=== rx_dma_sched ===
**rx_dma_sched: signal wires on met3**

Drawn at 2 px/um.
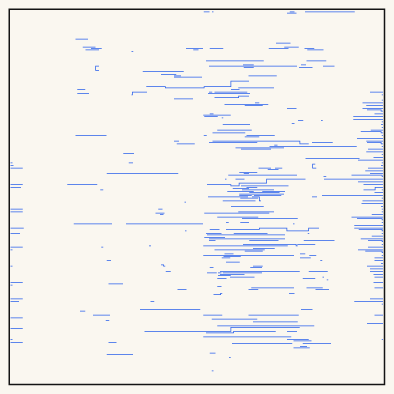

## src/rtl/rx_dma_sched.sv

```systemverilog
// Round-robin frame scheduler for the two-PHY receive DMA path.
// Grants the shared receive engine one frame at a time and owns both ring-buffer write pointers.
module rx_dma_sched #(
    parameter int SLOT_WORDS  = 32,
    parameter int TIMEOUT_CYC = 4095
) (
    input  logic         sys_clk,
    input  logic         sys_rst_n,
    input  logic [1:0]   dma_en,
    input  logic [21:2]  dma_length,
    input  logic [31:2]  dma1_addr_start,
    input  logic [31:2]  dma2_addr_start,
    input  logic [7:0]   phy1_rx_count,
    input  logic [7:0]   phy2_rx_count,
    output logic         grant_valid,
    output logic         grant_sel,
    output logic [31:2]  grant_addr,
    input  logic         done,
    output logic         abort,
    output logic [31:2]  dma1_addr_cur,
    output logic [31:2]  dma2_addr_cur,
    output logic [7:0]   dma1_rx_count,
    output logic [7:0]   dma2_rx_count,
    output logic [7:0]   err_count
);

    localparam logic [1:0] ST_IDLE   = 2'd0;
    localparam logic [1:0] ST_BUSY   = 2'd1;
    localparam logic [1:0] ST_UPDATE = 2'd2;

    logic [1:0]  state_q, state_d;
    logic [11:0] timer_q, timer_d;
    logic        last_sel_q, last_sel_d;
    logic        grant_valid_q, grant_valid_d;
    logic        grant_sel_q, grant_sel_d;
    logic [29:0] grant_addr_q, grant_addr_d;
    logic        abort_q, abort_d;
    logic [29:0] addr1_q, addr1_d;
    logic [29:0] addr2_q, addr2_d;
    logic [7:0]  cnt1_q, cnt1_d;
    logic [7:0]  cnt2_q, cnt2_d;
    logic [7:0]  err_q, err_d;

    logic        pend1, pend2, sel;
    logic [29:0] sel_cur;
    logic [29:0] upd_cur, upd_start, upd_next;
    logic [19:0] upd_off;
    logic [20:0] upd_nxt, upd_end;

    assign pend1   = dma_en[0] & (phy1_rx_count != cnt1_q);
    assign pend2   = dma_en[1] & (phy2_rx_count != cnt2_q);
    assign sel     = (pend1 & pend2) ? ~last_sel_q : pend2;
    assign sel_cur = sel ? addr2_q : addr1_q;

    // Next-slot arithmetic for the channel being retired; the slot after next must fit or we wrap.
    assign upd_cur   = grant_sel_q ? addr2_q : addr1_q;
    assign upd_start = grant_sel_q ? dma2_addr_start : dma1_addr_start;
    assign upd_off   = upd_cur[19:0] - upd_start[19:0];
    assign upd_nxt   = {1'b0, upd_off} + 21'(SLOT_WORDS);
    assign upd_end   = upd_nxt + 21'(SLOT_WORDS);
    assign upd_next  = (upd_end > {1'b0, dma_length}) ? upd_start
                                                       : upd_start + {9'b0, upd_nxt};

    always_comb begin
        state_d       = state_q;
        timer_d       = timer_q;
        last_sel_d    = last_sel_q;
        grant_valid_d = grant_valid_q;
        grant_sel_d   = grant_sel_q;
        grant_addr_d  = grant_addr_q;
        abort_d       = 1'b0;
        addr1_d       = addr1_q;
        addr2_d       = addr2_q;
        cnt1_d        = cnt1_q;
        cnt2_d        = cnt2_q;
        err_d         = err_q;

        case (state_q)
            ST_IDLE: begin
                if (!dma_en[0]) begin
                    addr1_d = dma1_addr_start;
                    cnt1_d  = phy1_rx_count;
                end else if (addr1_q == '0) begin
                    addr1_d = dma1_addr_start;
                end
                if (!dma_en[1]) begin
                    addr2_d = dma2_addr_start;
                    cnt2_d  = phy2_rx_count;
                end else if (addr2_q == '0) begin
                    addr2_d = dma2_addr_start;
                end
                // A channel whose pointer is still unloaded waits one cycle for its base.
                if ((pend1 | pend2) && (sel_cur != '0)) begin
                    grant_sel_d   = sel;
                    grant_addr_d  = sel_cur;
                    grant_valid_d = 1'b1;
                    timer_d       = '0;
                    state_d       = ST_BUSY;
                end
            end
            ST_BUSY: begin
                timer_d = timer_q + 12'd1;
                if (done) begin
                    grant_valid_d = 1'b0;
                    state_d       = ST_UPDATE;
                end else if (timer_q == 12'(TIMEOUT_CYC)) begin
                    grant_valid_d = 1'b0;
                    abort_d       = 1'b1;
                    err_d         = (err_q == 8'hff) ? 8'hff : err_q + 8'd1;
                    state_d       = ST_UPDATE;
                end
            end
            ST_UPDATE: begin
                if (grant_sel_q) begin
                    cnt2_d  = cnt2_q + 8'd1;
                    addr2_d = upd_next;
                end else begin
                    cnt1_d  = cnt1_q + 8'd1;
                    addr1_d = upd_next;
                end
                last_sel_d = grant_sel_q;
                state_d    = ST_IDLE;
            end
            default: state_d = ST_IDLE;
        endcase
    end

    always_ff @(posedge sys_clk) begin
        if (!sys_rst_n) begin
            state_q       <= ST_IDLE;
            timer_q       <= '0;
            last_sel_q    <= 1'b1;
            grant_valid_q <= 1'b0;
            grant_sel_q   <= 1'b0;
            grant_addr_q  <= '0;
            abort_q       <= 1'b0;
            addr1_q       <= '0;
            addr2_q       <= '0;
            cnt1_q        <= '0;
            cnt2_q        <= '0;
            err_q         <= '0;
        end else begin
            state_q       <= state_d;
            timer_q       <= timer_d;
            last_sel_q    <= last_sel_d;
            grant_valid_q <= grant_valid_d;
            grant_sel_q   <= grant_sel_d;
            grant_addr_q  <= grant_addr_d;
            abort_q       <= abort_d;
            addr1_q       <= addr1_d;
            addr2_q       <= addr2_d;
            cnt1_q        <= cnt1_d;
            cnt2_q        <= cnt2_d;
            err_q         <= err_d;
        end
    end

    assign grant_valid   = grant_valid_q;
    assign grant_sel     = grant_sel_q;
    assign grant_addr    = grant_addr_q;
    assign abort         = abort_q;
    assign dma1_addr_cur = addr1_q;
    assign dma2_addr_cur = addr2_q;
    assign dma1_rx_count = cnt1_q;
    assign dma2_rx_count = cnt2_q;
    assign err_count     = err_q;

endmodule

```

## config.mk

```make
export PLATFORM = sky130hd
export DESIGN_NAME = rx_dma_sched
export DESIGN_NICKNAME = d
export VERILOG_FILES = /design/src/rtl/rx_dma_sched.sv
export SDC_FILE = /design/constraint.sdc
export NUM_CORES = 1
export LEC_CHECK = 0
export ABC_AREA = 1
export CORE_MARGIN = 4
export CORE_UTILIZATION = 35
export DETAILED_ROUTE_END_ITERATION = 7
export GPL_TIMING_DRIVEN = 0
export PLACE_DENSITY_LB_ADDON = 0.1
export SKIP_CTS_REPAIR_TIMING = 1
export SLEW_MARGIN = 20
export SYNTH_ARGS = -nofsm -noshare
export SYNTH_HDL_FRONTEND = slang
export SYNTH_SLANG_ARGS = --single-unit
```

## constraint.sdc

```tcl
create_clock -name sys_clk -period 8 [get_ports sys_clk]
set_input_delay 1.2 -clock sys_clk [delete_from_list [all_inputs] [get_ports sys_clk]]
set_output_delay 1.2 -clock sys_clk [all_outputs]
set_load 0.1 [all_outputs]
```

=== alu_issue_scheduler ===
File: config.mk
export PLATFORM = sky130hd
export DESIGN_NAME = alu_issue_scheduler
export DESIGN_NICKNAME = d
export VERILOG_FILES = /design/src/rtl/mips_core_pkg.sv /design/src/rtl/alu_issue_scheduler_picker.sv /design/src/rtl/alu_issue_scheduler.sv
export SDC_FILE = /design/constraint.sdc
export NUM_CORES = 1
export LEC_CHECK = 0
export CORE_MARGIN = 4
export CORE_UTILIZATION = 45
export CTS_CLUSTER_SIZE = 10
export DETAILED_ROUTE_END_ITERATION = 6
export MAX_ROUTING_LAYER = met4
export PLACE_DENSITY_LB_ADDON = 0.3
export SLEW_MARGIN = 20
export SYNTH_ARGS = -nofsm -noshare
export SYNTH_HDL_FRONTEND = slang
export SYNTH_SLANG_ARGS = --single-unit
export TNS_END_PERCENT = 50
File: constraint.sdc
create_clock -name clk -period 3.03 [get_ports clk]
set_input_delay 0.4545 -clock clk [delete_from_list [all_inputs] [get_ports clk]]
set_output_delay 0.4545 -clock clk [all_outputs]
set_load 0.03 [all_outputs]
File: src/rtl/mips_core_pkg.sv
// Shared execution-stage types: ALU control encoding and the reservation-station entry.
// The entry layout is sized by the RS_* widths; the scheduler's width parameters default to them.
package mips_core_pkg;

  typedef enum logic [3:0] {
    ALU_ADDU = 4'd0,
    ALU_SUBU = 4'd1,
    ALU_AND  = 4'd2,
    ALU_OR   = 4'd3,
    ALU_XOR  = 4'd4,
    ALU_NOR  = 4'd5,
    ALU_SLT  = 4'd6,
    ALU_SLTU = 4'd7,
    ALU_SLL  = 4'd8,
    ALU_SRL  = 4'd9,
    ALU_SRA  = 4'd10,
    ALU_LUI  = 4'd11
  } alu_ctl_t;

  localparam int RS_TAG_WIDTH  = 4;
  localparam int RS_DATA_WIDTH = 32;

  typedef struct packed {
    logic                     valid;
    alu_ctl_t                 alu_ctl;
    logic [RS_TAG_WIDTH-1:0]  tag;
    logic                     op1_rdy;
    logic [RS_DATA_WIDTH-1:0] op1;
    logic [RS_TAG_WIDTH-1:0]  op1_tag;
    logic                     op2_rdy;
    logic [RS_DATA_WIDTH-1:0] op2;
    logic [RS_TAG_WIDTH-1:0]  op2_tag;
  } rs_entry_t;

  // Result-broadcast capture for one entry; untouched if nothing it waits on matches.
  function automatic rs_entry_t rs_wake(input rs_entry_t e,
                                        input logic cdb_valid,
                                        input logic [RS_TAG_WIDTH-1:0] cdb_tag,
                                        input logic [RS_DATA_WIDTH-1:0] cdb_result);
    rs_entry_t r;
    r = e;
    if (e.valid && cdb_valid) begin
      if (!e.op1_rdy && e.op1_tag == cdb_tag) begin
        r.op1_rdy = 1'b1;
        r.op1     = cdb_result;
      end
      if (!e.op2_rdy && e.op2_tag == cdb_tag) begin
        r.op2_rdy = 1'b1;
        r.op2     = cdb_result;
      end
    end
    return r;
  endfunction

endpackage

File: src/rtl/alu_issue_scheduler_picker.sv
// Priority encoder over reservation-station ready bits; index 0 (oldest) wins.
module rs_oldest_ready_picker #(
  parameter int DEPTH = 4,
  localparam int IDX_W = $clog2(DEPTH)
) (
  input  logic [DEPTH-1:0] req,
  output logic             found,
  output logic [IDX_W-1:0] idx
);

  always_comb begin
    found = 1'b0;
    idx   = '0;
    // Scan from the top so the lowest set bit is the last one written.
    for (int i = DEPTH - 1; i >= 0; i--) begin
      if (req[i]) begin
        found = 1'b1;
        idx   = IDX_W'(i);
      end
    end
  end

endmodule

File: src/rtl/alu_issue_scheduler.sv
// Collapsing-queue reservation station in front of the combinational ALU.
// Entry 0 is the oldest; valid entries stay packed from index 0.
module alu_issue_scheduler
  import mips_core_pkg::*;
#(
  parameter int DEPTH      = 4,
  parameter int TAG_WIDTH  = RS_TAG_WIDTH,
  parameter int DATA_WIDTH = RS_DATA_WIDTH,
  localparam int OCC_W     = $clog2(DEPTH + 1)
) (
  input  logic                  clk,
  input  logic                  rst,
  input  logic                  flush,
  input  logic                  disp_valid,
  output logic                  disp_ready,
  input  alu_ctl_t              disp_alu_ctl,
  input  logic [TAG_WIDTH-1:0]  disp_tag,
  input  logic                  disp_op1_rdy,
  input  logic [DATA_WIDTH-1:0] disp_op1,
  input  logic [TAG_WIDTH-1:0]  disp_op1_tag,
  input  logic                  disp_op2_rdy,
  input  logic [DATA_WIDTH-1:0] disp_op2,
  input  logic [TAG_WIDTH-1:0]  disp_op2_tag,
  input  logic                  cdb_valid,
  input  logic [TAG_WIDTH-1:0]  cdb_tag,
  input  logic [DATA_WIDTH-1:0] cdb_result,
  output logic                  iss_valid,
  input  logic                  iss_ready,
  output alu_ctl_t              iss_alu_ctl,
  output logic [DATA_WIDTH-1:0] iss_op1,
  output logic [DATA_WIDTH-1:0] iss_op2,
  output logic [TAG_WIDTH-1:0]  iss_tag,
  output logic [OCC_W-1:0]      occupancy
);

  localparam int IDX_W = $clog2(DEPTH);

  rs_entry_t        q     [DEPTH];
  rs_entry_t        q_ext [DEPTH+1];
  rs_entry_t        q_nxt [DEPTH];
  rs_entry_t        new_e;
  logic [OCC_W-1:0] occ;
  logic [OCC_W-1:0] wr_idx;
  logic [DEPTH-1:0] req;
  logic             found;
  logic [IDX_W-1:0] sel;
  logic             fire;
  logic             disp_fire;
  logic             hit1;
  logic             hit2;

  always_comb begin
    req = '0;
    for (int i = 0; i < DEPTH; i++)
      req[i] = q[i].valid & q[i].op1_rdy & q[i].op2_rdy;
  end

  rs_oldest_ready_picker #(.DEPTH(DEPTH)) u_picker (
    .req   (req),
    .found (found),
    .idx   (sel)
  );

  assign occupancy  = occ;
  assign disp_ready = (occ < OCC_W'(DEPTH));
  assign iss_valid  = found;
  assign fire       = found & iss_ready;
  assign disp_fire  = disp_valid & disp_ready;

  always_comb begin
    iss_alu_ctl = alu_ctl_t'(4'd0);
    iss_op1     = '0;
    iss_op2     = '0;
    iss_tag     = '0;
    if (found) begin
      iss_alu_ctl = q[sel].alu_ctl;
      iss_op1     = q[sel].op1;
      iss_op2     = q[sel].op2;
      iss_tag     = q[sel].tag;
    end
  end

  // Incoming op, with same-cycle bypass from the result broadcast.
  always_comb begin
    hit1          = !disp_op1_rdy && cdb_valid && (cdb_tag == disp_op1_tag);
    hit2          = !disp_op2_rdy && cdb_valid && (cdb_tag == disp_op2_tag);
    new_e         = '0;
    new_e.valid   = 1'b1;
    new_e.alu_ctl = disp_alu_ctl;
    new_e.tag     = disp_tag;
    new_e.op1_rdy = disp_op1_rdy | hit1;
    new_e.op1     = hit1 ? cdb_result : disp_op1;
    new_e.op1_tag = disp_op1_tag;
    new_e.op2_rdy = disp_op2_rdy | hit2;
    new_e.op2     = hit2 ? cdb_result : disp_op2;
    new_e.op2_tag = disp_op2_tag;
  end

  assign wr_idx = occ - OCC_W'(fire);

  // Collapse above the issued slot, then wake, then drop the new op at the tail.
  always_comb begin
    for (int i = 0; i < DEPTH; i++)
      q_ext[i] = q[i];
    q_ext[DEPTH] = '0;
    for (int i = 0; i < DEPTH; i++) begin
      q_nxt[i] = (fire && (IDX_W'(i) >= sel)) ? q_ext[i+1] : q_ext[i];
      q_nxt[i] = rs_wake(q_nxt[i], cdb_valid, cdb_tag, cdb_result);
      if (disp_fire && (wr_idx == OCC_W'(i)))
        q_nxt[i] = new_e;
    end
  end

  always_ff @(posedge clk) begin
    if (rst || flush) begin
      for (int i = 0; i < DEPTH; i++)
        q[i] <= '0;
      occ <= '0;
    end else begin
      for (int i = 0; i < DEPTH; i++)
        q[i] <= q_nxt[i];
      occ <= occ + OCC_W'(disp_fire) - OCC_W'(fire);
    end
  end

endmodule

=== led_drv ===
**config.mk**
```make
export PLATFORM = sky130hd
export DESIGN_NAME = led_drv
export DESIGN_NICKNAME = d
export VERILOG_FILES = /design/src/rtl/led_drv.sv
export SDC_FILE = /design/constraint.sdc
export NUM_CORES = 1
export LEC_CHECK = 0
export CAP_MARGIN = 40
export CORE_ASPECT_RATIO = 1.1
export CORE_MARGIN = 1.5
export CORE_UTILIZATION = 55
export CTS_CLUSTER_DIAMETER = 60
export CTS_CLUSTER_SIZE = 16
export DETAILED_ROUTE_END_ITERATION = 16
export PLACE_DENSITY = 0.8
export SYNTH_ARGS = -nofsm -noshare
export SYNTH_HDL_FRONTEND = slang
export SYNTH_SLANG_ARGS = --single-unit
```
**constraint.sdc**
```tcl
create_clock -name clk -period 2.38 [get_ports clk]
set_input_delay 0.476 -clock clk [delete_from_list [all_inputs] [get_ports clk]]
set_output_delay 0.476 -clock clk [all_outputs]
set_load 0.01 [all_outputs]
```
**src/rtl/led_drv.sv**
```systemverilog
`default_nettype none
// ============================================================================
//  Module      : led_drv
//  Description : Single-pin indicator driver (LED/buzzer). Accepts CPU-side
//                commands for static off/on, continuous blink and counted
//                bursts, timed in ticks from a free-running prescaler.
//                Optional macro LED_PWM_EN adds brightness PWM during
//                on-phases using the latched duty value.
//  Revision    : 1.0 - initial release
// ============================================================================
module led_drv #(
    parameter int TICK_DIV = 50000,
    parameter int PER_W    = 8,
    parameter int CNT_W    = 4,
    parameter int PWM_W    = 4
) (
    input  logic             clk,
    input  logic             rst,
    input  logic             cmd_valid,
    output logic             cmd_ready,
    input  logic [1:0]       cmd_mode,
    input  logic [PER_W-1:0] cmd_on,
    input  logic [PER_W-1:0] cmd_off,
    input  logic [CNT_W-1:0] cmd_count,
    input  logic [PWM_W-1:0] cmd_duty,
    output logic             led,
    output logic             busy,
    output logic             done
);

    localparam int               PRE_W     = (TICK_DIV > 2) ? $clog2(TICK_DIV) : 1;
    localparam logic [PRE_W-1:0] TICK_LAST = PRE_W'(TICK_DIV - 1);
    localparam logic [PER_W-1:0] PER_ONE   = PER_W'(1);
    localparam logic [CNT_W-1:0] CNT_ONE   = CNT_W'(1);

    typedef enum logic [2:0] {
        S_OFF    = 3'd0,
        S_ON     = 3'd1,
        S_BL_ON  = 3'd2,
        S_BL_OFF = 3'd3,
        S_BU_ON  = 3'd4,
        S_BU_OFF = 3'd5
    } state_t;

    state_t           state_q, state_d;
    logic [PRE_W-1:0] presc_q, presc_d;
    logic [PER_W-1:0] phase_q, phase_d;
    logic [PER_W-1:0] on_len_q, on_len_d;
    logic [PER_W-1:0] off_len_q, off_len_d;
    logic [CNT_W-1:0] rem_q, rem_d;
    logic             busy_q, busy_d;
    logic             done_q, done_d;
    logic             led_q, led_d;

    logic             w_accept;
    logic             w_tick;
    logic             w_on_state;
    logic [PER_W-1:0] w_on_eff;
    logic [PER_W-1:0] w_off_eff;

    assign w_accept  = cmd_valid & ~busy_q;
    assign w_tick    = (presc_q == TICK_LAST);
    // A zero-length phase would never expire, so it is promoted to one tick.
    assign w_on_eff  = (cmd_on  == '0) ? PER_ONE : cmd_on;
    assign w_off_eff = (cmd_off == '0) ? PER_ONE : cmd_off;

    // Next-state logic: command acceptance has priority over phase timing.
    always_comb begin
        state_d   = state_q;
        presc_d   = w_tick ? '0 : presc_q + 1'b1;
        phase_d   = phase_q;
        on_len_d  = on_len_q;
        off_len_d = off_len_q;
        rem_d     = rem_q;
        busy_d    = busy_q;
        done_d    = 1'b0;

        if (w_accept) begin
            // Restarting the prescaler makes the first phase exactly L ticks long.
            presc_d   = '0;
            on_len_d  = w_on_eff;
            off_len_d = w_off_eff;
            case (cmd_mode)
                2'b00: state_d = S_OFF;
                2'b01: state_d = S_ON;
                2'b10: begin
                    state_d = S_BL_ON;
                    phase_d = w_on_eff;
                end
                default: begin
                    if (cmd_count == '0) begin
                        state_d = S_OFF;
                        done_d  = 1'b1;
                    end else begin
                        state_d = S_BU_ON;
                        phase_d = w_on_eff;
                        rem_d   = cmd_count;
                        busy_d  = 1'b1;
                    end
                end
            endcase
        end else if (w_tick && (state_q != S_OFF) && (state_q != S_ON)) begin
            if (phase_q != PER_ONE) begin
                phase_d = phase_q - 1'b1;
            end else begin
                case (state_q)
                    S_BL_ON: begin
                        state_d = S_BL_OFF;
                        phase_d = off_len_q;
                    end
                    S_BL_OFF: begin
                        state_d = S_BL_ON;
                        phase_d = on_len_q;
                    end
                    S_BU_ON: begin
                        rem_d = rem_q - 1'b1;
                        // Last pulse ends the burst directly; no trailing off-phase.
                        if (rem_q == CNT_ONE) begin
                            state_d = S_OFF;
                            busy_d  = 1'b0;
                            done_d  = 1'b1;
                        end else begin
                            state_d = S_BU_OFF;
                            phase_d = off_len_q;
                        end
                    end
                    S_BU_OFF: begin
                        state_d = S_BU_ON;
                        phase_d = on_len_q;
                    end
                    default: state_d = state_q;
                endcase
            end
        end
    end

    assign w_on_state = (state_d == S_ON) || (state_d == S_BL_ON) || (state_d == S_BU_ON);

`ifdef LED_PWM_EN
    logic [PWM_W-1:0] pwm_q, pwm_d;
    logic [PWM_W-1:0] duty_q, duty_d;

    // Brightness: pin follows the PWM compare of the counter value of the next cycle.
    always_comb begin
        pwm_d  = pwm_q + 1'b1;
        duty_d = w_accept ? cmd_duty : duty_q;
        led_d  = w_on_state && ((duty_d == '1) || (pwm_d < duty_d));
    end

    // Free-running PWM counter and latched duty.
    always_ff @(posedge clk) begin
        if (rst) begin
            pwm_q  <= '0;
            duty_q <= '0;
        end else begin
            pwm_q  <= pwm_d;
            duty_q <= duty_d;
        end
    end
`else
    logic w_unused_duty;
    assign w_unused_duty = ^cmd_duty;

    // Without PWM the pin is simply on in every on-state.
    always_comb begin
        led_d = w_on_state;
    end
`endif

    // State, timing counters and registered outputs.
    always_ff @(posedge clk) begin
        if (rst) begin
            state_q   <= S_OFF;
            presc_q   <= '0;
            phase_q   <= '0;
            on_len_q  <= '0;
            off_len_q <= '0;
            rem_q     <= '0;
            busy_q    <= 1'b0;
            done_q    <= 1'b0;
            led_q     <= 1'b0;
        end else begin
            state_q   <= state_d;
            presc_q   <= presc_d;
            phase_q   <= phase_d;
            on_len_q  <= on_len_d;
            off_len_q <= off_len_d;
            rem_q     <= rem_d;
            busy_q    <= busy_d;
            done_q    <= done_d;
            led_q     <= led_d;
        end
    end

    assign cmd_ready = ~busy_q;
    assign led       = led_q;
    assign busy      = busy_q;
    assign done      = done_q;

endmodule
`default_nettype wire

```
=== seven_seg_scan ===
--- config.mk ---
export PLATFORM = sky130hd
export DESIGN_NAME = seven_seg_scan
export DESIGN_NICKNAME = d
export VERILOG_FILES = /design/src/rtl/seven_seg_scan.sv
export SDC_FILE = /design/constraint.sdc
export NUM_CORES = 1
export LEC_CHECK = 0
export CAP_MARGIN = 20
export CORE_MARGIN = 5
export CORE_UTILIZATION = 45
export CTS_CLUSTER_DIAMETER = 100
export DETAILED_ROUTE_END_ITERATION = 7
export HOLD_SLACK_MARGIN = 0.12
export PLACE_DENSITY = 0.66
export SLEW_MARGIN = 5
export SYNTH_ARGS = -nofsm -noshare
export SYNTH_HDL_FRONTEND = slang
export SYNTH_SLANG_ARGS = --single-unit
--- constraint.sdc ---
create_clock -name clk -period 2.7 [get_ports clk]
set_input_delay 0.54 -clock clk [delete_from_list [all_inputs] [get_ports clk]]
set_output_delay 0.54 -clock clk [all_outputs]
set_load 0.005 [all_outputs]
--- src/rtl/seven_seg_scan.sv ---
// Time-multiplexed hex seven-segment scanner with frame-aligned double buffering.
// Optional leading-zero blanking is enabled by defining SEVSEG_LZB_EN.
module seven_seg_scan #(
  parameter int DIGITS      = 4,
  parameter int REFRESH_DIV = 1000,
  parameter int BLANK_CYC   = 2
) (
  input  logic                  clk,
  input  logic                  rst,
  input  logic                  load,
  input  logic [4*DIGITS-1:0]   value,
  input  logic [DIGITS-1:0]     dp_in,
  output logic [6:0]            seg,
  output logic                  dp,
  output logic [DIGITS-1:0]     an,
  output logic                  frame_done
);

  localparam int IDX_W = (DIGITS > 1) ? $clog2(DIGITS) : 1;
  localparam int CNT_W = $clog2(REFRESH_DIV);
  localparam logic [CNT_W-1:0] CNT_LAST = CNT_W'(REFRESH_DIV - 1);
  localparam logic [IDX_W-1:0] IDX_LAST = IDX_W'(DIGITS - 1);

  logic [CNT_W-1:0]    cnt;
  logic [IDX_W-1:0]    idx;
  logic [4*DIGITS-1:0] shadow_val;
  logic [DIGITS-1:0]   shadow_dp;
  logic                pending;
  logic [4*DIGITS-1:0] disp_val;
  logic [DIGITS-1:0]   disp_dp;

  logic       slot_end;
  logic       wrap;
  logic       show;
  logic [3:0] nib;
  logic [6:0] seg_next;

  function automatic logic [6:0] hex7(input logic [3:0] n);
    case (n)
      4'h0: hex7 = 7'h3F;
      4'h1: hex7 = 7'h06;
      4'h2: hex7 = 7'h5B;
      4'h3: hex7 = 7'h4F;
      4'h4: hex7 = 7'h66;
      4'h5: hex7 = 7'h6D;
      4'h6: hex7 = 7'h7D;
      4'h7: hex7 = 7'h07;
      4'h8: hex7 = 7'h7F;
      4'h9: hex7 = 7'h6F;
      4'hA: hex7 = 7'h77;
      4'hB: hex7 = 7'h7C;
      4'hC: hex7 = 7'h39;
      4'hD: hex7 = 7'h5E;
      4'hE: hex7 = 7'h79;
      default: hex7 = 7'h71;
    endcase
  endfunction

  assign slot_end = (cnt == CNT_LAST);
  assign wrap     = slot_end && (idx == IDX_LAST);
  assign show     = (int'(cnt) >= BLANK_CYC);
  assign nib      = disp_val[{idx, 2'b00} +: 4];

`ifdef SEVSEG_LZB_EN
  // lz[i]: nibble i and every more-significant nibble are zero
  logic [DIGITS:0] lz;
  always_comb begin
    lz = '0;
    lz[DIGITS] = 1'b1;
    for (int unsigned i = DIGITS; i > 0; i--) begin
      lz[i-1] = lz[i] && (disp_val[4*(i-1) +: 4] == 4'h0);
    end
  end
`endif

  always_comb begin
    seg_next = hex7(nib);
`ifdef SEVSEG_LZB_EN
    if ((idx != '0) && lz[idx]) seg_next = '0;
`endif
  end

  always_ff @(posedge clk or posedge rst) begin
    if (rst) begin
      cnt        <= '0;
      idx        <= '0;
      shadow_val <= '0;
      shadow_dp  <= '0;
      pending    <= 1'b0;
      disp_val   <= '0;
      disp_dp    <= '0;
      seg        <= '0;
      dp         <= 1'b0;
      an         <= '0;
      frame_done <= 1'b0;
    end else begin
      if (slot_end) begin
        cnt <= '0;
        idx <= (idx == IDX_LAST) ? '0 : idx + 1'b1;
      end else begin
        cnt <= cnt + 1'b1;
      end

      if (load) begin
        shadow_val <= value;
        shadow_dp  <= dp_in;
      end

      // A load coinciding with the wrap bypasses the shadow so it is not lost
      if (wrap) begin
        pending <= 1'b0;
        if (load) begin
          disp_val <= value;
          disp_dp  <= dp_in;
        end else if (pending) begin
          disp_val <= shadow_val;
          disp_dp  <= shadow_dp;
        end
      end else if (load) begin
        pending <= 1'b1;
      end

      seg        <= seg_next;
      dp         <= disp_dp[idx];
      an         <= show ? (DIGITS'(1) << idx) : '0;
      frame_done <= wrap;
    end
  end

endmodule

**alu_issue_scheduler: cell classes on the final placement**

Drawn at 1 px/um.
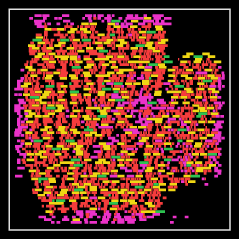
- yellow: flip-flops (cells 335)
- red: all other logic (cells 1804)
- magenta: other buffers and delay cells (cells 349)
- green: clock drivers and dummy loads (cells 59)

==> impl_results.rst, alu_issue_scheduler <==
Run summary
-----------

.. list-table::
   :header-rows: 1

   * - Metric
     - Value
   * - Register-to-register setup slack
     - 0.20 ns
   * - Relative max-transition margin
     - 45.32%
   * - Total wire length
     - 76920 um
   * - Worst reg-to-reg path cell count
     - 12
   * - Share of the core filled with cells
     - 57.17%
   * - Total cells reported by yosys after synthesis
     - 2433
   * - Dominant kind of combinational cell
     - AND-OR/OR-AND gates
   * - Kind of start point of the critical path
     - flip-flop
   * - Final weighted congestion in routability-driven placement
     - 0.9081
   * - Worst setup path start
     - q[3][82]$_SDFF_PP0_
   * - Final HPWL from detailed placement
     - 48110 um
   * - Final-layout worst hold slack
     - 0.4858 ns
   * - Final net count
     - 2660
   * - Global route total overflow
     - 0
   * - Post-route total power
     - 10.29 mW
   * - Via count of the routed design
     - 21030
   * - Die area
     - 48070 um2
   * - Result of the run
     - completed
   * - Initial standard-cell utilization of the core
     - 45.51%
   * - Yosys chip area
     - 20080 um2
   * - Number of DRC markers in iteration 0
     - 2655
   * - Worst path buffer plus inverter count
     - 2
   * - Final standard cell area without fillers
     - 25220 um2
   * - Internal power summed over all cells
     - 7.603 mW
   * - Top flip-flop cell by instance count after synthesis
     - dfxtp_1
-- alu_issue_scheduler: synthesized netlist by cell type (38+ instances only) --
master	number	area, um2
dfxtp_1	335	6706
mux2i_1	323	3233
nand2_1	317	1190
clkbuf_1	224	840.8
a21oi_1	162	810.8
nand3_1	110	550.5
a211oi_1	109	818.3
nand4_1	96	600.6
nor2_1	91	341.6
o22ai_1	76	475.5
a311oi_1	67	586.8
o211a_1	65	650.6
o311a_1	65	650.6
o21ai_0	47	235.2
inv_1	43	161.4
and3_1	42	262.8
buf_2	38	190.2
-- alu_issue_scheduler: power by group through the flow --
stage	clock network [mW]	registers (mW)	logic, mW
CTS	4.65	4.54	1.12
detailed placement	0	4.63	1.11
finish	4.61	4.54	1.14
global route	4.83	4.55	1.21
floorplan	0	4.62	0.613
global placement	0	4.63	1.08
-- alu_issue_scheduler: routing by layer --
metal / track usage (%) / vias to the layer above / wire [um]
met5: - / - / 0
met1: 39.74 / 10190 / 30780
met4: 16.94 / 0 / 4135
met3: 4.459 / 236 / 6497
li1: - / 9344 / -
met2: 48.97 / 1254 / 35510
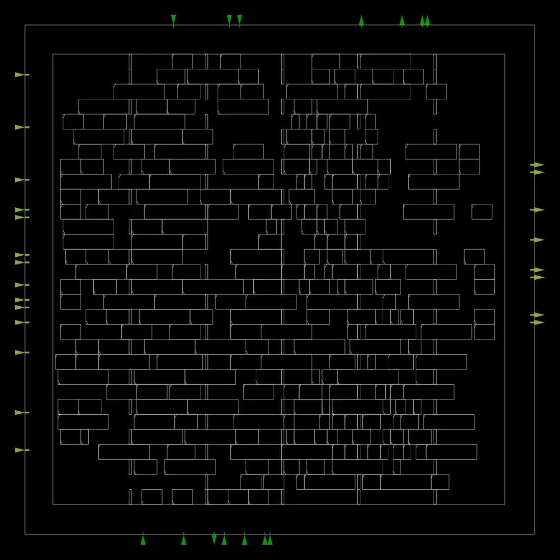
**Above:** seven_seg_scan (cell outlines without signal wires).
cell row count: 30
flop count: 66
share of the core filled with cells: 56.27%
fill cell instance count of the final layout: 582

==> impl_results.rst, seven_seg_scan <==
Run summary
-----------

.. list-table::
   :header-rows: 1

   * - Metric
     - Value
   * - Area post-placement
     - 3510 um2
   * - Wire length per cell
     - 14.92 um
   * - Number of buffers inserted by post-CTS setup repair
     - 0
   * - Met3 Wirelength
     - 241 um
   * - Worst ir drop on vdd
     - 0.3719 mV
   * - Power in combinational cells
     - 0.104 mW
   * - Clk. pwr
     - 1.02 mW
   * - Hold Crit Depth
     - 1
   * - Global route total overflow
     - 0
   * - Share of synthesized registers carrying an async set or reset
     - 100.0%
   * - Count of plain and timing-repair buffers
     - 41
   * - Slowest library cell on the worst path
     - dfrtp_1
   * - Well tap count
     - 80
   * - Met1 Usage GRT
     - 17.89%
   * - Result of the run
     - completed
   * - Clock distribution area overhead in the final layout
     - 6.656%
   * - Post-Synthesis Net Count
     - 258
   * - Seq/Total Area, Yosys
     - 54.16%
## seven_seg_scan: cell families after synthesis
| kind of cell | after synthesis | synth area share, % |
|---|---|---|
| AND-OR/OR-AND | 21 | 4.391 |
| adder cells (fa/ha/maj) | 13 | 5.335 |
| buffers and inverters | 15 | 2.421 |
| multiplexers | 54 | 23.68 |
| AND/OR/NAND/NOR | 47 | 8.289 |
| flip-flops | 66 | 54.16 |
| XOR/XNOR | 6 | 1.724 |
## seven_seg_scan: path summary, 6_finish.rpt
| check | from | to | slack (ns) |
|---|---|---|---|
| max | idx[0]$_DFFE_PP0N_ | seg[0]$_DFF_PP0_ | 0.43 |
| min | cnt[0]$_DFF_PP0_ | cnt[0]$_DFF_PP0_ | 0.49 |
| max reg2reg | idx[0]$_DFFE_PP0N_ | seg[0]$_DFF_PP0_ | 0.43 |
| min reg2reg | cnt[0]$_DFF_PP0_ | cnt[0]$_DFF_PP0_ | 0.49 |
| max in group asynchronous | rst | an[1]$_DFF_PP0_ | 1.54 |
| min in group asynchronous | rst | shadow_dp[2]$_DFFE_PP0P_ | 0.56 |
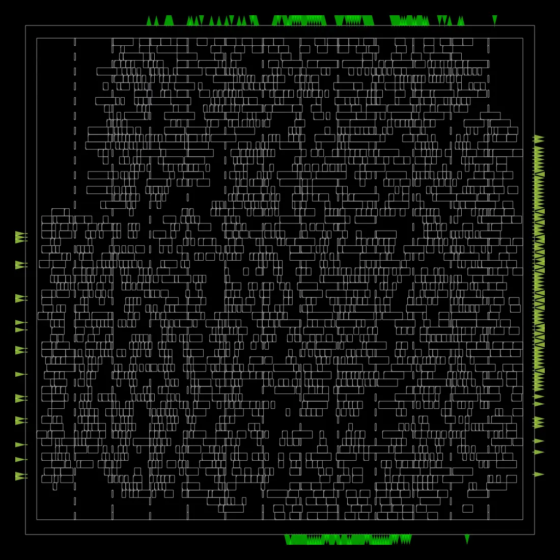
**Above:** rx_dma_sched (cell outlines without signal wires).
core region area: 31560 um2
cell row count: 65
flop count: 132

## Picture notes: 'signal wires on met3' of rx_dma_sched
- longest straight run: 48.3 um
- nets with wire on the layer: 252
- wire length on this layer: 2960 um

==> impl_results.rst, rx_dma_sched <==
Run summary
-----------

.. list-table::
   :header-rows: 1

   * - Metric
     - Value
   * - Result of the run
     - completed
   * - Worst-Margin Slew
     - 1.073 ns
   * - Remaining routing DRC violations
     - 0
   * - Number of top-level pins
     - 218
   * - Post-Synthesis Net Count
     - 2024
   * - Met2 WL
     - 20560 um
   * - Total wire length
     - 45080 um
   * - Max-cap check violation count
     - 0
   * - Number of buffers on the longest clock path
     - 2
   * - Proportion of layout cells with a drive suffix above 1
     - 6.039%
   * - Well tap count
     - 402
   * - Post-synthesis cell type with the largest instance count
     - nand2_1
   * - Cell at the root of the clock tree
     - clkbuf_16
   * - Slowest library cell on the worst path
     - o41ai_4
   * - Clock latency (worst-skew pair)
     - 0.43 ns
   * - Fill cell instance count of the final layout
     - 3403
   * - Register-to-register setup slack
     - 0.73 ns
   * - Number of buffers added on ports
     - 217
   * - Post-synth top area cell
     - dfxtp_1
-- rx_dma_sched: worst min path at each step --
stage          cells past startpoint                       start  slack (ns)                    endpoint
2_1_floorplan                      2     last_sel_q$_SDFFE_PN1P_        0.44     last_sel_q$_SDFFE_PN1P_
3_3_place_gp                       2     last_sel_q$_SDFFE_PN1P_        0.45     last_sel_q$_SDFFE_PN1P_
3_5_place_dp                       2    grant_valid$_SDFFE_PN0P_        0.46    grant_valid$_SDFFE_PN0P_
4_1_cts                            2     last_sel_q$_SDFFE_PN1P_        0.47     last_sel_q$_SDFFE_PN1P_
5_1_grt                            2  grant_addr[5]$_SDFFE_PN0P_        0.51  grant_addr[5]$_SDFFE_PN0P_
6_report                           2    grant_valid$_SDFFE_PN0P_        0.47    grant_valid$_SDFFE_PN0P_
-- rx_dma_sched: worst max-delay path, delay by kind of cell, from the launching register on --
family / cells / cell delay (ns)
compound gates: 3 / 0.79
flops: 1 / 0.38
simple gates: 18 / 2.43
xor+xnor: 2 / 0.35
fa+ha+maj: 4 / 1.20
buf+inv: 9 / 1.98
**led_drv: cell outlines without signal wires**

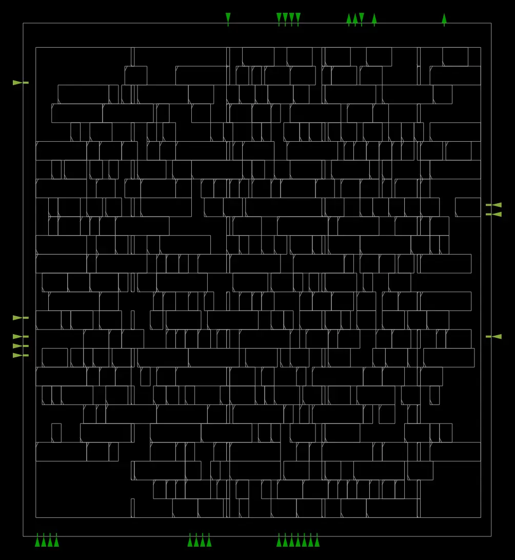
fill cell instance count of the final layout: 352
core region area: 4379 um2
well tap count: 54
cell row count: 25
flip-flop and latch share of the layout cell area: 32.91%

**led_drv: cell classes on the final placement**

Drawn at 4 px/um.
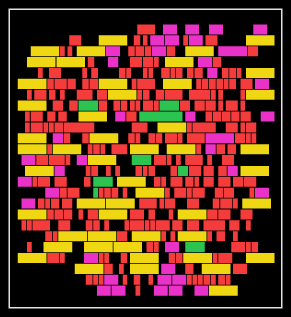
- magenta: other buffers and delay cells (cells 39)
- red: all other logic (cells 245)
- yellow: flip-flops (cells 50)
- green: clock drivers and dummy loads (cells 8)

==> impl_results.rst, led_drv <==
Run summary
-----------

.. list-table::
   :header-rows: 1

   * - Metric
     - Value
   * - Result of the run
     - completed
   * - Yosys chip area
     - 2537 um2
   * - Die boundary height
     - 74.24 um
   * - Drt pass-1 iters
     - 4
   * - Final hold violation count
     - 0
   * - Clock period minus worst slack
     - 2.259 ns
   * - Number of buffers added on ports
     - 28
   * - Number of hold buffers added after CTS
     - 0
   * - Relative max-transition margin
     - 66.02%
   * - Hold Crit Depth
     - 2
   * - Worst-Margin Slew
     - 0.5050 ns
   * - Max-cap check violation count
     - 0
   * - Most common library cells after synthesis
     - dfxtp_1, nand2_1, nor2_1
   * - H-tree depth
     - 2
   * - Wire length of the first global-routing pass
     - 9190 um
[led_drv: report_power, final]
group          internal [mW]  switching [mW]
Sequential             0.873          0.0321
Combinational          0.139           0.145
Clock                  0.314           0.285
Total                   1.33           0.462
[led_drv: metrics by stage]
stage | setup slack (ns) | utilization, % | std cells | power [mW] | area (um2)
CTS | 0.1132 | 69.46 | 396 | 1.794 | 3042
finish | 0.1207 | 69.46 | 396 | 1.788 | 3042
floorplan | 0.2074 | - | 310 | 1.099 | 2537
detailed placement | 0.1134 | 66.94 | 388 | 1.205 | 2932
global route | 0.02955 | 69.46 | 396 | 1.865 | 3042
global placement | 0.1498 | 66.94 | 388 | 1.199 | 2932
[led_drv: final cells by class]
type / count / area (um2) / area share [%]
clock buffers: 6 / 72.57 / 2.386
clock inverters: 2 / 37.54 / 1.234
inverters: 7 / 26.28 / 0.8638
multi-input cells: 238 / 1449 / 47.63
flip-flops and latches: 50 / 1001 / 32.91
well taps: 54 / 67.56 / 2.221
repair buffers: 39 / 387.9 / 12.75
[led_drv: sequential cells by signal, indices dropped and copies added (netlist names)]
name,flops
off_len_q,8
done,1
busy,1
on_len_q,8
phase_q,8
presc_q,16
state_q,3
rem_q,4
led,1

## Gallery

Sequential cells grouped by signal name.
picture 1
Drawn at 8 px/um. Other sequential cells in the stronger gray, the rest of the logic in the fainter gray.
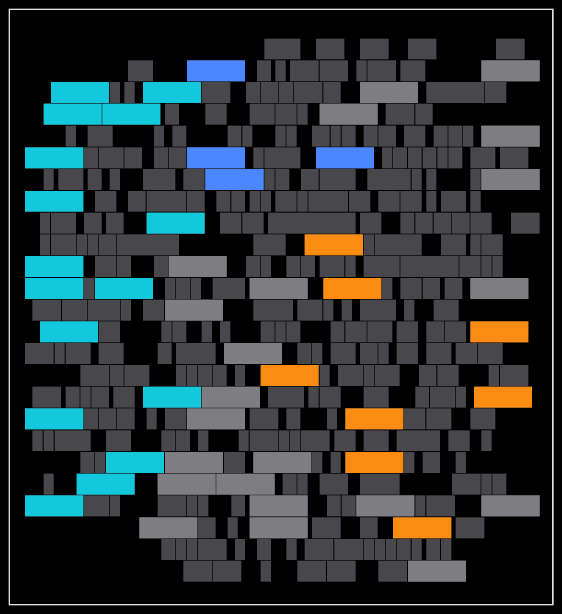
picture 2
Drawn at 6 px/um. Other sequential cells in the stronger gray, the rest of the logic in the fainter gray.
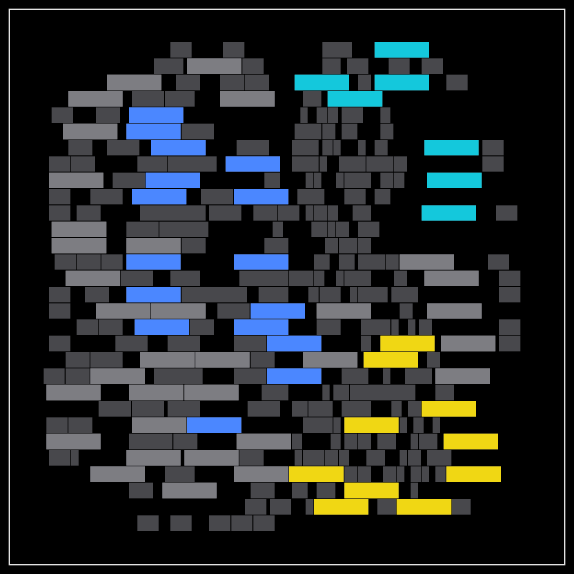
picture 3
Drawn at 2 px/um. Other cells in gray.
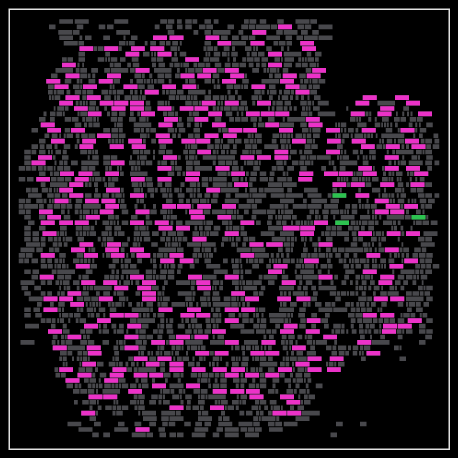
picture 4
Drawn at 3 px/um. Other sequential cells in the stronger gray, the rest of the logic in the fainter gray.
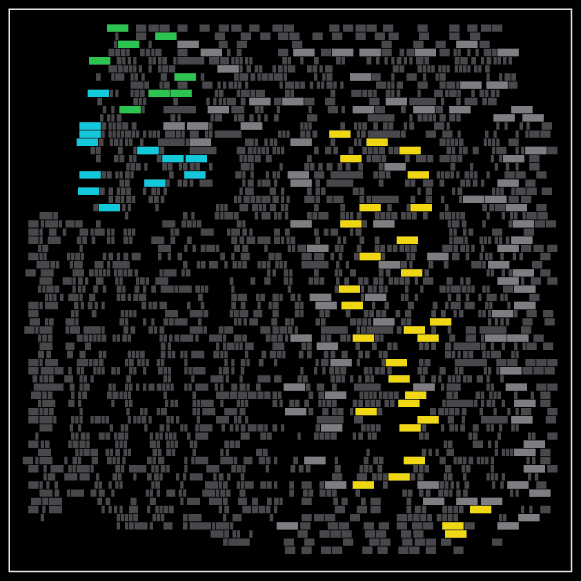
picture 2 -> seven_seg_scan
picture 4 -> rx_dma_sched
picture 3 -> alu_issue_scheduler
picture 1 -> led_drv
- fewest sequential cells: picture 1


=== clk_step_ctrl_flat ===
--- src/rtl/clk_step_ctrl_if.sv ---
// clk_step_ctrl_if: groups the CPU-facing signals of the clock-step controller.
//   run_sw     : slide switch, 1 = free-run, 0 = single-step (asynchronous)
//   step_btn   : pushbutton, active-high (asynchronous)
//   halt       : halt request from the CPU, synchronous to sys_clk
//   cpu_en     : one-cycle CPU clock-enable pulse
//   mode_run   : 1 while the controller is in RUN
//   halted     : 1 while the controller is in HALTED
//   step_count : number of cpu_en pulses issued, wraps at 16 bits
// master = board/CPU side, slave = clk_step_ctrl.
interface clk_step_ctrl_if;
  logic        run_sw;
  logic        step_btn;
  logic        halt;
  logic        cpu_en;
  logic        mode_run;
  logic        halted;
  logic [15:0] step_count;

  modport master (
    output run_sw, step_btn, halt,
    input  cpu_en, mode_run, halted, step_count
  );

  modport slave (
    input  run_sw, step_btn, halt,
    output cpu_en, mode_run, halted, step_count
  );
endinterface

--- src/rtl/clk_step_ctrl.sv ---
// clk_step_ctrl: CPU clock-enable generator. Produces a single-cycle cpu_en
// pulse either at a divided rate (RUN) or once per button press (STEP).
// A CPU halt freezes the block until reset.
// Ports:
//   sys_clk : board clock, single domain
//   reset   : synchronous, active-high
//   bus     : clk_step_ctrl_if.slave (run_sw, step_btn, halt in;
//             cpu_en, mode_run, halted, step_count out)
// Parameters: DIV_MAX (run period - 1), DIV_W, DB_CYCLES (debounce window - 1), DB_W.
// Build option: define CLK_STEP_DEBOUNCE_EN to insert the button debouncer;
// without it the synchronised button is used directly.
//
// state  | meaning
// IDLE   | one cycle after reset, picks RUN or STEP from run_s
// RUN    | free-running divider, pulse after each terminal count
// STEP   | one pulse per debounced button rising edge
// HALTED | CPU halted, no pulses, counters frozen until reset
module clk_step_ctrl #(
  parameter int unsigned          DIV_W     = 26,
  parameter logic [DIV_W-1:0]     DIV_MAX   = 26'd49_999_999,
  parameter int unsigned          DB_W      = 20,
  parameter logic [DB_W-1:0]      DB_CYCLES = 20'd999_999
) (
  input  logic                 sys_clk,
  input  logic                 reset,
  clk_step_ctrl_if.slave       bus
);

  typedef enum logic [1:0] {IDLE, RUN, STEP, HALTED} state_t;

  state_t           state_q, state_d;
  logic [DIV_W-1:0] div_cnt_q, div_cnt_d;
  logic             cpu_en_q, cpu_en_d;
  logic             mode_run_q, halted_q;
  logic [15:0]      step_cnt_q;

  logic run_meta, run_s;
  logic btn_meta, btn_s;
  logic btn_db, btn_db_q, step_req;

  always_ff @(posedge sys_clk) begin
    if (reset) begin
      run_meta <= 1'b0;
      run_s    <= 1'b0;
      btn_meta <= 1'b0;
      btn_s    <= 1'b0;
    end else begin
      run_meta <= bus.run_sw;
      run_s    <= run_meta;
      btn_meta <= bus.step_btn;
      btn_s    <= btn_meta;
    end
  end

`ifdef CLK_STEP_DEBOUNCE_EN
  logic [DB_W-1:0] db_cnt_q;
  logic            btn_db_r;

  // btn_db only follows btn_s after it has disagreed for DB_CYCLES+1 cycles
  always_ff @(posedge sys_clk) begin
    if (reset) begin
      db_cnt_q <= '0;
      btn_db_r <= 1'b0;
    end else if (btn_s == btn_db_r) begin
      db_cnt_q <= '0;
    end else if (db_cnt_q == DB_CYCLES) begin
      btn_db_r <= btn_s;
      db_cnt_q <= '0;
    end else begin
      db_cnt_q <= db_cnt_q + 1'b1;
    end
  end

  assign btn_db = btn_db_r;
`else
  // debounce parameters have no hardware in this build
  logic [DB_W-1:0] unused_db;
  assign unused_db = DB_CYCLES;
  assign btn_db    = btn_s;
`endif

  // registered rising-edge detect; this stage sets the 3-edge step latency
  always_ff @(posedge sys_clk) begin
    if (reset) begin
      btn_db_q <= 1'b0;
      step_req <= 1'b0;
    end else begin
      btn_db_q <= btn_db;
      step_req <= btn_db & ~btn_db_q;
    end
  end

  // priority in RUN/STEP: halt, then mode change, then pulse
  always_comb begin
    state_d   = state_q;
    div_cnt_d = div_cnt_q;
    cpu_en_d  = 1'b0;
    case (state_q)
      IDLE: begin
        div_cnt_d = '0;
        state_d   = run_s ? RUN : STEP;
      end
      RUN: begin
        if (bus.halt) begin
          state_d = HALTED;
        end else if (!run_s) begin
          state_d   = STEP;
          div_cnt_d = '0;
        end else if (div_cnt_q == DIV_MAX) begin
          div_cnt_d = '0;
          cpu_en_d  = 1'b1;
        end else begin
          div_cnt_d = div_cnt_q + 1'b1;
        end
      end
      STEP: begin
        if (bus.halt) begin
          state_d = HALTED;
        end else if (run_s) begin
          state_d   = RUN;
          div_cnt_d = '0;
        end else if (step_req) begin
          cpu_en_d = 1'b1;
        end
      end
      HALTED: begin
        state_d = HALTED;
      end
      default: begin
        state_d = IDLE;
      end
    endcase
  end

  always_ff @(posedge sys_clk) begin
    if (reset) begin
      state_q    <= IDLE;
      div_cnt_q  <= '0;
      cpu_en_q   <= 1'b0;
      mode_run_q <= 1'b0;
      halted_q   <= 1'b0;
    end else begin
      state_q    <= state_d;
      div_cnt_q  <= div_cnt_d;
      cpu_en_q   <= cpu_en_d;
      mode_run_q <= (state_d == RUN);
      halted_q   <= (state_d == HALTED);
    end
  end

  // counts the pulse at the end of the cycle in which cpu_en is high
  always_ff @(posedge sys_clk) begin
    if (reset) begin
      step_cnt_q <= '0;
    end else if (cpu_en_q) begin
      step_cnt_q <= step_cnt_q + 16'd1;
    end
  end

  assign bus.cpu_en     = cpu_en_q;
  assign bus.mode_run   = mode_run_q;
  assign bus.halted     = halted_q;
  assign bus.step_count = step_cnt_q;

endmodule

--- src/flat_wrapper.sv ---
// flat-port wrapper written by rule: the top's interface ports become plain ports
module clk_step_ctrl_flat 
#(
  parameter int unsigned          DIV_W     = 26,
  parameter logic [DIV_W-1:0]     DIV_MAX   = 26'd49_999_999,
  parameter int unsigned          DB_W      = 20,
  parameter logic [DB_W-1:0]      DB_CYCLES = 20'd999_999
)
  (sys_clk, reset, bus_run_sw, bus_step_btn, bus_halt, bus_cpu_en, bus_mode_run, bus_halted, bus_step_count);
  clk_step_ctrl_if bus_i ();
  input  logic sys_clk;
  input  logic reset;
  input wire logic [$bits(bus_i.run_sw)-1:0] bus_run_sw;
  input wire logic [$bits(bus_i.step_btn)-1:0] bus_step_btn;
  input wire logic [$bits(bus_i.halt)-1:0] bus_halt;
  output wire logic [$bits(bus_i.cpu_en)-1:0] bus_cpu_en;
  output wire logic [$bits(bus_i.mode_run)-1:0] bus_mode_run;
  output wire logic [$bits(bus_i.halted)-1:0] bus_halted;
  output wire logic [$bits(bus_i.step_count)-1:0] bus_step_count;
  assign bus_i.run_sw = bus_run_sw;
  assign bus_i.step_btn = bus_step_btn;
  assign bus_i.halt = bus_halt;
  assign bus_cpu_en = bus_i.cpu_en;
  assign bus_mode_run = bus_i.mode_run;
  assign bus_halted = bus_i.halted;
  assign bus_step_count = bus_i.step_count;
  clk_step_ctrl #(.DIV_W(DIV_W), .DIV_MAX(DIV_MAX), .DB_W(DB_W), .DB_CYCLES(DB_CYCLES)) u_core (.sys_clk(sys_clk), .reset(reset), .bus(bus_i));
endmodule
--- config.mk ---
export PLATFORM = sky130hd
export DESIGN_NAME = clk_step_ctrl_flat
export DESIGN_NICKNAME = d
export VERILOG_FILES = /design/src/rtl/clk_step_ctrl_if.sv /design/src/rtl/clk_step_ctrl.sv /design/src/flat_wrapper.sv
export SDC_FILE = /design/constraint.sdc
export NUM_CORES = 1
export LEC_CHECK = 0
export CORE_AREA = 2 2 87 89
export CTS_BUF_LIST = sky130_fd_sc_hd__clkbuf_2 sky130_fd_sc_hd__clkbuf_4 sky130_fd_sc_hd__clkbuf_8
export CTS_CLUSTER_SIZE = 12
export DETAILED_ROUTE_END_ITERATION = 8
export DIE_AREA = 0 0 89 91
export PLACE_DENSITY = 0.54
export SYNTH_ARGS = -nofsm -noshare
export SYNTH_HDL_FRONTEND = slang
export SYNTH_SLANG_ARGS = --single-unit
export TNS_END_PERCENT = 100
--- constraint.sdc ---
create_clock -name sys_clk -period 4.7 [get_ports sys_clk]
set_input_delay 0.94 -clock sys_clk [delete_from_list [all_inputs] [get_ports sys_clk]]
set_output_delay 0.94 -clock sys_clk [all_outputs]
set_load 0.01 [all_outputs]
=== sb_tx_arbiter_flat ===
[src/rtl/sb_tx_arbiter_if.sv]
// Requester/pattern/TX-FSM side signals of the sideband TX arbiter.
// master = requesters and SB TX FSM, slave = arbiter.
interface sb_tx_arbiter_if #(
    parameter int unsigned N_REQ = 3,
    parameter int unsigned MSG_W = 64
);
    logic [N_REQ-1:0]       i_req;
    logic [N_REQ*MSG_W-1:0] i_req_msg;
    logic [N_REQ-1:0]       i_req_has_data;
    logic                   i_pattern_req;
    logic                   i_pattern_done;
    logic                   i_tx_busy;
    logic [N_REQ-1:0]       o_grant;
    logic                   o_msg_valid;
    logic                   o_data_valid;
    logic [MSG_W-1:0]       o_msg;
    logic                   o_start_pattern_req;
    logic                   o_arb_busy;
    logic                   o_start_err;

    modport master (
        output i_req, i_req_msg, i_req_has_data, i_pattern_req, i_pattern_done, i_tx_busy,
        input  o_grant, o_msg_valid, o_data_valid, o_msg, o_start_pattern_req,
               o_arb_busy, o_start_err
    );

    modport slave (
        input  i_req, i_req_msg, i_req_has_data, i_pattern_req, i_pattern_done, i_tx_busy,
        output o_grant, o_msg_valid, o_data_valid, o_msg, o_start_pattern_req,
               o_arb_busy, o_start_err
    );
endinterface

[src/rtl/sb_tx_arbiter.sv]
// Shares the sideband TX path between N_REQ message requesters and the start
// pattern: pattern first, then round-robin, one packet at a time with idle gap.
module sb_tx_arbiter #(
    parameter int unsigned N_REQ      = 3,
    parameter int unsigned MSG_W      = 64,
    parameter int unsigned GAP_CYCLES = 4,
    parameter int unsigned START_TO   = 16
) (
    input  logic           i_clk,
    input  logic           i_rst_n,
    sb_tx_arbiter_if.slave bus
);
    localparam int unsigned PTR_W = (N_REQ > 1) ? $clog2(N_REQ) : 1;
    localparam int unsigned TO_W  = $clog2(START_TO + 1);
    localparam int unsigned GAP_W = $clog2(GAP_CYCLES + 1);

    typedef enum logic [2:0] {
        S_IDLE,
        S_PAT,
        S_LAUNCH,
        S_WAIT_START,
        S_WAIT_DONE,
        S_GAP
    } state_t;

    state_t           r_state;
    logic [PTR_W-1:0] r_ptr;
    logic [TO_W-1:0]  r_to_cnt;
    logic [GAP_W-1:0] r_gap_cnt;
    logic [N_REQ-1:0] r_grant;
    logic             r_msg_valid;
    logic             r_data_valid;
    logic [MSG_W-1:0] r_msg;
    logic             r_start_pattern_req;
    logic             r_arb_busy;
    logic             r_start_err;

    logic             w_any;
    logic [PTR_W-1:0] w_win;
    logic [MSG_W-1:0] w_win_msg;
    logic             w_win_data;

    // Round-robin pick: lowest requester above r_ptr, else lowest overall (wrap).
    always_comb begin
        w_any = 1'b0;
        w_win = '0;
        for (int k = int'(N_REQ) - 1; k >= 0; k--) begin
            if (bus.i_req[k] && (PTR_W'(k) > r_ptr)) begin
                w_win = PTR_W'(k);
                w_any = 1'b1;
            end
        end
        if (!w_any) begin
            for (int k = int'(N_REQ) - 1; k >= 0; k--) begin
                if (bus.i_req[k]) begin
                    w_win = PTR_W'(k);
                    w_any = 1'b1;
                end
            end
        end
    end

    always_comb begin
        w_win_msg  = '0;
        w_win_data = 1'b0;
        for (int k = 0; k < int'(N_REQ); k++) begin
            if (PTR_W'(k) == w_win) begin
                w_win_msg  = bus.i_req_msg[k*MSG_W +: MSG_W];
                w_win_data = bus.i_req_has_data[k];
            end
        end
    end

    always_ff @(posedge i_clk or negedge i_rst_n) begin
        if (!i_rst_n) begin
            r_state             <= S_IDLE;
            r_ptr               <= PTR_W'(N_REQ - 1);
            r_to_cnt            <= '0;
            r_gap_cnt           <= '0;
            r_grant             <= '0;
            r_msg_valid         <= 1'b0;
            r_data_valid        <= 1'b0;
            r_msg               <= '0;
            r_start_pattern_req <= 1'b0;
            r_arb_busy          <= 1'b0;
            r_start_err         <= 1'b0;
        end else begin
            // Strobes are single-cycle unless re-asserted below.
            r_grant             <= '0;
            r_msg_valid         <= 1'b0;
            r_data_valid        <= 1'b0;
            r_start_pattern_req <= 1'b0;
            r_start_err         <= 1'b0;
            case (r_state)
                S_IDLE: begin
                    if (bus.i_pattern_req) begin
                        r_start_pattern_req <= 1'b1;
                        r_arb_busy          <= 1'b1;
                        r_state             <= S_PAT;
                    end else if (w_any) begin
                        r_ptr        <= w_win;
                        r_msg        <= w_win_msg;
                        r_grant      <= N_REQ'(1) << w_win;
                        r_msg_valid  <= 1'b1;
                        r_data_valid <= w_win_data;
                        r_arb_busy   <= 1'b1;
                        r_state      <= S_LAUNCH;
                    end
                end
                S_PAT: begin
                    if (bus.i_pattern_done) begin
                        r_gap_cnt <= '0;
                        r_state   <= S_GAP;
                    end
                end
                S_LAUNCH: begin
                    r_to_cnt <= '0;
                    r_state  <= S_WAIT_START;
                end
                S_WAIT_START: begin
                    if (bus.i_tx_busy) begin
                        r_state <= S_WAIT_DONE;
                    end else if (r_to_cnt == TO_W'(START_TO - 1)) begin
                        // Packet dropped: FSM never started it.
                        r_start_err <= 1'b1;
                        r_gap_cnt   <= '0;
                        r_state     <= S_GAP;
                    end else if (r_to_cnt != '1) begin
                        r_to_cnt <= r_to_cnt + TO_W'(1);
                    end
                end
                S_WAIT_DONE: begin
                    if (!bus.i_tx_busy) begin
                        r_gap_cnt <= '0;
                        r_state   <= S_GAP;
                    end
                end
                S_GAP: begin
                    if (r_gap_cnt == GAP_W'(GAP_CYCLES - 1)) begin
                        r_arb_busy <= 1'b0;
                        r_state    <= S_IDLE;
                    end else begin
                        r_gap_cnt <= r_gap_cnt + GAP_W'(1);
                    end
                end
                default: begin
                    r_arb_busy <= 1'b0;
                    r_state    <= S_IDLE;
                end
            endcase
        end
    end

    assign bus.o_grant             = r_grant;
    assign bus.o_msg_valid         = r_msg_valid;
    assign bus.o_data_valid        = r_data_valid;
    assign bus.o_msg               = r_msg;
    assign bus.o_start_pattern_req = r_start_pattern_req;
    assign bus.o_arb_busy          = r_arb_busy;
    assign bus.o_start_err         = r_start_err;
endmodule
[src/flat_wrapper.sv]
// flat-port wrapper written by rule: the top's interface ports become plain ports
module sb_tx_arbiter_flat 
#(
    parameter int unsigned N_REQ      = 3,
    parameter int unsigned MSG_W      = 64,
    parameter int unsigned GAP_CYCLES = 4,
    parameter int unsigned START_TO   = 16
)
  (i_clk, i_rst_n, bus_i_req, bus_i_req_msg, bus_i_req_has_data, bus_i_pattern_req, bus_i_pattern_done, bus_i_tx_busy, bus_o_grant, bus_o_msg_valid, bus_o_data_valid, bus_o_msg, bus_o_start_pattern_req, bus_o_arb_busy, bus_o_start_err);
  sb_tx_arbiter_if #(.N_REQ(N_REQ), .MSG_W(MSG_W)) bus_i ();
  input  logic i_clk;
  input  logic i_rst_n;
  input wire logic [$bits(bus_i.i_req)-1:0] bus_i_req;
  input wire logic [$bits(bus_i.i_req_msg)-1:0] bus_i_req_msg;
  input wire logic [$bits(bus_i.i_req_has_data)-1:0] bus_i_req_has_data;
  input wire logic [$bits(bus_i.i_pattern_req)-1:0] bus_i_pattern_req;
  input wire logic [$bits(bus_i.i_pattern_done)-1:0] bus_i_pattern_done;
  input wire logic [$bits(bus_i.i_tx_busy)-1:0] bus_i_tx_busy;
  output wire logic [$bits(bus_i.o_grant)-1:0] bus_o_grant;
  output wire logic [$bits(bus_i.o_msg_valid)-1:0] bus_o_msg_valid;
  output wire logic [$bits(bus_i.o_data_valid)-1:0] bus_o_data_valid;
  output wire logic [$bits(bus_i.o_msg)-1:0] bus_o_msg;
  output wire logic [$bits(bus_i.o_start_pattern_req)-1:0] bus_o_start_pattern_req;
  output wire logic [$bits(bus_i.o_arb_busy)-1:0] bus_o_arb_busy;
  output wire logic [$bits(bus_i.o_start_err)-1:0] bus_o_start_err;
  assign bus_i.i_req = bus_i_req;
  assign bus_i.i_req_msg = bus_i_req_msg;
  assign bus_i.i_req_has_data = bus_i_req_has_data;
  assign bus_i.i_pattern_req = bus_i_pattern_req;
  assign bus_i.i_pattern_done = bus_i_pattern_done;
  assign bus_i.i_tx_busy = bus_i_tx_busy;
  assign bus_o_grant = bus_i.o_grant;
  assign bus_o_msg_valid = bus_i.o_msg_valid;
  assign bus_o_data_valid = bus_i.o_data_valid;
  assign bus_o_msg = bus_i.o_msg;
  assign bus_o_start_pattern_req = bus_i.o_start_pattern_req;
  assign bus_o_arb_busy = bus_i.o_arb_busy;
  assign bus_o_start_err = bus_i.o_start_err;
  sb_tx_arbiter #(.N_REQ(N_REQ), .MSG_W(MSG_W), .GAP_CYCLES(GAP_CYCLES), .START_TO(START_TO)) u_core (.i_clk(i_clk), .i_rst_n(i_rst_n), .bus(bus_i));
endmodule
[config.mk]
export PLATFORM = sky130hd
export DESIGN_NAME = sb_tx_arbiter_flat
export DESIGN_NICKNAME = d
export VERILOG_FILES = /design/src/rtl/sb_tx_arbiter_if.sv /design/src/rtl/sb_tx_arbiter.sv /design/src/flat_wrapper.sv
export SDC_FILE = /design/constraint.sdc
export NUM_CORES = 1
export LEC_CHECK = 0
export CAP_MARGIN = 20
export CORE_MARGIN = 4
export CORE_UTILIZATION = 35
export CTS_BUF_LIST = sky130_fd_sc_hd__clkbuf_4 sky130_fd_sc_hd__clkbuf_8 sky130_fd_sc_hd__clkbuf_16
export DETAILED_ROUTE_END_ITERATION = 8
export HOLD_SLACK_MARGIN = 0.1
export PLACE_DENSITY = 0.74
export SETUP_SLACK_MARGIN = 0.1
export SLEW_MARGIN = 20
export SYNTH_ARGS = -nofsm -noshare
export SYNTH_HDL_FRONTEND = slang
export SYNTH_SLANG_ARGS = --single-unit
[constraint.sdc]
create_clock -name i_clk -period 2.2 [get_ports i_clk]
set_input_delay 0.66 -clock i_clk [delete_from_list [all_inputs] [get_ports i_clk]]
set_output_delay 0.66 -clock i_clk [all_outputs]
set_load 0.01 [all_outputs]

==> screenshots <==
Sequential cells grouped by signal name.
Plate I
Drawn at 4 px/um. Other sequential cells in the stronger gray, the rest of the logic in the fainter gray.
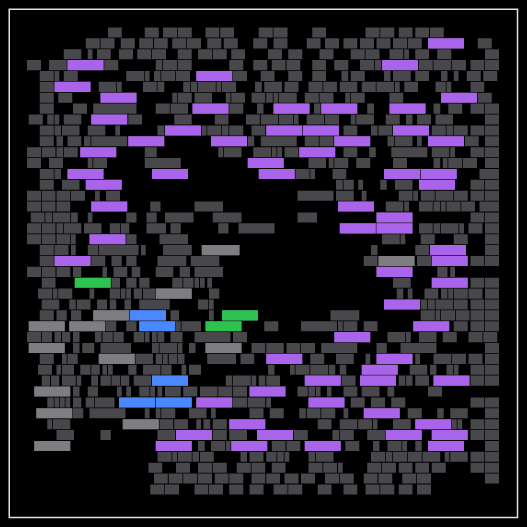
Plate II
Drawn at 6 px/um. Other sequential cells in the stronger gray, the rest of the logic in the fainter gray.
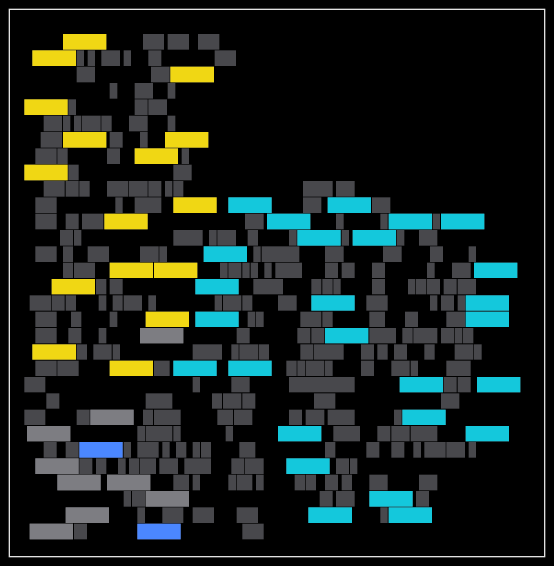
clk_step_ctrl_flat is Plate II.
sb_tx_arbiter_flat is Plate I.

**clk_step_ctrl_flat: signal wires by layer**

Drawn at 4 px/um. Two of the layers only.
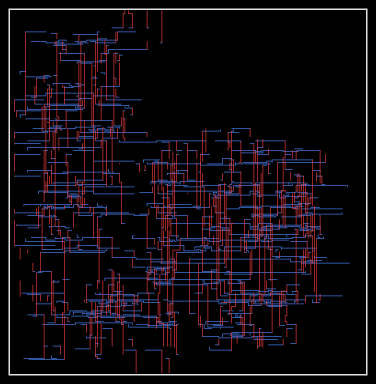
- red: met2 (wire length 2200 um)
- blue: met1 (wire length 2390 um)

**clk_step_ctrl_flat: cell classes on the final placement**

Drawn at 3 px/um.
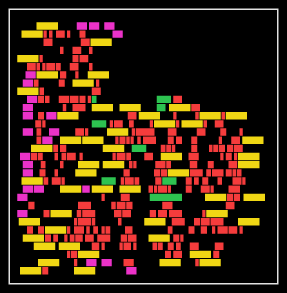
- green: clock drivers and dummy loads (cells 8)
- yellow: flip-flops (cells 53)
- magenta: other buffers and delay cells (cells 24)
- red: all other logic (cells 213)

==> impl_results.rst, clk_step_ctrl_flat <==
Run summary
-----------

.. list-table::
   :header-rows: 1

   * - Metric
     - Value
   * - Number of buffers inserted by post-CTS setup repair
     - 0
   * - Unique masters post-synth
     - 47
   * - Global router's overall resource usage
     - 13.01%
   * - Placed cells
     - 389
   * - Via/cell ratio
     - 4.912
   * - Final net count
     - 308
   * - Final setup vio count
     - 0
   * - Result of the run
     - completed
   * - Clk network pwr share
     - 32.0%
   * - Worst setup path start
     - bus_halt
   * - Worst-Margin Slew
     - 0.8900 ns
   * - Antenna violations before repair
     - 0
   * - H-tree depth
     - 2
   * - Leakage power summed over all cells
     - 0.8934 nW
   * - Total power density per cell area
     - 337.8 nW/um2
   * - Commonest non-fill, non-tap cells in the layout
     - dfxtp_1, nor2_1, clkdlybuf4s50_1
   * - Global route total overflow
     - 0
   * - N_diodes
     - 0
   * - Core region area
     - 7137 um2
   * - Post-Synthesis Net Count
     - 286
   * - AND-OR/OR-AND Cells, Area Fraction
     - 7.325%
   * - XOR-XNOR Cells, Area Fraction
     - 11.39%
   * - Width of the die
     - 89 um
   * - Worst path buffer plus inverter count
     - 1
   * - Most congested layer reported by global routing
     - met2
   * - Crit. End Element
     - flip-flop
## clk_step_ctrl_flat: state kept, by name (all words and copies together), names as in the netlist
name	count
u_core.run_s	1
u_core.btn_db	1
u_core.bus.step_count	16
u_core.div_cnt_q	26
u_core.step_req	1
u_core.state_q	2
u_core.bus.mode_run	1
u_core.bus.halted	1
u_core.btn_meta	1
u_core.run_meta	1
u_core.bus.cpu_en	1
u_core.btn_db_q	1
## clk_step_ctrl_flat: path summary, 6_finish.rpt
| check | endpoint | slack, ns | depth (start not counted) |
|---|---|---|---|
| min | u_core.step_req$_SDFF_PP0_ | 0.39 | 1 |
| max reg2reg | u_core.div_cnt_q[18]$_SDFFE_PP0P_ | 2.46 | 5 |
| max | u_core.div_cnt_q[15]$_SDFFE_PP0P_ | 2.25 | 6 |
| min reg2reg | u_core.step_req$_SDFF_PP0_ | 0.39 | 1 |
## clk_step_ctrl_flat: final cells by class
cell class,count,area share (%)
clock buffers,5,2.386
clock inverters,3,1.518
inverters,8,1.041
multi-input cells,205,45.73
flip-flops and latches,53,36.79
well taps,99,4.295
repair buffers,24,8.243
**sb_tx_arbiter_flat: cell outlines without signal wires**

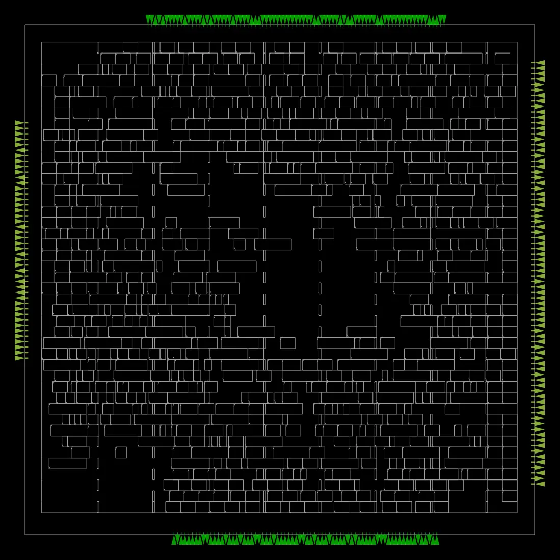
core region area: 13830 um2
flip-flop and latch share of the layout cell area: 25.20%
flop count: 85
number of standard cells in the layout, taps in and fillers out: 939
cell row count: 43

**sb_tx_arbiter_flat: cell classes on the final placement**

Drawn at 2 px/um.
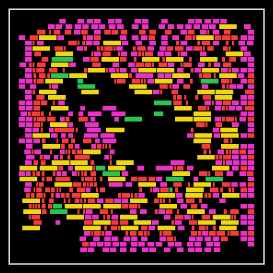
- magenta: other buffers and delay cells (cells 311)
- red: all other logic (cells 348)
- green: clock drivers and dummy loads (cells 15)
- yellow: flip-flops (cells 85)

==> impl_results.rst, sb_tx_arbiter_flat <==
Run summary
-----------

.. list-table::
   :header-rows: 1

   * - Metric
     - Value
   * - Placed cells
     - 921
   * - Total cells reported by yosys after synthesis
     - 471
   * - Final setup vio count
     - 0
   * - Most common library cell in the layout ignoring fill and taps
     - clkdlybuf4s50_1
   * - Setup WS pre-CTS
     - -0.2753 ns
   * - Final hold violation count
     - 0
   * - Drt pass-1 iters
     - 4
   * - Arrival time at the worst endpoint
     - 2.28 ns
   * - Final period util
     - 93.36%
   * - Largest power group
     - combinational logic
   * - Result of the run
     - completed
   * - Total number of warnings across the stage logs
     - 29
   * - Setup TNS after final layout
     - 0 ns
   * - #MultiIn Comb
     - 340
   * - Seq/Total Area, Yosys
     - 43.18%
   * - Area overhead of the layout relative to synthesis
     - 71.36%
   * - Relative max-transition margin
     - 68.92%
   * - Number of buffers added on ports
     - 274
   * - Met2 Track Usage GR
     - 37.64%
   * - Num Clock Sinks
     - 85
   * - Maximum number of pins on one net before global-route repair
     - 41
   * - N_diodes
     - 0
   * - Clock period minus worst slack
     - 2.054 ns
   * - Clock distribution area overhead in the final layout
     - 3.674%
   * - Uppermost routed layer
     - met4
   * - Well tap count
     - 180
   * - Sequential cell fraction of total power
     - 29.2%
   * - Total count of max-transition violations in the final report
     - 0
   * - Crit. End Element
     - flip-flop
   * - Clk network pwr share
     - 18.3%
   * - Met3 routing resource usage after global routing
     - 6.063%
   * - Worst-Margin Slew
     - 0.4598 ns
   * - Remaining routing DRC violations
     - 0
   * - Number of buffers on the longest clock path
     - 2
   * - Post-synth area hogs
     - dfrtp_1, o211ai_2, mux2i_1
   * - Worst min path class
     - input port to asynchronous set/reset pin
   * - Share of synthesized registers carrying an async set or reset
     - 100.0%
## sb_tx_arbiter_flat: final timing paths
path                                             startpoint                               end  slack (ns)  cells after the start
hold reg to reg            u_core.bus.o_msg[15]$_DFFE_PN0P_  u_core.bus.o_msg[15]$_DFFE_PN0P_        0.49                      2
hold / removal                                      i_rst_n  u_core.bus.o_msg[57]$_DFFE_PN0P_        0.21                      1
min in group i_clk         u_core.bus.o_msg[15]$_DFFE_PN0P_  u_core.bus.o_msg[15]$_DFFE_PN0P_        0.49                      2
setup reg to reg             u_core.r_to_cnt[0]$_DFFE_PN0P_    u_core.r_to_cnt[4]$_DFFE_PN0P_        0.25                      7
max in group asynchronous                           i_rst_n  u_core.bus.o_msg[39]$_DFFE_PN0P_        1.43                      2
setup / recovery                               bus_i_req[2]  u_core.bus.o_msg[53]$_DFFE_PN0P_        0.15                      7
## sb_tx_arbiter_flat: timing repair
action | in CTS | in global routing
gates resized | 0 | 5
buffers inserted | 0 | 1
endpoints found under the setup margin | 1 | 62
hold buffers | 0 | 0
hold endpoints to repair | 0 | 0
gates cloned | 0 | 2

=== datapath_sequencer ===
## config.mk

```make
export PLATFORM = sky130hd
export DESIGN_NAME = datapath_sequencer
export DESIGN_NICKNAME = d
export VERILOG_FILES = /design/src/rtl/datapath_sequencer.sv
export SDC_FILE = /design/constraint.sdc
export NUM_CORES = 1
export LEC_CHECK = 0
export CAP_MARGIN = 5
export CORE_MARGIN = 8
export CORE_UTILIZATION = 25
export CTS_CLUSTER_SIZE = 8
export DETAILED_ROUTE_END_ITERATION = 12
export PLACE_DENSITY_LB_ADDON = 0.05
export SYNTH_ARGS = -nofsm -noshare
export SYNTH_HDL_FRONTEND = slang
export SYNTH_SLANG_ARGS = --single-unit
```

## constraint.sdc

```tcl
create_clock -name clock -period 2.75 [get_ports clock]
set_clock_uncertainty 0.15 [all_clocks]
set_input_delay 0.825 -clock clock [delete_from_list [all_inputs] [get_ports clock]]
set_output_delay 0.825 -clock clock [all_outputs]
set_load 0.05 [all_outputs]
```

## src/rtl/datapath_sequencer.sv

```systemverilog
// Hardwired fetch/decode/execute control unit for the `system` datapath.
// Control outputs are a combinational decode of the state register and IR bytes, forced inactive while reset is high.
module datapath_sequencer #(
    parameter logic [7:0] RESET_PC = 8'h00
) (
    input  logic       clock,
    input  logic       reset,
    input  logic       start,
    input  logic [7:0] ir_msb,
    input  logic [7:0] ir_lsb,
    output logic [1:0] outasel,
    output logic [1:0] outbsel,
    output logic [1:0] funsel_IR,
    output logic [1:0] funsel_arf,
    output logic [1:0] funsel_rf,
    output logic [3:0] funsel_alu,
    output logic [3:0] regsel_rf,
    output logic [3:0] regsel_arf,
    output logic [3:0] rf_tsel,
    output logic [2:0] rf_o1sel,
    output logic [2:0] rf_o2sel,
    output logic       wrMEM,
    output logic       csMEM,
    output logic       IR_enable,
    output logic       IR_lh,
    output logic [1:0] MUXSelA,
    output logic [1:0] MUXSelB,
    output logic       MUXSelC,
    output logic       busy,
    output logic       halted
);

    // IDLE wait start | CLR PC clear | FETCH_L/H IR byte load + PC++ | EXEC decode | HALT until reset
    typedef enum logic [2:0] {
        IDLE    = 3'd0,
        CLR     = 3'd1,
        FETCH_L = 3'd2,
        FETCH_H = 3'd3,
        EXEC    = 3'd4,
        HALT    = 3'd5
    } state_t;

    localparam logic [3:0] OP_LDI = 4'h0, OP_LDM = 4'h1, OP_STM = 4'h2, OP_ADD = 4'h3,
                           OP_SUB = 4'h4, OP_LAR = 4'h5, OP_BRA = 4'h6, OP_INC = 4'h7,
                           OP_DEC = 4'h8, OP_HLT = 4'hF;

    state_t     state_q, state_d;
    logic [3:0] opcode;
    logic [1:0] rd, rs;
    logic [3:0] rd_onehot;
    logic [2:0] rd_idx, rs_idx;
    logic       unused_ir_lsb;

    assign opcode        = ir_msb[7:4];
    assign rd            = ir_msb[3:2];
    assign rs            = ir_msb[1:0];
    assign rd_onehot     = 4'b1000 >> rd;
    assign rd_idx        = 3'b100 + {1'b0, rd};
    assign rs_idx        = 3'b100 + {1'b0, rs};
    assign unused_ir_lsb = ^ir_lsb;

    always_comb begin
        state_d = state_q;
        case (state_q)
            IDLE:    if (start) state_d = CLR;
            CLR:     state_d = FETCH_L;
            FETCH_L: state_d = FETCH_H;
            FETCH_H: state_d = EXEC;
            EXEC:    state_d = (opcode == OP_HLT) ? HALT : FETCH_L;
            HALT:    state_d = HALT;
            default: state_d = IDLE;
        endcase
    end

    always_ff @(posedge clock) begin
        if (reset) state_q <= IDLE;
        else       state_q <= state_d;
    end

    always_comb begin
        outasel    = 2'b00;
        outbsel    = 2'b00;
        funsel_IR  = 2'b00;
        funsel_arf = 2'b00;
        funsel_rf  = 2'b00;
        funsel_alu = 4'b0000;
        regsel_rf  = 4'b0000;
        regsel_arf = 4'b0000;
        rf_tsel    = 4'b0000;
        rf_o1sel   = 3'b000;
        rf_o2sel   = 3'b000;
        wrMEM      = 1'b0;
        csMEM      = 1'b1;
        IR_enable  = 1'b0;
        IR_lh      = 1'b0;
        MUXSelA    = 2'b00;
        MUXSelB    = 2'b00;
        MUXSelC    = 1'b0;
        busy       = 1'b0;
        halted     = 1'b0;
        // Gating on reset keeps every write enable low on the reset edge itself.
        if (!reset) begin
            case (state_q)
                CLR: begin
                    regsel_arf = 4'b0001;
                    if (RESET_PC != 8'h00) begin
                        MUXSelB    = 2'b10;
                        funsel_arf = 2'b01;
                    end
                end
                FETCH_L, FETCH_H: begin
                    busy       = 1'b1;
                    outbsel    = 2'b11;
                    csMEM      = 1'b0;
                    IR_enable  = 1'b1;
                    funsel_IR  = 2'b01;
                    IR_lh      = (state_q == FETCH_H);
                    regsel_arf = 4'b0001;
                    funsel_arf = 2'b11;
                end
                EXEC: begin
                    busy = 1'b1;
                    case (opcode)
                        OP_LDI: begin
                            MUXSelA   = 2'b10;
                            funsel_rf = 2'b01;
                            regsel_rf = rd_onehot;
                        end
                        OP_LDM: begin
                            csMEM     = 1'b0;
                            MUXSelA   = 2'b01;
                            funsel_rf = 2'b01;
                            regsel_rf = rd_onehot;
                        end
                        OP_STM: begin
                            rf_o1sel = rd_idx;
                            csMEM    = 1'b0;
                            wrMEM    = 1'b1;
                        end
                        OP_ADD, OP_SUB: begin
                            rf_o1sel   = rd_idx;
                            rf_o2sel   = rs_idx;
                            funsel_alu = (opcode == OP_ADD) ? 4'b0100 : 4'b0110;
                            funsel_rf  = 2'b01;
                            regsel_rf  = rd_onehot;
                        end
                        OP_LAR: begin
                            MUXSelB    = 2'b10;
                            regsel_arf = 4'b1000;
                            funsel_arf = 2'b01;
                        end
                        OP_BRA: begin
                            MUXSelB    = 2'b10;
                            regsel_arf = 4'b0001;
                            funsel_arf = 2'b01;
                        end
                        OP_INC: begin
                            funsel_rf = 2'b11;
                            regsel_rf = rd_onehot;
                        end
                        OP_DEC: begin
                            funsel_rf = 2'b10;
                            regsel_rf = rd_onehot;
                        end
                        default: ;
                    endcase
                end
                HALT:    halted = 1'b1;
                default: ;
            endcase
        end
    end

endmodule

```

=== uart_tx_param ===
$ cat config.mk
export PLATFORM = sky130hd
export DESIGN_NAME = uart_tx_param
export DESIGN_NICKNAME = d
export VERILOG_FILES = /design/src/rtl/uart_pkg.sv /design/src/rtl/uart_baud_gen.sv /design/src/rtl/uart_tx_param.sv
export SDC_FILE = /design/constraint.sdc
export NUM_CORES = 1
export LEC_CHECK = 0
export CAP_MARGIN = 40
export CORE_MARGIN = 2
export CORE_UTILIZATION = 58
export DETAILED_ROUTE_END_ITERATION = 10
export PLACE_DENSITY = 0.81
export SYNTH_ARGS = -nofsm -noshare
export SYNTH_HDL_FRONTEND = slang
export SYNTH_HIERARCHICAL = 1
export SYNTH_SLANG_ARGS = --single-unit
export TNS_END_PERCENT = 5
$ cat constraint.sdc
create_clock -name clk -period 4.35 [get_ports clk]
set_input_delay 0.87 -clock clk [delete_from_list [all_inputs] [get_ports clk]]
set_output_delay 0.87 -clock clk [all_outputs]
set_load 0.01 [all_outputs]
$ cat src/rtl/uart_pkg.sv
// uart_pkg: definitions shared by the parametrised UART transmitter and receiver.
//   uart_state_t : frame sequencer states
//   PAR_*        : encodings of the PARITY parameter
package uart_pkg;

  typedef enum logic [2:0] {
    IDLE,
    START,
    DATA,
    PARITY,
    STOP
  } uart_state_t;

  localparam int PAR_NONE = 0;
  localparam int PAR_ODD  = 1;
  localparam int PAR_EVEN = 2;

endpackage

$ cat src/rtl/uart_baud_gen.sv
// uart_baud_gen: bit-period timer for the UART transmitter.
//   clk      in  system clock
//   reset    in  asynchronous active-low reset
//   clear    in  restart a full bit period (asserted on frame acceptance)
//   bit_tick out high during the last cycle of every bit period
module uart_baud_gen #(
  parameter int CLK_DIV = 868
) (
  input  logic clk,
  input  logic reset,
  input  logic clear,
  output logic bit_tick
);

  localparam int            CW     = (CLK_DIV > 1) ? $clog2(CLK_DIV) : 1;
  localparam logic [CW-1:0] RELOAD = CW'(CLK_DIV - 1);

  logic [CW-1:0] cnt;

  // Down-counter: CLK_DIV-1 .. 0, reload on zero, so ticks are exactly CLK_DIV apart.
  always_ff @(posedge clk or negedge reset) begin
    if (!reset) begin
      cnt <= '0;
    end else if (clear || (cnt == '0)) begin
      cnt <= RELOAD;
    end else begin
      cnt <= cnt - CW'(1);
    end
  end

  assign bit_tick = (cnt == '0);

endmodule

$ cat src/rtl/uart_tx_param.sv
// uart_tx_param: parametrised UART transmitter (start, DATA_BITS LSB first,
// optional parity, STOP_BITS stop bits), CLK_DIV clocks per bit.
//   clk   in  system clock
//   reset in  asynchronous active-low reset
//   start in  send request, accepted only while busy is low
//   data  in  character, captured on the accepting edge
//   tx    out serial line, idle high (registered)
//   busy  out frame in progress (registered)
//   done  out one-cycle pulse at frame end (registered)
module uart_tx_param #(
  parameter int CLK_DIV   = 868,
  parameter int DATA_BITS = 8,
  parameter int PARITY    = 0,
  parameter int STOP_BITS = 1
) (
  input  logic                 clk,
  input  logic                 reset,
  input  logic                 start,
  input  logic [DATA_BITS-1:0] data,
  output logic                 tx,
  output logic                 busy,
  output logic                 done
);

  import uart_pkg::*;

  localparam int            BW        = $clog2(DATA_BITS + 1);
  localparam logic [BW-1:0] LAST_BIT  = BW'(DATA_BITS);
  localparam logic          STOP_LAST = 1'(STOP_BITS - 1);

  if (DATA_BITS < 5 || DATA_BITS > 9) begin : g_bad_data_bits
    $error("uart_tx_param: DATA_BITS must be in 5..9");
  end
  if (PARITY != PAR_NONE && PARITY != PAR_ODD && PARITY != PAR_EVEN) begin : g_bad_parity
    $error("uart_tx_param: PARITY must be 0, 1 or 2");
  end
  if (STOP_BITS != 1 && STOP_BITS != 2) begin : g_bad_stop_bits
    $error("uart_tx_param: STOP_BITS must be 1 or 2");
  end
  if (CLK_DIV < 2) begin : g_bad_clk_div
    $error("uart_tx_param: CLK_DIV must be at least 2");
  end

  function automatic logic calc_parity(input logic [DATA_BITS-1:0] d);
    return (PARITY == PAR_ODD) ? ~(^d) : (^d);
  endfunction

  uart_state_t          state;
  logic [DATA_BITS-1:0] shreg;
  logic                 par_bit;
  logic [BW-1:0]        bit_cnt;
  logic                 stop_cnt;
  logic                 bit_tick;
  logic                 accept;

  assign accept = (state == IDLE) && start;

  uart_baud_gen #(
    .CLK_DIV (CLK_DIV)
  ) u_baud (
    .clk      (clk),
    .reset    (reset),
    .clear    (accept),
    .bit_tick (bit_tick)
  );

  // Character datapath: captured on acceptance, shifted as each data bit goes out.
  always_ff @(posedge clk) begin
    if (accept) begin
      shreg   <= data;
      par_bit <= calc_parity(data);
    end else if (bit_tick && (state == START || state == DATA)) begin
      shreg <= shreg >> 1;
    end
  end

  // Frame sequencer; bit_cnt counts data bits already placed on the line.
  always_ff @(posedge clk or negedge reset) begin
    if (!reset) begin
      state    <= IDLE;
      tx       <= 1'b1;
      busy     <= 1'b0;
      done     <= 1'b0;
      bit_cnt  <= '0;
      stop_cnt <= 1'b0;
    end else begin
      done <= 1'b0;
      unique case (state)
        IDLE: begin
          if (start) begin
            state    <= START;
            tx       <= 1'b0;
            busy     <= 1'b1;
            bit_cnt  <= '0;
            stop_cnt <= 1'b0;
          end
        end
        START: begin
          if (bit_tick) begin
            state   <= DATA;
            tx      <= shreg[0];
            bit_cnt <= BW'(1);
          end
        end
        DATA: begin
          if (bit_tick) begin
            if (bit_cnt == LAST_BIT) begin
              if (PARITY != PAR_NONE) begin
                state <= uart_pkg::PARITY;
                tx    <= par_bit;
              end else begin
                state <= STOP;
                tx    <= 1'b1;
              end
            end else begin
              tx      <= shreg[0];
              bit_cnt <= bit_cnt + BW'(1);
            end
          end
        end
        uart_pkg::PARITY: begin
          if (bit_tick) begin
            state    <= STOP;
            tx       <= 1'b1;
            stop_cnt <= 1'b0;
          end
        end
        STOP: begin
          if (bit_tick) begin
            if (stop_cnt == STOP_LAST) begin
              state <= IDLE;
              busy  <= 1'b0;
              done  <= 1'b1;
            end else begin
              stop_cnt <= 1'b1;
            end
          end
        end
        default: begin
          state <= IDLE;
          tx    <= 1'b1;
          busy  <= 1'b0;
        end
      endcase
    end
  end

endmodule

**uart_tx_param: signal wires by layer**

Drawn at 6 px/um. Two of the layers only.
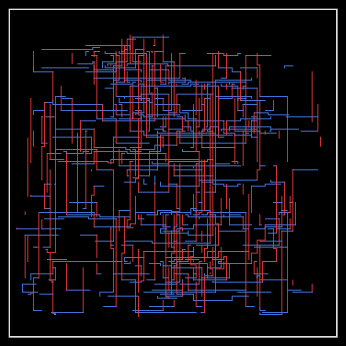
- red: met2 (wire length 1290 um)
- blue: met1 (wire length 1180 um)

**uart_tx_param: cell classes on the final placement**

Drawn at 4 px/um.
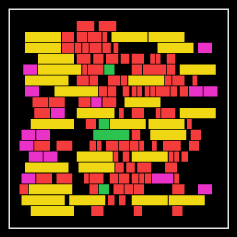
- red: all other logic (cells 96)
- yellow: flip-flops (cells 28)
- magenta: other buffers and delay cells (cells 15)
- green: clock drivers and dummy loads (cells 4)

==> impl_results.rst, uart_tx_param <==
Run summary
-----------

.. list-table::
   :header-rows: 1

   * - Metric
     - Value
   * - Worst min path class
     - flip-flop to flip-flop
   * - Post-synthesis cell type with the largest instance count
     - dfrtp_1
   * - Flops & latches, synth
     - 28
   * - Number of ordinary inverters in the final layout
     - 7
   * - Final weighted congestion in routability-driven placement
     - 0.7288
   * - Final net count
     - 158
   * - Most common library cells after synthesis
     - dfrtp_1, nor2_1, edfxtp_1
   * - Number of buffers inserted by post-CTS setup repair
     - 0
   * - Per-instance average area after synthesis
     - 11.05 um2
   * - WL met1
     - 1176 um
   * - Wire length of the first global-routing pass
     - 4498 um
   * - Cell at the root of the clock tree
     - clkbuf_4
   * - Result of the run
     - completed
   * - Well tap count
     - 30
   * - Reg clk slew, reported paths
     - 0.17 ns
   * - Worst-Margin Slew
     - 0.6841 ns
   * - Remaining routing DRC violations
     - 0
   * - Resized Gates After CTS
     - 0
   * - Met2 Track Usage GR
     - 34.54%
   * - Clock distribution area overhead in the final layout
     - 2.877%
   * - Max Freq
     - 0.4097 GHz
   * - Die boundary height
     - 54.35 um
   * - Flip-flop and latch share of the layout cell area
     - 44.89%
   * - Met3 Wirelength
     - 156 um
   * - Multiplexer area fraction after synthesis
     - 8.085%
   * - XOR-XNOR Cells, Area Fraction
     - 0.5957%
   * - Clock period minus worst slack
     - 2.441 ns
   * - Post-synth top area cell
     - dfrtp_1
   * - Maximum single-stage delay on the critical path
     - 0.46 ns
   * - Worst ir drop on vdd
     - 0.2922 mV
   * - Flop count
     - 28
[uart_tx_param: per-stage QoR]
stage / setup WS (ns) / power [mW] / util (%) / instances / area, um2
2_1_floorplan: 1.874 / 0.5839 / - / 133 / 1470
3_3_place_gp: 1.638 / 0.6244 / 65.38 / 168 / 1590
3_5_place_dp: 1.568 / 0.6416 / 66.00 / 169 / 1605
4_1_cts: 1.916 / 0.7920 / 67.95 / 173 / 1653
5_1_grt: 1.672 / 0.8468 / 67.95 / 173 / 1653
6_report: 1.909 / 0.7915 / 67.95 / 173 / 1653
[uart_tx_param: worst paths after layout]
check                                     endpoint  cells past startpoint  slack, ns
setup / recovery                shreg[6]$_DFFE_PP_                      7       1.91
hold / removal             u_baud/cnt[0]$_DFF_PN0_                      1       0.49
setup reg to reg                shreg[6]$_DFFE_PP_                      7       1.91
hold reg to reg            u_baud/cnt[0]$_DFF_PN0_                      1       0.49
max in group asynchronous           tx$_DFFE_PN1P_                      2       3.11
min in group asynchronous  u_baud/cnt[8]$_DFF_PN0_                      1       0.77
[uart_tx_param: registers in the layout, summed over array words and instances (netlist names)]
signal,cells
bit_cnt,4
busy,1
state,3
shreg,8
done,1
tx,1
u_baud/cnt,10
**datapath_sequencer: cell classes on the final placement**

Drawn at 4 px/um.
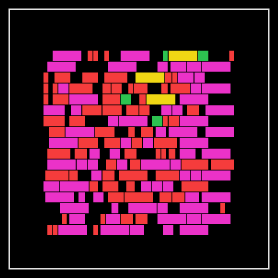
- red: all other logic (cells 71)
- magenta: other buffers and delay cells (cells 70)
- green: clock drivers and dummy loads (cells 4)
- yellow: flip-flops (cells 3)

==> impl_results.rst, datapath_sequencer <==
Run summary
-----------

.. list-table::
   :header-rows: 1

   * - Metric
     - Value
   * - Met3 routing resource usage after global routing
     - 4.124%
   * - Num Clock Sinks
     - 3
   * - Worst setup path start
     - reset
   * - Area post-placement
     - 1603 um2
   * - Worst setup margin
     - -0.4407 ns
   * - Worst flop-to-flop path endpoint
     - state_q[1]$_SDFFE_PP0P_
   * - Final net count
     - 168
   * - Final setup vio count
     - 29
   * - Proportion of layout cells with a drive suffix above 1
     - 68.92%
   * - Num CTS Buffers
     - 3
   * - Final HPWL from detailed placement
     - 2077 um
   * - Violations in the final reports
     - negative setup slack
   * - Register-to-register setup slack
     - 1.45 ns
   * - Fill cell instance count of the final layout
     - 156
   * - Most congested layer reported by global routing
     - met2
   * - Area share of and/or/nand/nor cells after synthesis
     - 45.32%
   * - Clock distribution area overhead in the final layout
     - 1.536%
   * - Max reg flops
     - 3
   * - Largest power group
     - combinational logic
   * - Worst reg-to-reg path cell count
     - 4
   * - Sequential cell area
     - 60.06 um2
   * - Crit. End Element
     - output port
   * - N_diodes
     - 0
   * - Uppermost routed layer
     - met4
   * - Layout non-clock buf frac
     - 55.38%
   * - Result of the run
     - finished with violations
   * - Most common library cell in the layout ignoring fill and taps
     - buf_12
   * - Worst path buffer plus inverter count
     - 2
   * - Final weighted congestion in routability-driven placement
     - 0.7781
   * - Top reg by flops
     - state_q
   * - Drt pass-1 iters
     - 4
   * - Final hold violation count
     - 0
   * - Highest net fanout along the worst path
     - 4
   * - Worst r2r src
     - state_q[1]$_SDFFE_PP0P_
   * - Final period util
     - 116.0%
-- datapath_sequencer: Yosys cell counts --
master	number	area, um2
o32a_1	1	10.01
buf_4	17	127.6
nand3b_1	3	22.52
or3b_2	2	17.52
nand3_1	1	5.000
nor3_1	5	25.02
nor4b_1	1	8.760
xnor2_1	1	8.760
nor2b_1	1	6.260
and2_1	6	37.54
dfxtp_1	3	60.06
a21oi_1	3	15.01
conb_1	1	3.750
and4_1	1	8.760
o21bai_1	2	15.01
nand2_1	3	11.26
or3_4	1	11.26
nor2_1	7	26.28
or4b_2	1	10.01
or4b_4	1	13.76
inv_1	2	7.510
nand4b_1	1	8.760
a31oi_1	1	6.260
o21a_1	1	7.510
clkbuf_1	2	7.510
o21ai_0	3	15.01
a211oi_1	2	15.01
nor3b_1	3	22.52
nand2b_1	5	31.28
buf_6	2	22.52
-- datapath_sequencer: through the flow --
step	power, mW	hold WS (ns)	util (%)	setup TNS [ns]
CTS	0.4122	0.4872	75.62	-9.052
finish	0.4104	0.4856	77.32	-7.916
floorplan	0.2286	0.3660	-	-8.326
global placement	0.3184	0.4685	72.45	-17.53
global route	0.4295	0.5374	77.32	-9.001
detailed placement	0.3228	0.4806	72.45	-17.87

=== source_sram_tile_reader ===
**source_sram_tile_reader: cell classes on the final placement**

Drawn at 1.5 px/um.
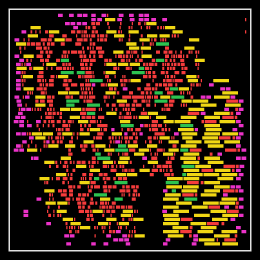

## config.mk

```make
export PLATFORM = sky130hd
export DESIGN_NAME = source_sram_tile_reader
export DESIGN_NICKNAME = d
export VERILOG_FILES = /design/src/rtl/source_sram_tile_reader.sv
export SDC_FILE = /design/constraint.sdc
export NUM_CORES = 1
export LEC_CHECK = 0
export ABC_CLOCK_PERIOD_IN_PS = 5200
export CAP_MARGIN = 15
export CORE_MARGIN = 2
export CORE_UTILIZATION = 40
export DETAILED_ROUTE_END_ITERATION = 10
export SLEW_MARGIN = 20
export SYNTH_ARGS = -nofsm -noshare
export SYNTH_HDL_FRONTEND = slang
export SYNTH_SLANG_ARGS = --single-unit
```

## constraint.sdc

```tcl
create_clock -name clk_i -period 5.2 [get_ports clk_i]
set_input_delay 1.3 -clock clk_i [delete_from_list [all_inputs] [get_ports clk_i]]
set_output_delay 1.3 -clock clk_i [all_outputs]
set_load 0.005 [all_outputs]
```

## src/rtl/source_sram_tile_reader.sv

```systemverilog
// Streams a rows x cols tile of operands out of an SRAM read port onto a valid/ready
// stream. A credit check on FIFO occupancy plus the in-flight read keeps stalls lossless.
module source_sram_tile_reader #(
  parameter int ADDR_W     = 15,
  parameter int DATA_W     = 16,
  parameter int FIFO_DEPTH = 4
) (
  input  logic              clk_i,
  input  logic              reset_i,
  input  logic              start_i,
  input  logic              abort_i,
  input  logic [ADDR_W-1:0] base_addr_i,
  input  logic [15:0]       rows_i,
  input  logic [15:0]       cols_i,
  input  logic [ADDR_W-1:0] stride_i,
  output logic              busy_o,
  output logic              done_o,
  output logic [ADDR_W-1:0] sram_address_o,
  output logic              sram_chipselect_o,
  output logic              sram_write_o,
  output logic [1:0]        sram_byteenable_o,
  input  logic [DATA_W-1:0] sram_readdata_i,
  output logic [DATA_W-1:0] out_data_o,
  output logic              out_valid_o,
  input  logic              out_ready_i,
  output logic              out_last_col_o,
  output logic              out_last_o
);

  localparam int PW = $clog2(FIFO_DEPTH);
  localparam int CW = PW + 1;
  localparam logic [CW:0] OCC_LIM = (CW+1)'(FIFO_DEPTH - 2);

  typedef enum logic [1:0] {IDLE, ISSUE, DRAIN} state_e;

  typedef struct packed {
    logic [DATA_W-1:0] data;
    logic              last_col;
    logic              last;
  } entry_t;

  state_e            state_q, state_d;
  logic [ADDR_W-1:0] row_ptr_q, stride_q;
  logic [15:0]       rows_q, cols_q, col_q, row_q;
  logic              inflight_q, tag_lc_q, tag_l_q;
  entry_t            mem_q [FIFO_DEPTH];
  logic [PW-1:0]     wr_ptr_q, rd_ptr_q;
  logic [CW-1:0]     cnt_q, cnt_d;
  logic              done_q, done_d;
  logic [CW:0]       occ;
  logic              issue, push, pop, accept, at_last_col, at_last;
  entry_t            head;

  assign occ         = {1'b0, cnt_q} + {{CW{1'b0}}, inflight_q};
  assign at_last_col = (col_q == cols_q - 16'd1);
  assign at_last     = at_last_col && (row_q == rows_q - 16'd1);
  assign accept      = (state_q == IDLE) && start_i && !abort_i;
  assign push        = inflight_q;
  assign pop         = out_valid_o && out_ready_i;
  // The pop of this cycle is counted so DRAIN can leave right after the last handshake.
  assign cnt_d       = abort_i ? '0 : cnt_q + CW'(push) - CW'(pop);

  // FSM: state register
  always_ff @(posedge clk_i) begin
    if (reset_i) state_q <= IDLE;
    else         state_q <= state_d;
  end

  // FSM: next state
  always_comb begin
    state_d = state_q;
    if (abort_i) begin
      state_d = IDLE;
    end else begin
      case (state_q)
        IDLE:    if (start_i) state_d = (rows_i == 16'd0 || cols_i == 16'd0) ? DRAIN : ISSUE;
        ISSUE:   if (issue && at_last) state_d = DRAIN;
        DRAIN:   if (cnt_d == '0 && !issue) state_d = IDLE;
        default: state_d = IDLE;
      endcase
    end
  end

  // FSM: outputs
  always_comb begin
    busy_o            = (state_q != IDLE);
    issue             = (state_q == ISSUE) && !abort_i && (occ <= OCC_LIM);
    sram_chipselect_o = issue;
    done_d            = (state_q == DRAIN) && (state_d == IDLE) && !abort_i;
  end

  assign sram_address_o    = row_ptr_q + col_q[ADDR_W-1:0];
  assign sram_write_o      = 1'b0;
  assign sram_byteenable_o = 2'b11;
  assign done_o            = done_q;

  always_ff @(posedge clk_i) begin
    if (reset_i) begin
      done_q     <= 1'b0;
      inflight_q <= 1'b0;
      tag_lc_q   <= 1'b0;
      tag_l_q    <= 1'b0;
      wr_ptr_q   <= '0;
      rd_ptr_q   <= '0;
      cnt_q      <= '0;
      row_ptr_q  <= '0;
      stride_q   <= '0;
      rows_q     <= '0;
      cols_q     <= '0;
      col_q      <= '0;
      row_q      <= '0;
    end else begin
      done_q <= done_d;
      cnt_q  <= cnt_d;
      if (abort_i) begin
        inflight_q <= 1'b0;
        wr_ptr_q   <= '0;
        rd_ptr_q   <= '0;
      end else begin
        inflight_q <= issue;
        tag_lc_q   <= at_last_col;
        tag_l_q    <= at_last;
        if (push) wr_ptr_q <= wr_ptr_q + PW'(1);
        if (pop)  rd_ptr_q <= rd_ptr_q + PW'(1);
      end
      if (accept) begin
        row_ptr_q <= base_addr_i;
        stride_q  <= stride_i;
        rows_q    <= rows_i;
        cols_q    <= cols_i;
        col_q     <= '0;
        row_q     <= '0;
      end else if (issue) begin
        if (at_last_col) begin
          col_q     <= '0;
          row_q     <= row_q + 16'd1;
          row_ptr_q <= row_ptr_q + stride_q;
        end else begin
          col_q <= col_q + 16'd1;
        end
      end
    end
  end

  // Storage needs no reset: the head is masked whenever the FIFO is empty.
  always_ff @(posedge clk_i) begin
    if (push && !abort_i && !reset_i)
      mem_q[wr_ptr_q] <= '{data: sram_readdata_i, last_col: tag_lc_q, last: tag_l_q};
  end

  assign head           = mem_q[rd_ptr_q];
  assign out_valid_o    = (cnt_q != '0);
  assign out_data_o     = out_valid_o ? head.data : '0;
  assign out_last_col_o = out_valid_o && head.last_col;
  assign out_last_o     = out_valid_o && head.last;

endmodule

```

=== branch_predictor ===
File: src/rtl/branch_predictor_pkg.sv
// Shared constants for the fetch-stage branch predictor: 2-bit counter
// encoding and the default datapath width.
package branch_predictor_pkg;

    localparam int XLEN_DEF = 32;

    localparam logic [1:0] CTR_SNT = 2'b00;
    localparam logic [1:0] CTR_WNT = 2'b01;
    localparam logic [1:0] CTR_WT  = 2'b10;
    localparam logic [1:0] CTR_ST  = 2'b11;

    localparam logic [1:0] CTR_RESET = CTR_WNT;
    localparam logic [1:0] CTR_ALLOC = CTR_WT;

endpackage

File: src/rtl/branch_predictor_sat_counter2.sv
// 2-bit saturating counter next-state function: step towards strong-taken
// on a taken outcome, towards strong-not-taken otherwise.
module sat_counter2
    import branch_predictor_pkg::*;
(
    input  logic [1:0] ctr_i,
    input  logic       taken_i,
    output logic [1:0] ctr_o
);

    always_comb begin
        ctr_o = ctr_i;
        if (taken_i) begin
            if (ctr_i != CTR_ST) begin
                ctr_o = ctr_i + 2'd1;
            end
        end else begin
            if (ctr_i != CTR_SNT) begin
                ctr_o = ctr_i - 2'd1;
            end
        end
    end

endmodule

File: src/rtl/branch_predictor.sv
// Direct-mapped BTB with 2-bit counters: zero-latency fetch lookup, execute
// stage resolution with mispredict/redirect and saturating statistics.
module branch_predictor
    import branch_predictor_pkg::*;
#(
    parameter int IDX_BITS = 4,
    parameter int XLEN     = XLEN_DEF,
    parameter int CNT_W    = 16
) (
    input  logic             clk,
    input  logic             reset_n,
    input  logic [XLEN-1:0]  PCF,
    output logic             PredTakenF,
    output logic [XLEN-1:0]  PredTargetF,
    input  logic             UpdValidE,
    input  logic [XLEN-1:0]  PCE,
    input  logic             TakenE,
    input  logic [XLEN-1:0]  TargetE,
    input  logic             PredTakenE,
    input  logic [XLEN-1:0]  PredTargetE,
    output logic             MispredictE,
    output logic [XLEN-1:0]  RedirectPCE,
    output logic [CNT_W-1:0] BranchCount,
    output logic [CNT_W-1:0] MissCount
);

    localparam int TAG_BITS = XLEN - IDX_BITS - 2;
    localparam int ENTRIES  = 1 << IDX_BITS;

    logic                valid_q  [ENTRIES];
    logic [1:0]          ctr_q    [ENTRIES];
    logic [TAG_BITS-1:0] tag_q    [ENTRIES];
    logic [XLEN-1:0]     target_q [ENTRIES];

    logic [CNT_W-1:0]    branch_cnt_q, branch_cnt_d;
    logic [CNT_W-1:0]    miss_cnt_q, miss_cnt_d;

    logic [IDX_BITS-1:0] f_idx, u_idx;
    logic [TAG_BITS-1:0] f_tag, u_tag;
    logic                f_hit, u_hit;
    logic [1:0]          u_ctr_next;

    assign f_idx = PCF[IDX_BITS+1:2];
    assign f_tag = PCF[XLEN-1:IDX_BITS+2];
    assign u_idx = PCE[IDX_BITS+1:2];
    assign u_tag = PCE[XLEN-1:IDX_BITS+2];

    // Lookup reads registered state only, so a same-index update this cycle
    // is seen from the following cycle.
    always_comb begin
        f_hit       = valid_q[f_idx] && (tag_q[f_idx] == f_tag);
        PredTakenF  = f_hit && ctr_q[f_idx][1];
        PredTargetF = PredTakenF ? target_q[f_idx] : (PCF + XLEN'(4));
    end

    always_comb begin
        u_hit       = valid_q[u_idx] && (tag_q[u_idx] == u_tag);
        MispredictE = UpdValidE &&
                      ((TakenE != PredTakenE) || (TakenE && (PredTargetE != TargetE)));
        RedirectPCE = (UpdValidE && TakenE) ? TargetE : (PCE + XLEN'(4));
    end

    sat_counter2 u_sat_counter2 (
        .ctr_i   (ctr_q[u_idx]),
        .taken_i (TakenE),
        .ctr_o   (u_ctr_next)
    );

    always_ff @(posedge clk or negedge reset_n) begin
        if (!reset_n) begin
            for (int i = 0; i < ENTRIES; i++) begin
                valid_q[i] <= 1'b0;
                ctr_q[i]   <= CTR_RESET;
            end
        end else if (UpdValidE) begin
            if (u_hit) begin
                ctr_q[u_idx] <= u_ctr_next;
            end else if (TakenE) begin
                valid_q[u_idx] <= 1'b1;
                ctr_q[u_idx]   <= CTR_ALLOC;
            end
        end
    end

    // Tag and target need no reset; they are only trusted once valid is set.
    always_ff @(posedge clk) begin
        if (UpdValidE && TakenE) begin
            tag_q[u_idx]    <= u_tag;
            target_q[u_idx] <= TargetE;
        end
    end

    always_comb begin
        branch_cnt_d = branch_cnt_q;
        miss_cnt_d   = miss_cnt_q;
        if (UpdValidE) begin
            if (branch_cnt_q != {CNT_W{1'b1}}) begin
                branch_cnt_d = branch_cnt_q + CNT_W'(1);
            end
            if (MispredictE && (miss_cnt_q != {CNT_W{1'b1}})) begin
                miss_cnt_d = miss_cnt_q + CNT_W'(1);
            end
        end
    end

    always_ff @(posedge clk or negedge reset_n) begin
        if (!reset_n) begin
            branch_cnt_q <= '0;
            miss_cnt_q   <= '0;
        end else begin
            branch_cnt_q <= branch_cnt_d;
            miss_cnt_q   <= miss_cnt_d;
        end
    end

    assign BranchCount = branch_cnt_q;
    assign MissCount   = miss_cnt_q;

endmodule
File: config.mk
export PLATFORM = sky130hd
export DESIGN_NAME = branch_predictor
export DESIGN_NICKNAME = d
export VERILOG_FILES = /design/src/rtl/branch_predictor_pkg.sv /design/src/rtl/branch_predictor_sat_counter2.sv /design/src/rtl/branch_predictor.sv
export SDC_FILE = /design/constraint.sdc
export NUM_CORES = 1
export LEC_CHECK = 0
export ABC_CLOCK_PERIOD_IN_PS = 8900
export CELL_PAD_IN_SITES_DETAIL_PLACEMENT = 1
export CELL_PAD_IN_SITES_GLOBAL_PLACEMENT = 1
export CORE_MARGIN = 8
export CORE_UTILIZATION = 57
export CTS_BUF_LIST = sky130_fd_sc_hd__clkbuf_16
export DETAILED_ROUTE_END_ITERATION = 6
export MAX_ROUTING_LAYER = met4
export PLACE_DENSITY = 0.83
export SLEW_MARGIN = 5
export SYNTH_ARGS = -nofsm -noshare
export SYNTH_HDL_FRONTEND = slang
export SYNTH_SLANG_ARGS = --single-unit
export TNS_END_PERCENT = 100
File: constraint.sdc
create_clock -name clk -period 8.9 [get_ports clk]
set_input_delay 1.78 -clock clk [delete_from_list [all_inputs] [get_ports clk]]
set_output_delay 1.78 -clock clk [all_outputs]
set_load 0.01 [all_outputs]
=== fifo ===
## config.mk

```make
export PLATFORM = sky130hd
export DESIGN_NAME = fifo
export DESIGN_NICKNAME = d
export VERILOG_FILES = /design/src/rtl/fifo.sv
export SDC_FILE = /design/constraint.sdc
export NUM_CORES = 1
export LEC_CHECK = 0
export CAP_MARGIN = 10
export CORE_MARGIN = 4
export CORE_UTILIZATION = 55
export DETAILED_ROUTE_END_ITERATION = 7
export GPL_TIMING_DRIVEN = 0
export MAX_ROUTING_LAYER = met4
export PLACE_DENSITY_LB_ADDON = 0.25
export SETUP_SLACK_MARGIN = 0.02
export SYNTH_ARGS = -nofsm -noshare
export SYNTH_HDL_FRONTEND = slang
export SYNTH_SLANG_ARGS = --single-unit
```

## constraint.sdc

```tcl
create_clock -name clk -period 2.64 [get_ports clk]
set_input_delay 0.528 -clock clk [delete_from_list [all_inputs] [get_ports clk]]
set_output_delay 0.528 -clock clk [all_outputs]
set_load 0.01 [all_outputs]
```

## src/rtl/fifo.sv

```systemverilog
// Synchronous FIFO with registered read data and async active-high reset.
// Define FIFO_STATUS_EN to add count plus sticky overflow/underflow ports.
module fifo #(
    parameter int data_width    = 8,
    parameter int depth         = 8,
    parameter int address_lines = 3
) (
    input  logic                    clk,
    input  logic                    rst,
    input  logic                    write_en,
    input  logic                    read_en,
    input  logic [data_width-1:0]   din,
    output logic [data_width-1:0]   dout,
    output logic                    empty,
`ifdef FIFO_STATUS_EN
    output logic [address_lines:0]  count,
    output logic                    overflow,
    output logic                    underflow,
`endif
    output logic                    full
);

    localparam logic [address_lines:0] C_FULL = (address_lines + 1)'(depth);
    localparam logic [address_lines:0] C_ONE  = (address_lines + 1)'(1);

    logic [data_width-1:0]    r_mem [depth];
    logic [address_lines-1:0] r_wr_ptr;
    logic [address_lines-1:0] r_rd_ptr;
    logic [address_lines:0]   r_count;
    logic [address_lines:0]   w_count_nxt;
    logic                     w_wr;
    logic                     w_rd;

    assign empty = (r_count == '0);
    assign full  = (r_count == C_FULL);
    assign w_rd  = read_en && !empty;
    // A read frees a slot on the same edge, so a full FIFO still takes the write.
    assign w_wr  = write_en && (!full || read_en);

    always_comb begin
        w_count_nxt = r_count;
        unique case ({w_wr, w_rd})
            2'b10:   w_count_nxt = r_count + C_ONE;
            2'b01:   w_count_nxt = r_count - C_ONE;
            default: w_count_nxt = r_count;
        endcase
    end

    // Storage is not reset; stale entries are unreachable once pointers clear.
    always_ff @(posedge clk) begin
        if (w_wr) begin
            r_mem[r_wr_ptr] <= din;
        end
    end

    always_ff @(posedge clk or posedge rst) begin
        if (rst) begin
            r_wr_ptr <= '0;
            r_rd_ptr <= '0;
            r_count  <= '0;
            dout     <= '0;
        end else begin
            r_count <= w_count_nxt;
            if (w_wr) begin
                r_wr_ptr <= r_wr_ptr + 1'b1;
            end
            if (w_rd) begin
                r_rd_ptr <= r_rd_ptr + 1'b1;
                dout     <= r_mem[r_rd_ptr];
            end
        end
    end

`ifdef FIFO_STATUS_EN
    logic r_overflow;
    logic r_underflow;

    always_ff @(posedge clk or posedge rst) begin
        if (rst) begin
            r_overflow  <= 1'b0;
            r_underflow <= 1'b0;
        end else begin
            if (write_en && full) begin
                r_overflow <= 1'b1;
            end
            if (read_en && empty) begin
                r_underflow <= 1'b1;
            end
        end
    end

    assign count     = r_count;
    assign overflow  = r_overflow;
    assign underflow = r_underflow;
`else
    // Core-only build: occupancy stays internal and no sticky flags exist.
`endif

endmodule

```

**fifo: cell classes on the final placement**

Drawn at 3 px/um.
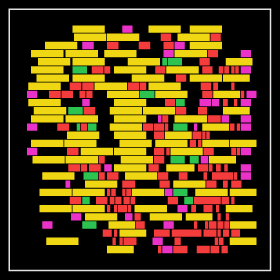
- yellow: flip-flops (cells 82)
- green: clock drivers and dummy loads (cells 16)
- red: all other logic (cells 127)
- magenta: other buffers and delay cells (cells 33)

**fifo: signal wires on met3**

Drawn at 4 px/um.
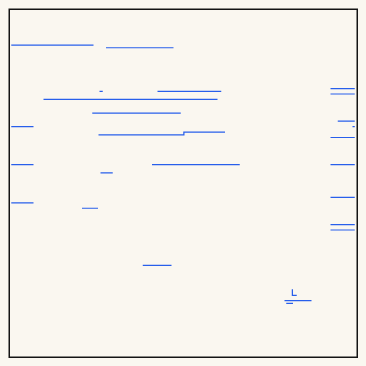
- longest straight run: 43.2 um
- nets with wire on the layer: 23

==> impl_results.rst, fifo <==
Run summary
-----------

.. list-table::
   :header-rows: 1

   * - Metric
     - Value
   * - Flip-flop and latch share of the layout cell area
     - 60.34%
   * - Worst flop-to-flop path endpoint
     - r_count[3]$_DFFE_PP0P_
   * - Number of buffers on the longest clock path
     - 2
   * - Area post-placement
     - 3717 um2
   * - Count of plain and timing-repair buffers
     - 33
   * - Result of the run
     - completed
   * - Proportion of layout cells with a drive suffix above 1
     - 19.38%
   * - Maximum single-stage delay on the critical path
     - 0.57 ns
   * - Highest net fanout along the worst path
     - 6
   * - Global router's overall resource usage
     - 18.45%
   * - Kind of start point of the critical path
     - flip-flop
   * - Clock period minus worst slack
     - 2.489 ns
   * - Arrival time at the worst endpoint
     - 1.96 ns
   * - Worst Setup Path Type
     - flip-flop to output port
   * - Met3 Wirelength
     - 254 um
   * - Post-synth top area cell
     - edfxtp_1
   * - Worst ir drop on vdd
     - 0.5885 mV
   * - Met3 routing resource usage after global routing
     - 3.422%
   * - Antenna violations before repair
     - 0
   * - Fill cell instance count of the final layout
     - 426
   * - Wire length per cell
     - 18.26 um
[fifo: timing repair]
action,CTS,global route
endpoints found under the hold margin,0,0
endpoints found under the setup margin,1,1
resized,1,3
setup buffers,0,1
pin swaps,1,1
[fifo: cell usage in the layout, fill, tap and decap left out, types with 4 or more instances in the layout]
master	instances
nor3_1	5
o21ai_0	5
o21ai_1	5
a221o_1	8
nand2_1	20
mux2_2	16
nor2_1	5
dfrtp_1	17
o22ai_1	8
mux2i_1	17
xnor2_1	5
buf_4	6
edfxtp_1	64
ha_1	4
clkdlybuf4s50_1	21
clkbuf_8	9
inv_1	8
[fifo: worst register-to-register path, cell delays in order (launching register included)]
cell	delay, ns
dfrtp_2	0.48
or4b_4	0.57
o21a_4	0.24
clkinv_4	0.09
ha_4	0.17
ha_1	0.16
inv_1	0.05
or3_1	0.34
nand4b_1	0.11
o211ai_1	0.10
[fifo: registers in the layout, indices dropped and copies added, names as in the netlist]
register	cells
r_wr_ptr	3
r_count	4
r_mem	64
r_rd_ptr	3
dout	8
[fifo: kinds of logic after synthesis]
kind of cell	Yosys count
mux	33
xor+xnor	6
buf+inv	17
flops	82
simple gates	42
fa+ha+maj	6
compound gates	31
**branch_predictor: cell classes on the final placement**

Drawn at 1 px/um.
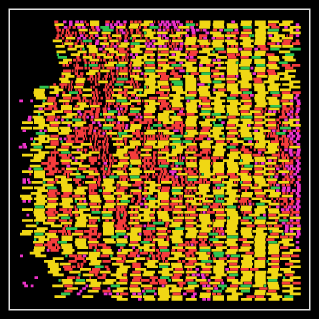
- green: clock drivers and dummy loads (cells 185)
- red: all other logic (cells 1283)
- magenta: other buffers and delay cells (cells 318)
- yellow: flip-flops (cells 1008)

==> impl_results.rst, branch_predictor <==
Run summary
-----------

.. list-table::
   :header-rows: 1

   * - Metric
     - Value
   * - Most common library cells after synthesis
     - edfxtp_1, mux4_2, xnor2_1
   * - Post-route total power
     - 10.98 mW
   * - Num Clock Sinks
     - 1008
   * - Worst Hold Endpoint
     - valid_q[14]$_DFFE_PN0P_
   * - Wire length of the first global-routing pass
     - 220300 um
   * - Width of the die
     - 298.9 um
   * - Post-synth EDFFs
     - 928
   * - Sequential cell fraction of total power
     - 49.0%
   * - Result of the run
     - completed
   * - Setup WS pre-CTS
     - 0.8789 ns
   * - Commonest non-fill, non-tap cells in the layout
     - edfxtp_1, mux4_2, clkdlybuf4s50_1
   * - Worst flop-to-flop path endpoint
     - ctr_q[27]$_DFFE_PN0P_
   * - Cell row count
     - 103
   * - Post-synth top area cell
     - edfxtp_1
   * - Placed cells
     - 3659
   * - Worst min path class
     - flip-flop to flip-flop
   * - Final hold violation count
     - 0
   * - Internal power summed over all cells
     - 8.310 mW
==> branch_predictor: registers in the layout, indices dropped and copies added (netlist names) <==
register / cells
tag_q: 416
BranchCount: 16
valid_q: 16
ctr_q: 32
MissCount: 16
target_q: 512
==> branch_predictor: worst max-delay path by stage <==
stage | to | slack (ns)
2_1_floorplan | PredTakenF | 2.29
4_1_cts | PredTargetF[3] | 0.76
3_3_place_gp | PredTargetF[31] | 1.03
3_5_place_dp | PredTargetF[3] | 0.88
6_report | PredTakenF | 0.64
5_1_grt | PredTargetF[3] | 0.53
==> branch_predictor: cells by family after synthesis <==
group	count (synthesis)	share of synthesized area (%)
flops	1008	65.52
mux	517	22.03
simple gates	357	3.815
xor+xnor	198	3.801
compound gates	184	2.729
buf+inv	169	1.898
fa+ha+maj	8	0.2139
==> branch_predictor: final cells by class <==
type                    instances  area [um2]
inverters                      19       71.32
repair buffers                318        2990
well taps                    1050        1314
multi-input cells            1264       14990
fillers                      6548       26480
clock inverters                84       827.0
flip-flops and latches       1008       29890
diodes                         14       35.03
clock buffers                 101        2527
**source_sram_tile_reader: signal wires by layer**

Drawn at 2 px/um. Two of the layers only.
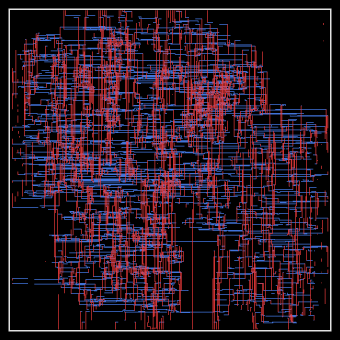
- red: met2 (wire length 11500 um)
- blue: met1 (wire length 11500 um)

## Picture notes: 'cell classes on the final placement' of source_sram_tile_reader
- red: all other logic (cells 766)
- green: clock drivers and dummy loads (cells 32)
- yellow: flip-flops (cells 181)
- magenta: other buffers and delay cells (cells 126)

==> impl_results.rst, source_sram_tile_reader <==
Run summary
-----------

.. list-table::
   :header-rows: 1

   * - Metric
     - Value
   * - #MultiIn Comb
     - 737
   * - Total wire length
     - 24360 um
   * - Final net count
     - 1219
   * - Most common library cell in the layout ignoring fill and taps
     - nand2_1
   * - Combinational share of cell area
     - 42.86%
   * - H-tree depth
     - 4
   * - Relative max-transition margin
     - 37.15%
   * - Total number of warnings across the stage logs
     - 29
   * - Num CTS Buffers
     - 17
   * - Crit. End Element
     - output port
   * - Cell row count
     - 57
   * - Post-synth area hogs
     - dfxtp_1, edfxtp_1, nand2_1
   * - Largest clock skew in the final design
     - 0.01962 ns
   * - Unique masters post-synth
     - 72
   * - Worst setup path start
     - col_q[0]$_SDFFE_PP0P_
   * - Flop count
     - 181
   * - Flip-flop and latch share of the layout cell area
     - 36.85%
   * - Via/cell ratio
     - 5.423
   * - Well tap count
     - 324
   * - Area overhead of the layout relative to synthesis
     - 21.07%
   * - Met1 Usage GRT
     - 27.05%
   * - Setup TNS after final layout
     - 0 ns
   * - Clock latency (worst-skew pair)
     - 0.45 ns
   * - Clock period minus worst slack
     - 4.851 ns
   * - Number of buffers added on ports
     - 119
   * - Number of cells produced by synthesis
     - 998
   * - Result of the run
     - completed
   * - Final period util
     - 93.29%
   * - Clock buffer count in the final layout
     - 17
   * - Worst-Margin Slew
     - 0.9428 ns
source_sram_tile_reader: cells by family after synthesis:
logic type / count (synthesis) / share of synthesized area (%)
buffers and inverters: 81 / 3.687
flip-flops: 181 / 44.61
other: 2 / 0.07712
multiplexers: 29 / 5.319
adder cells (fa/ha/maj): 44 / 5.885
XOR/XNOR: 84 / 7.555
AND/OR/NAND/NOR: 401 / 21.15
AND-OR/OR-AND: 176 / 11.72
source_sram_tile_reader: critical path, delay by kind of cell (launching register included):
family | cells | cell delay, ns
compound gates | 5 | 1.04
fa+ha+maj | 2 | 0.44
buf+inv | 2 | 0.61
flops | 1 | 0.39
simple gates | 3 | 0.64
source_sram_tile_reader: registers in the layout, summed over array words and instances (netlist names), 2 cells and up, named ones only:
signal     cells
row_ptr_q     15
rows_q        16
cnt_q          3
cols_q        16
rd_ptr_q       2
row_q         16
state_q        2
wr_ptr_q       2
mem_q         72
stride_q      15
col_q         16
source_sram_tile_reader: power breakdown:
group | switching [mW] | internal (mW) | total, mW
clock network | 0.701 | 0.679 | 1.38
logic | 0.202 | 0.194 | 0.395
registers | 0.0354 | 1.50 | 1.53
total | 0.938 | 2.37 | 3.31


==> layout pictures side by side <==
Sequential cells grouped by signal name.
(a)
Drawn at 6 px/um. Other sequential cells in the stronger gray, the rest of the logic in the fainter gray.
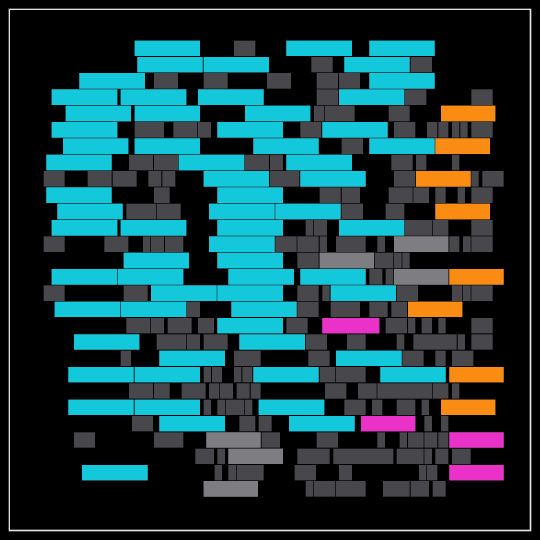
(b)
Drawn at 2 px/um. Other sequential cells in the stronger gray, the rest of the logic in the fainter gray.
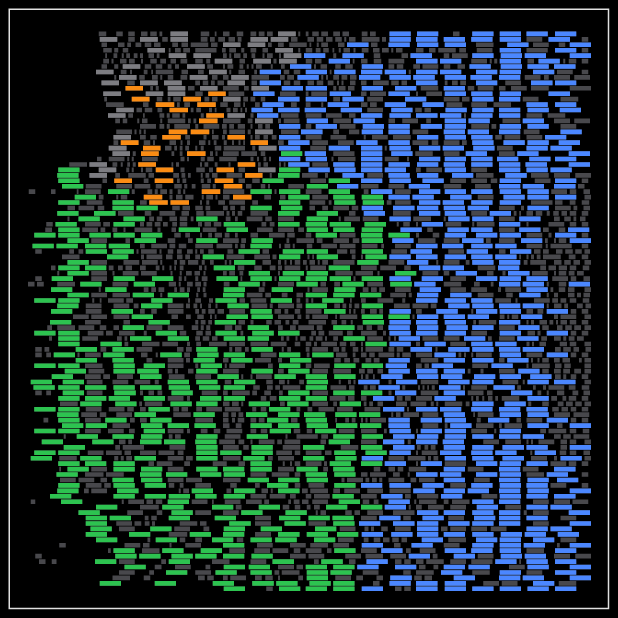
(c)
Drawn at 4 px/um. Other sequential cells in the stronger gray, the rest of the logic in the fainter gray.
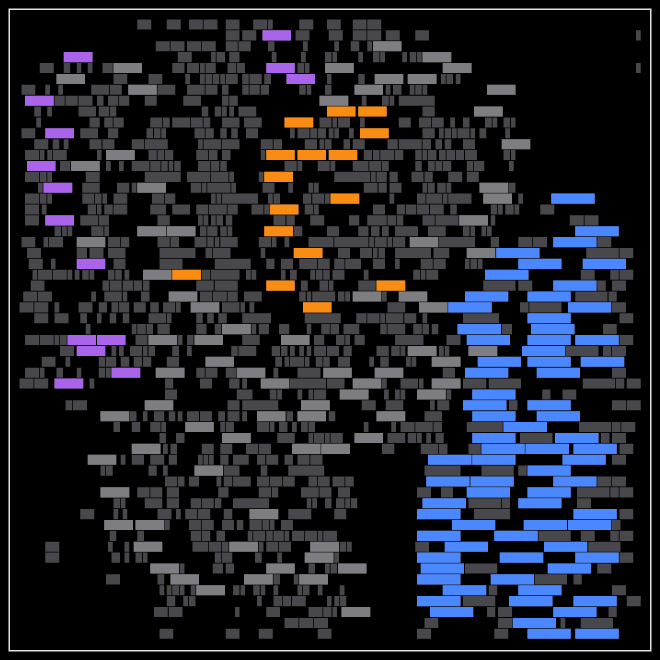
(d)
Drawn at 10 px/um. Other sequential cells in the stronger gray, the rest of the logic in the fainter gray.
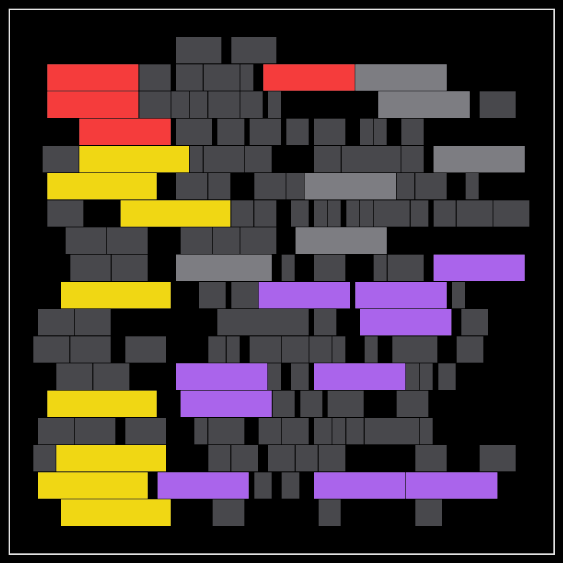
The one with the smallest die is (d).
The one with the most cells is (b).
- fifo = (a)
- uart_tx_param = (d)
- branch_predictor = (b)
- source_sram_tile_reader = (c)

Key to (c):
- orange: `col_q` (placed flops 16)
- blue: `mem_q` (placed flops 72)
- purple: `stride_q` (placed flops 15)
- not colored: 78


==> layout pictures side by side <==
Signal wires by layer.
panel A
Drawn at 2 px/um. Two of the layers only.
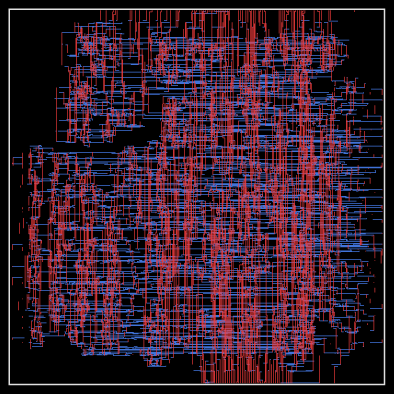
panel B
Drawn at 4 px/um. Two of the layers only.
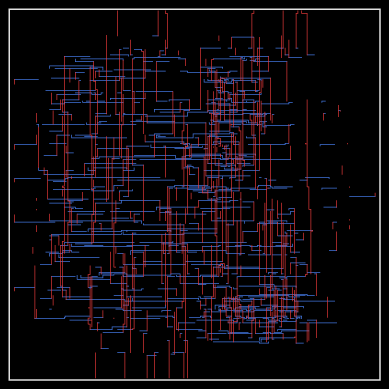
panel C
Drawn at 4 px/um. Two of the layers only.
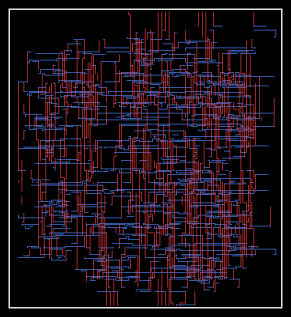
panel D
Drawn at 1.5 px/um. Two of the layers only.
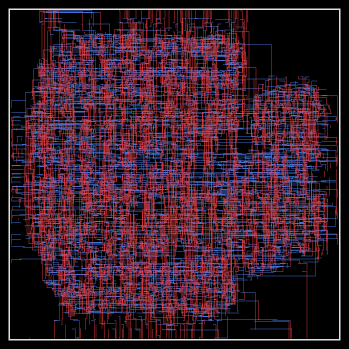
panel E
Drawn at 3 px/um. Two of the layers only.
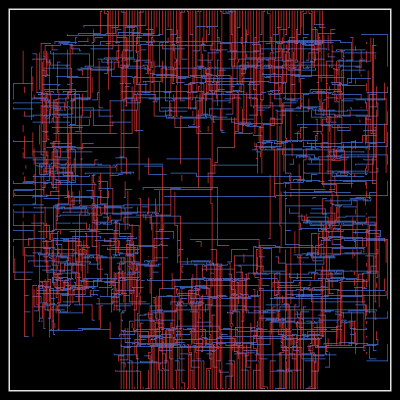
panel F
Drawn at 4 px/um. Two of the layers only.
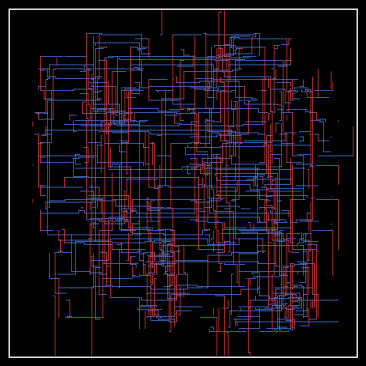
For seven_seg_scan, see panel B.
For fifo, see panel F.
For rx_dma_sched, see panel A.
For led_drv, see panel C.
For sb_tx_arbiter_flat, see panel E.
For alu_issue_scheduler, see panel D.
The one with the most wire is panel D.

No activity file was given, so power comes from the tool's default toggle rates.
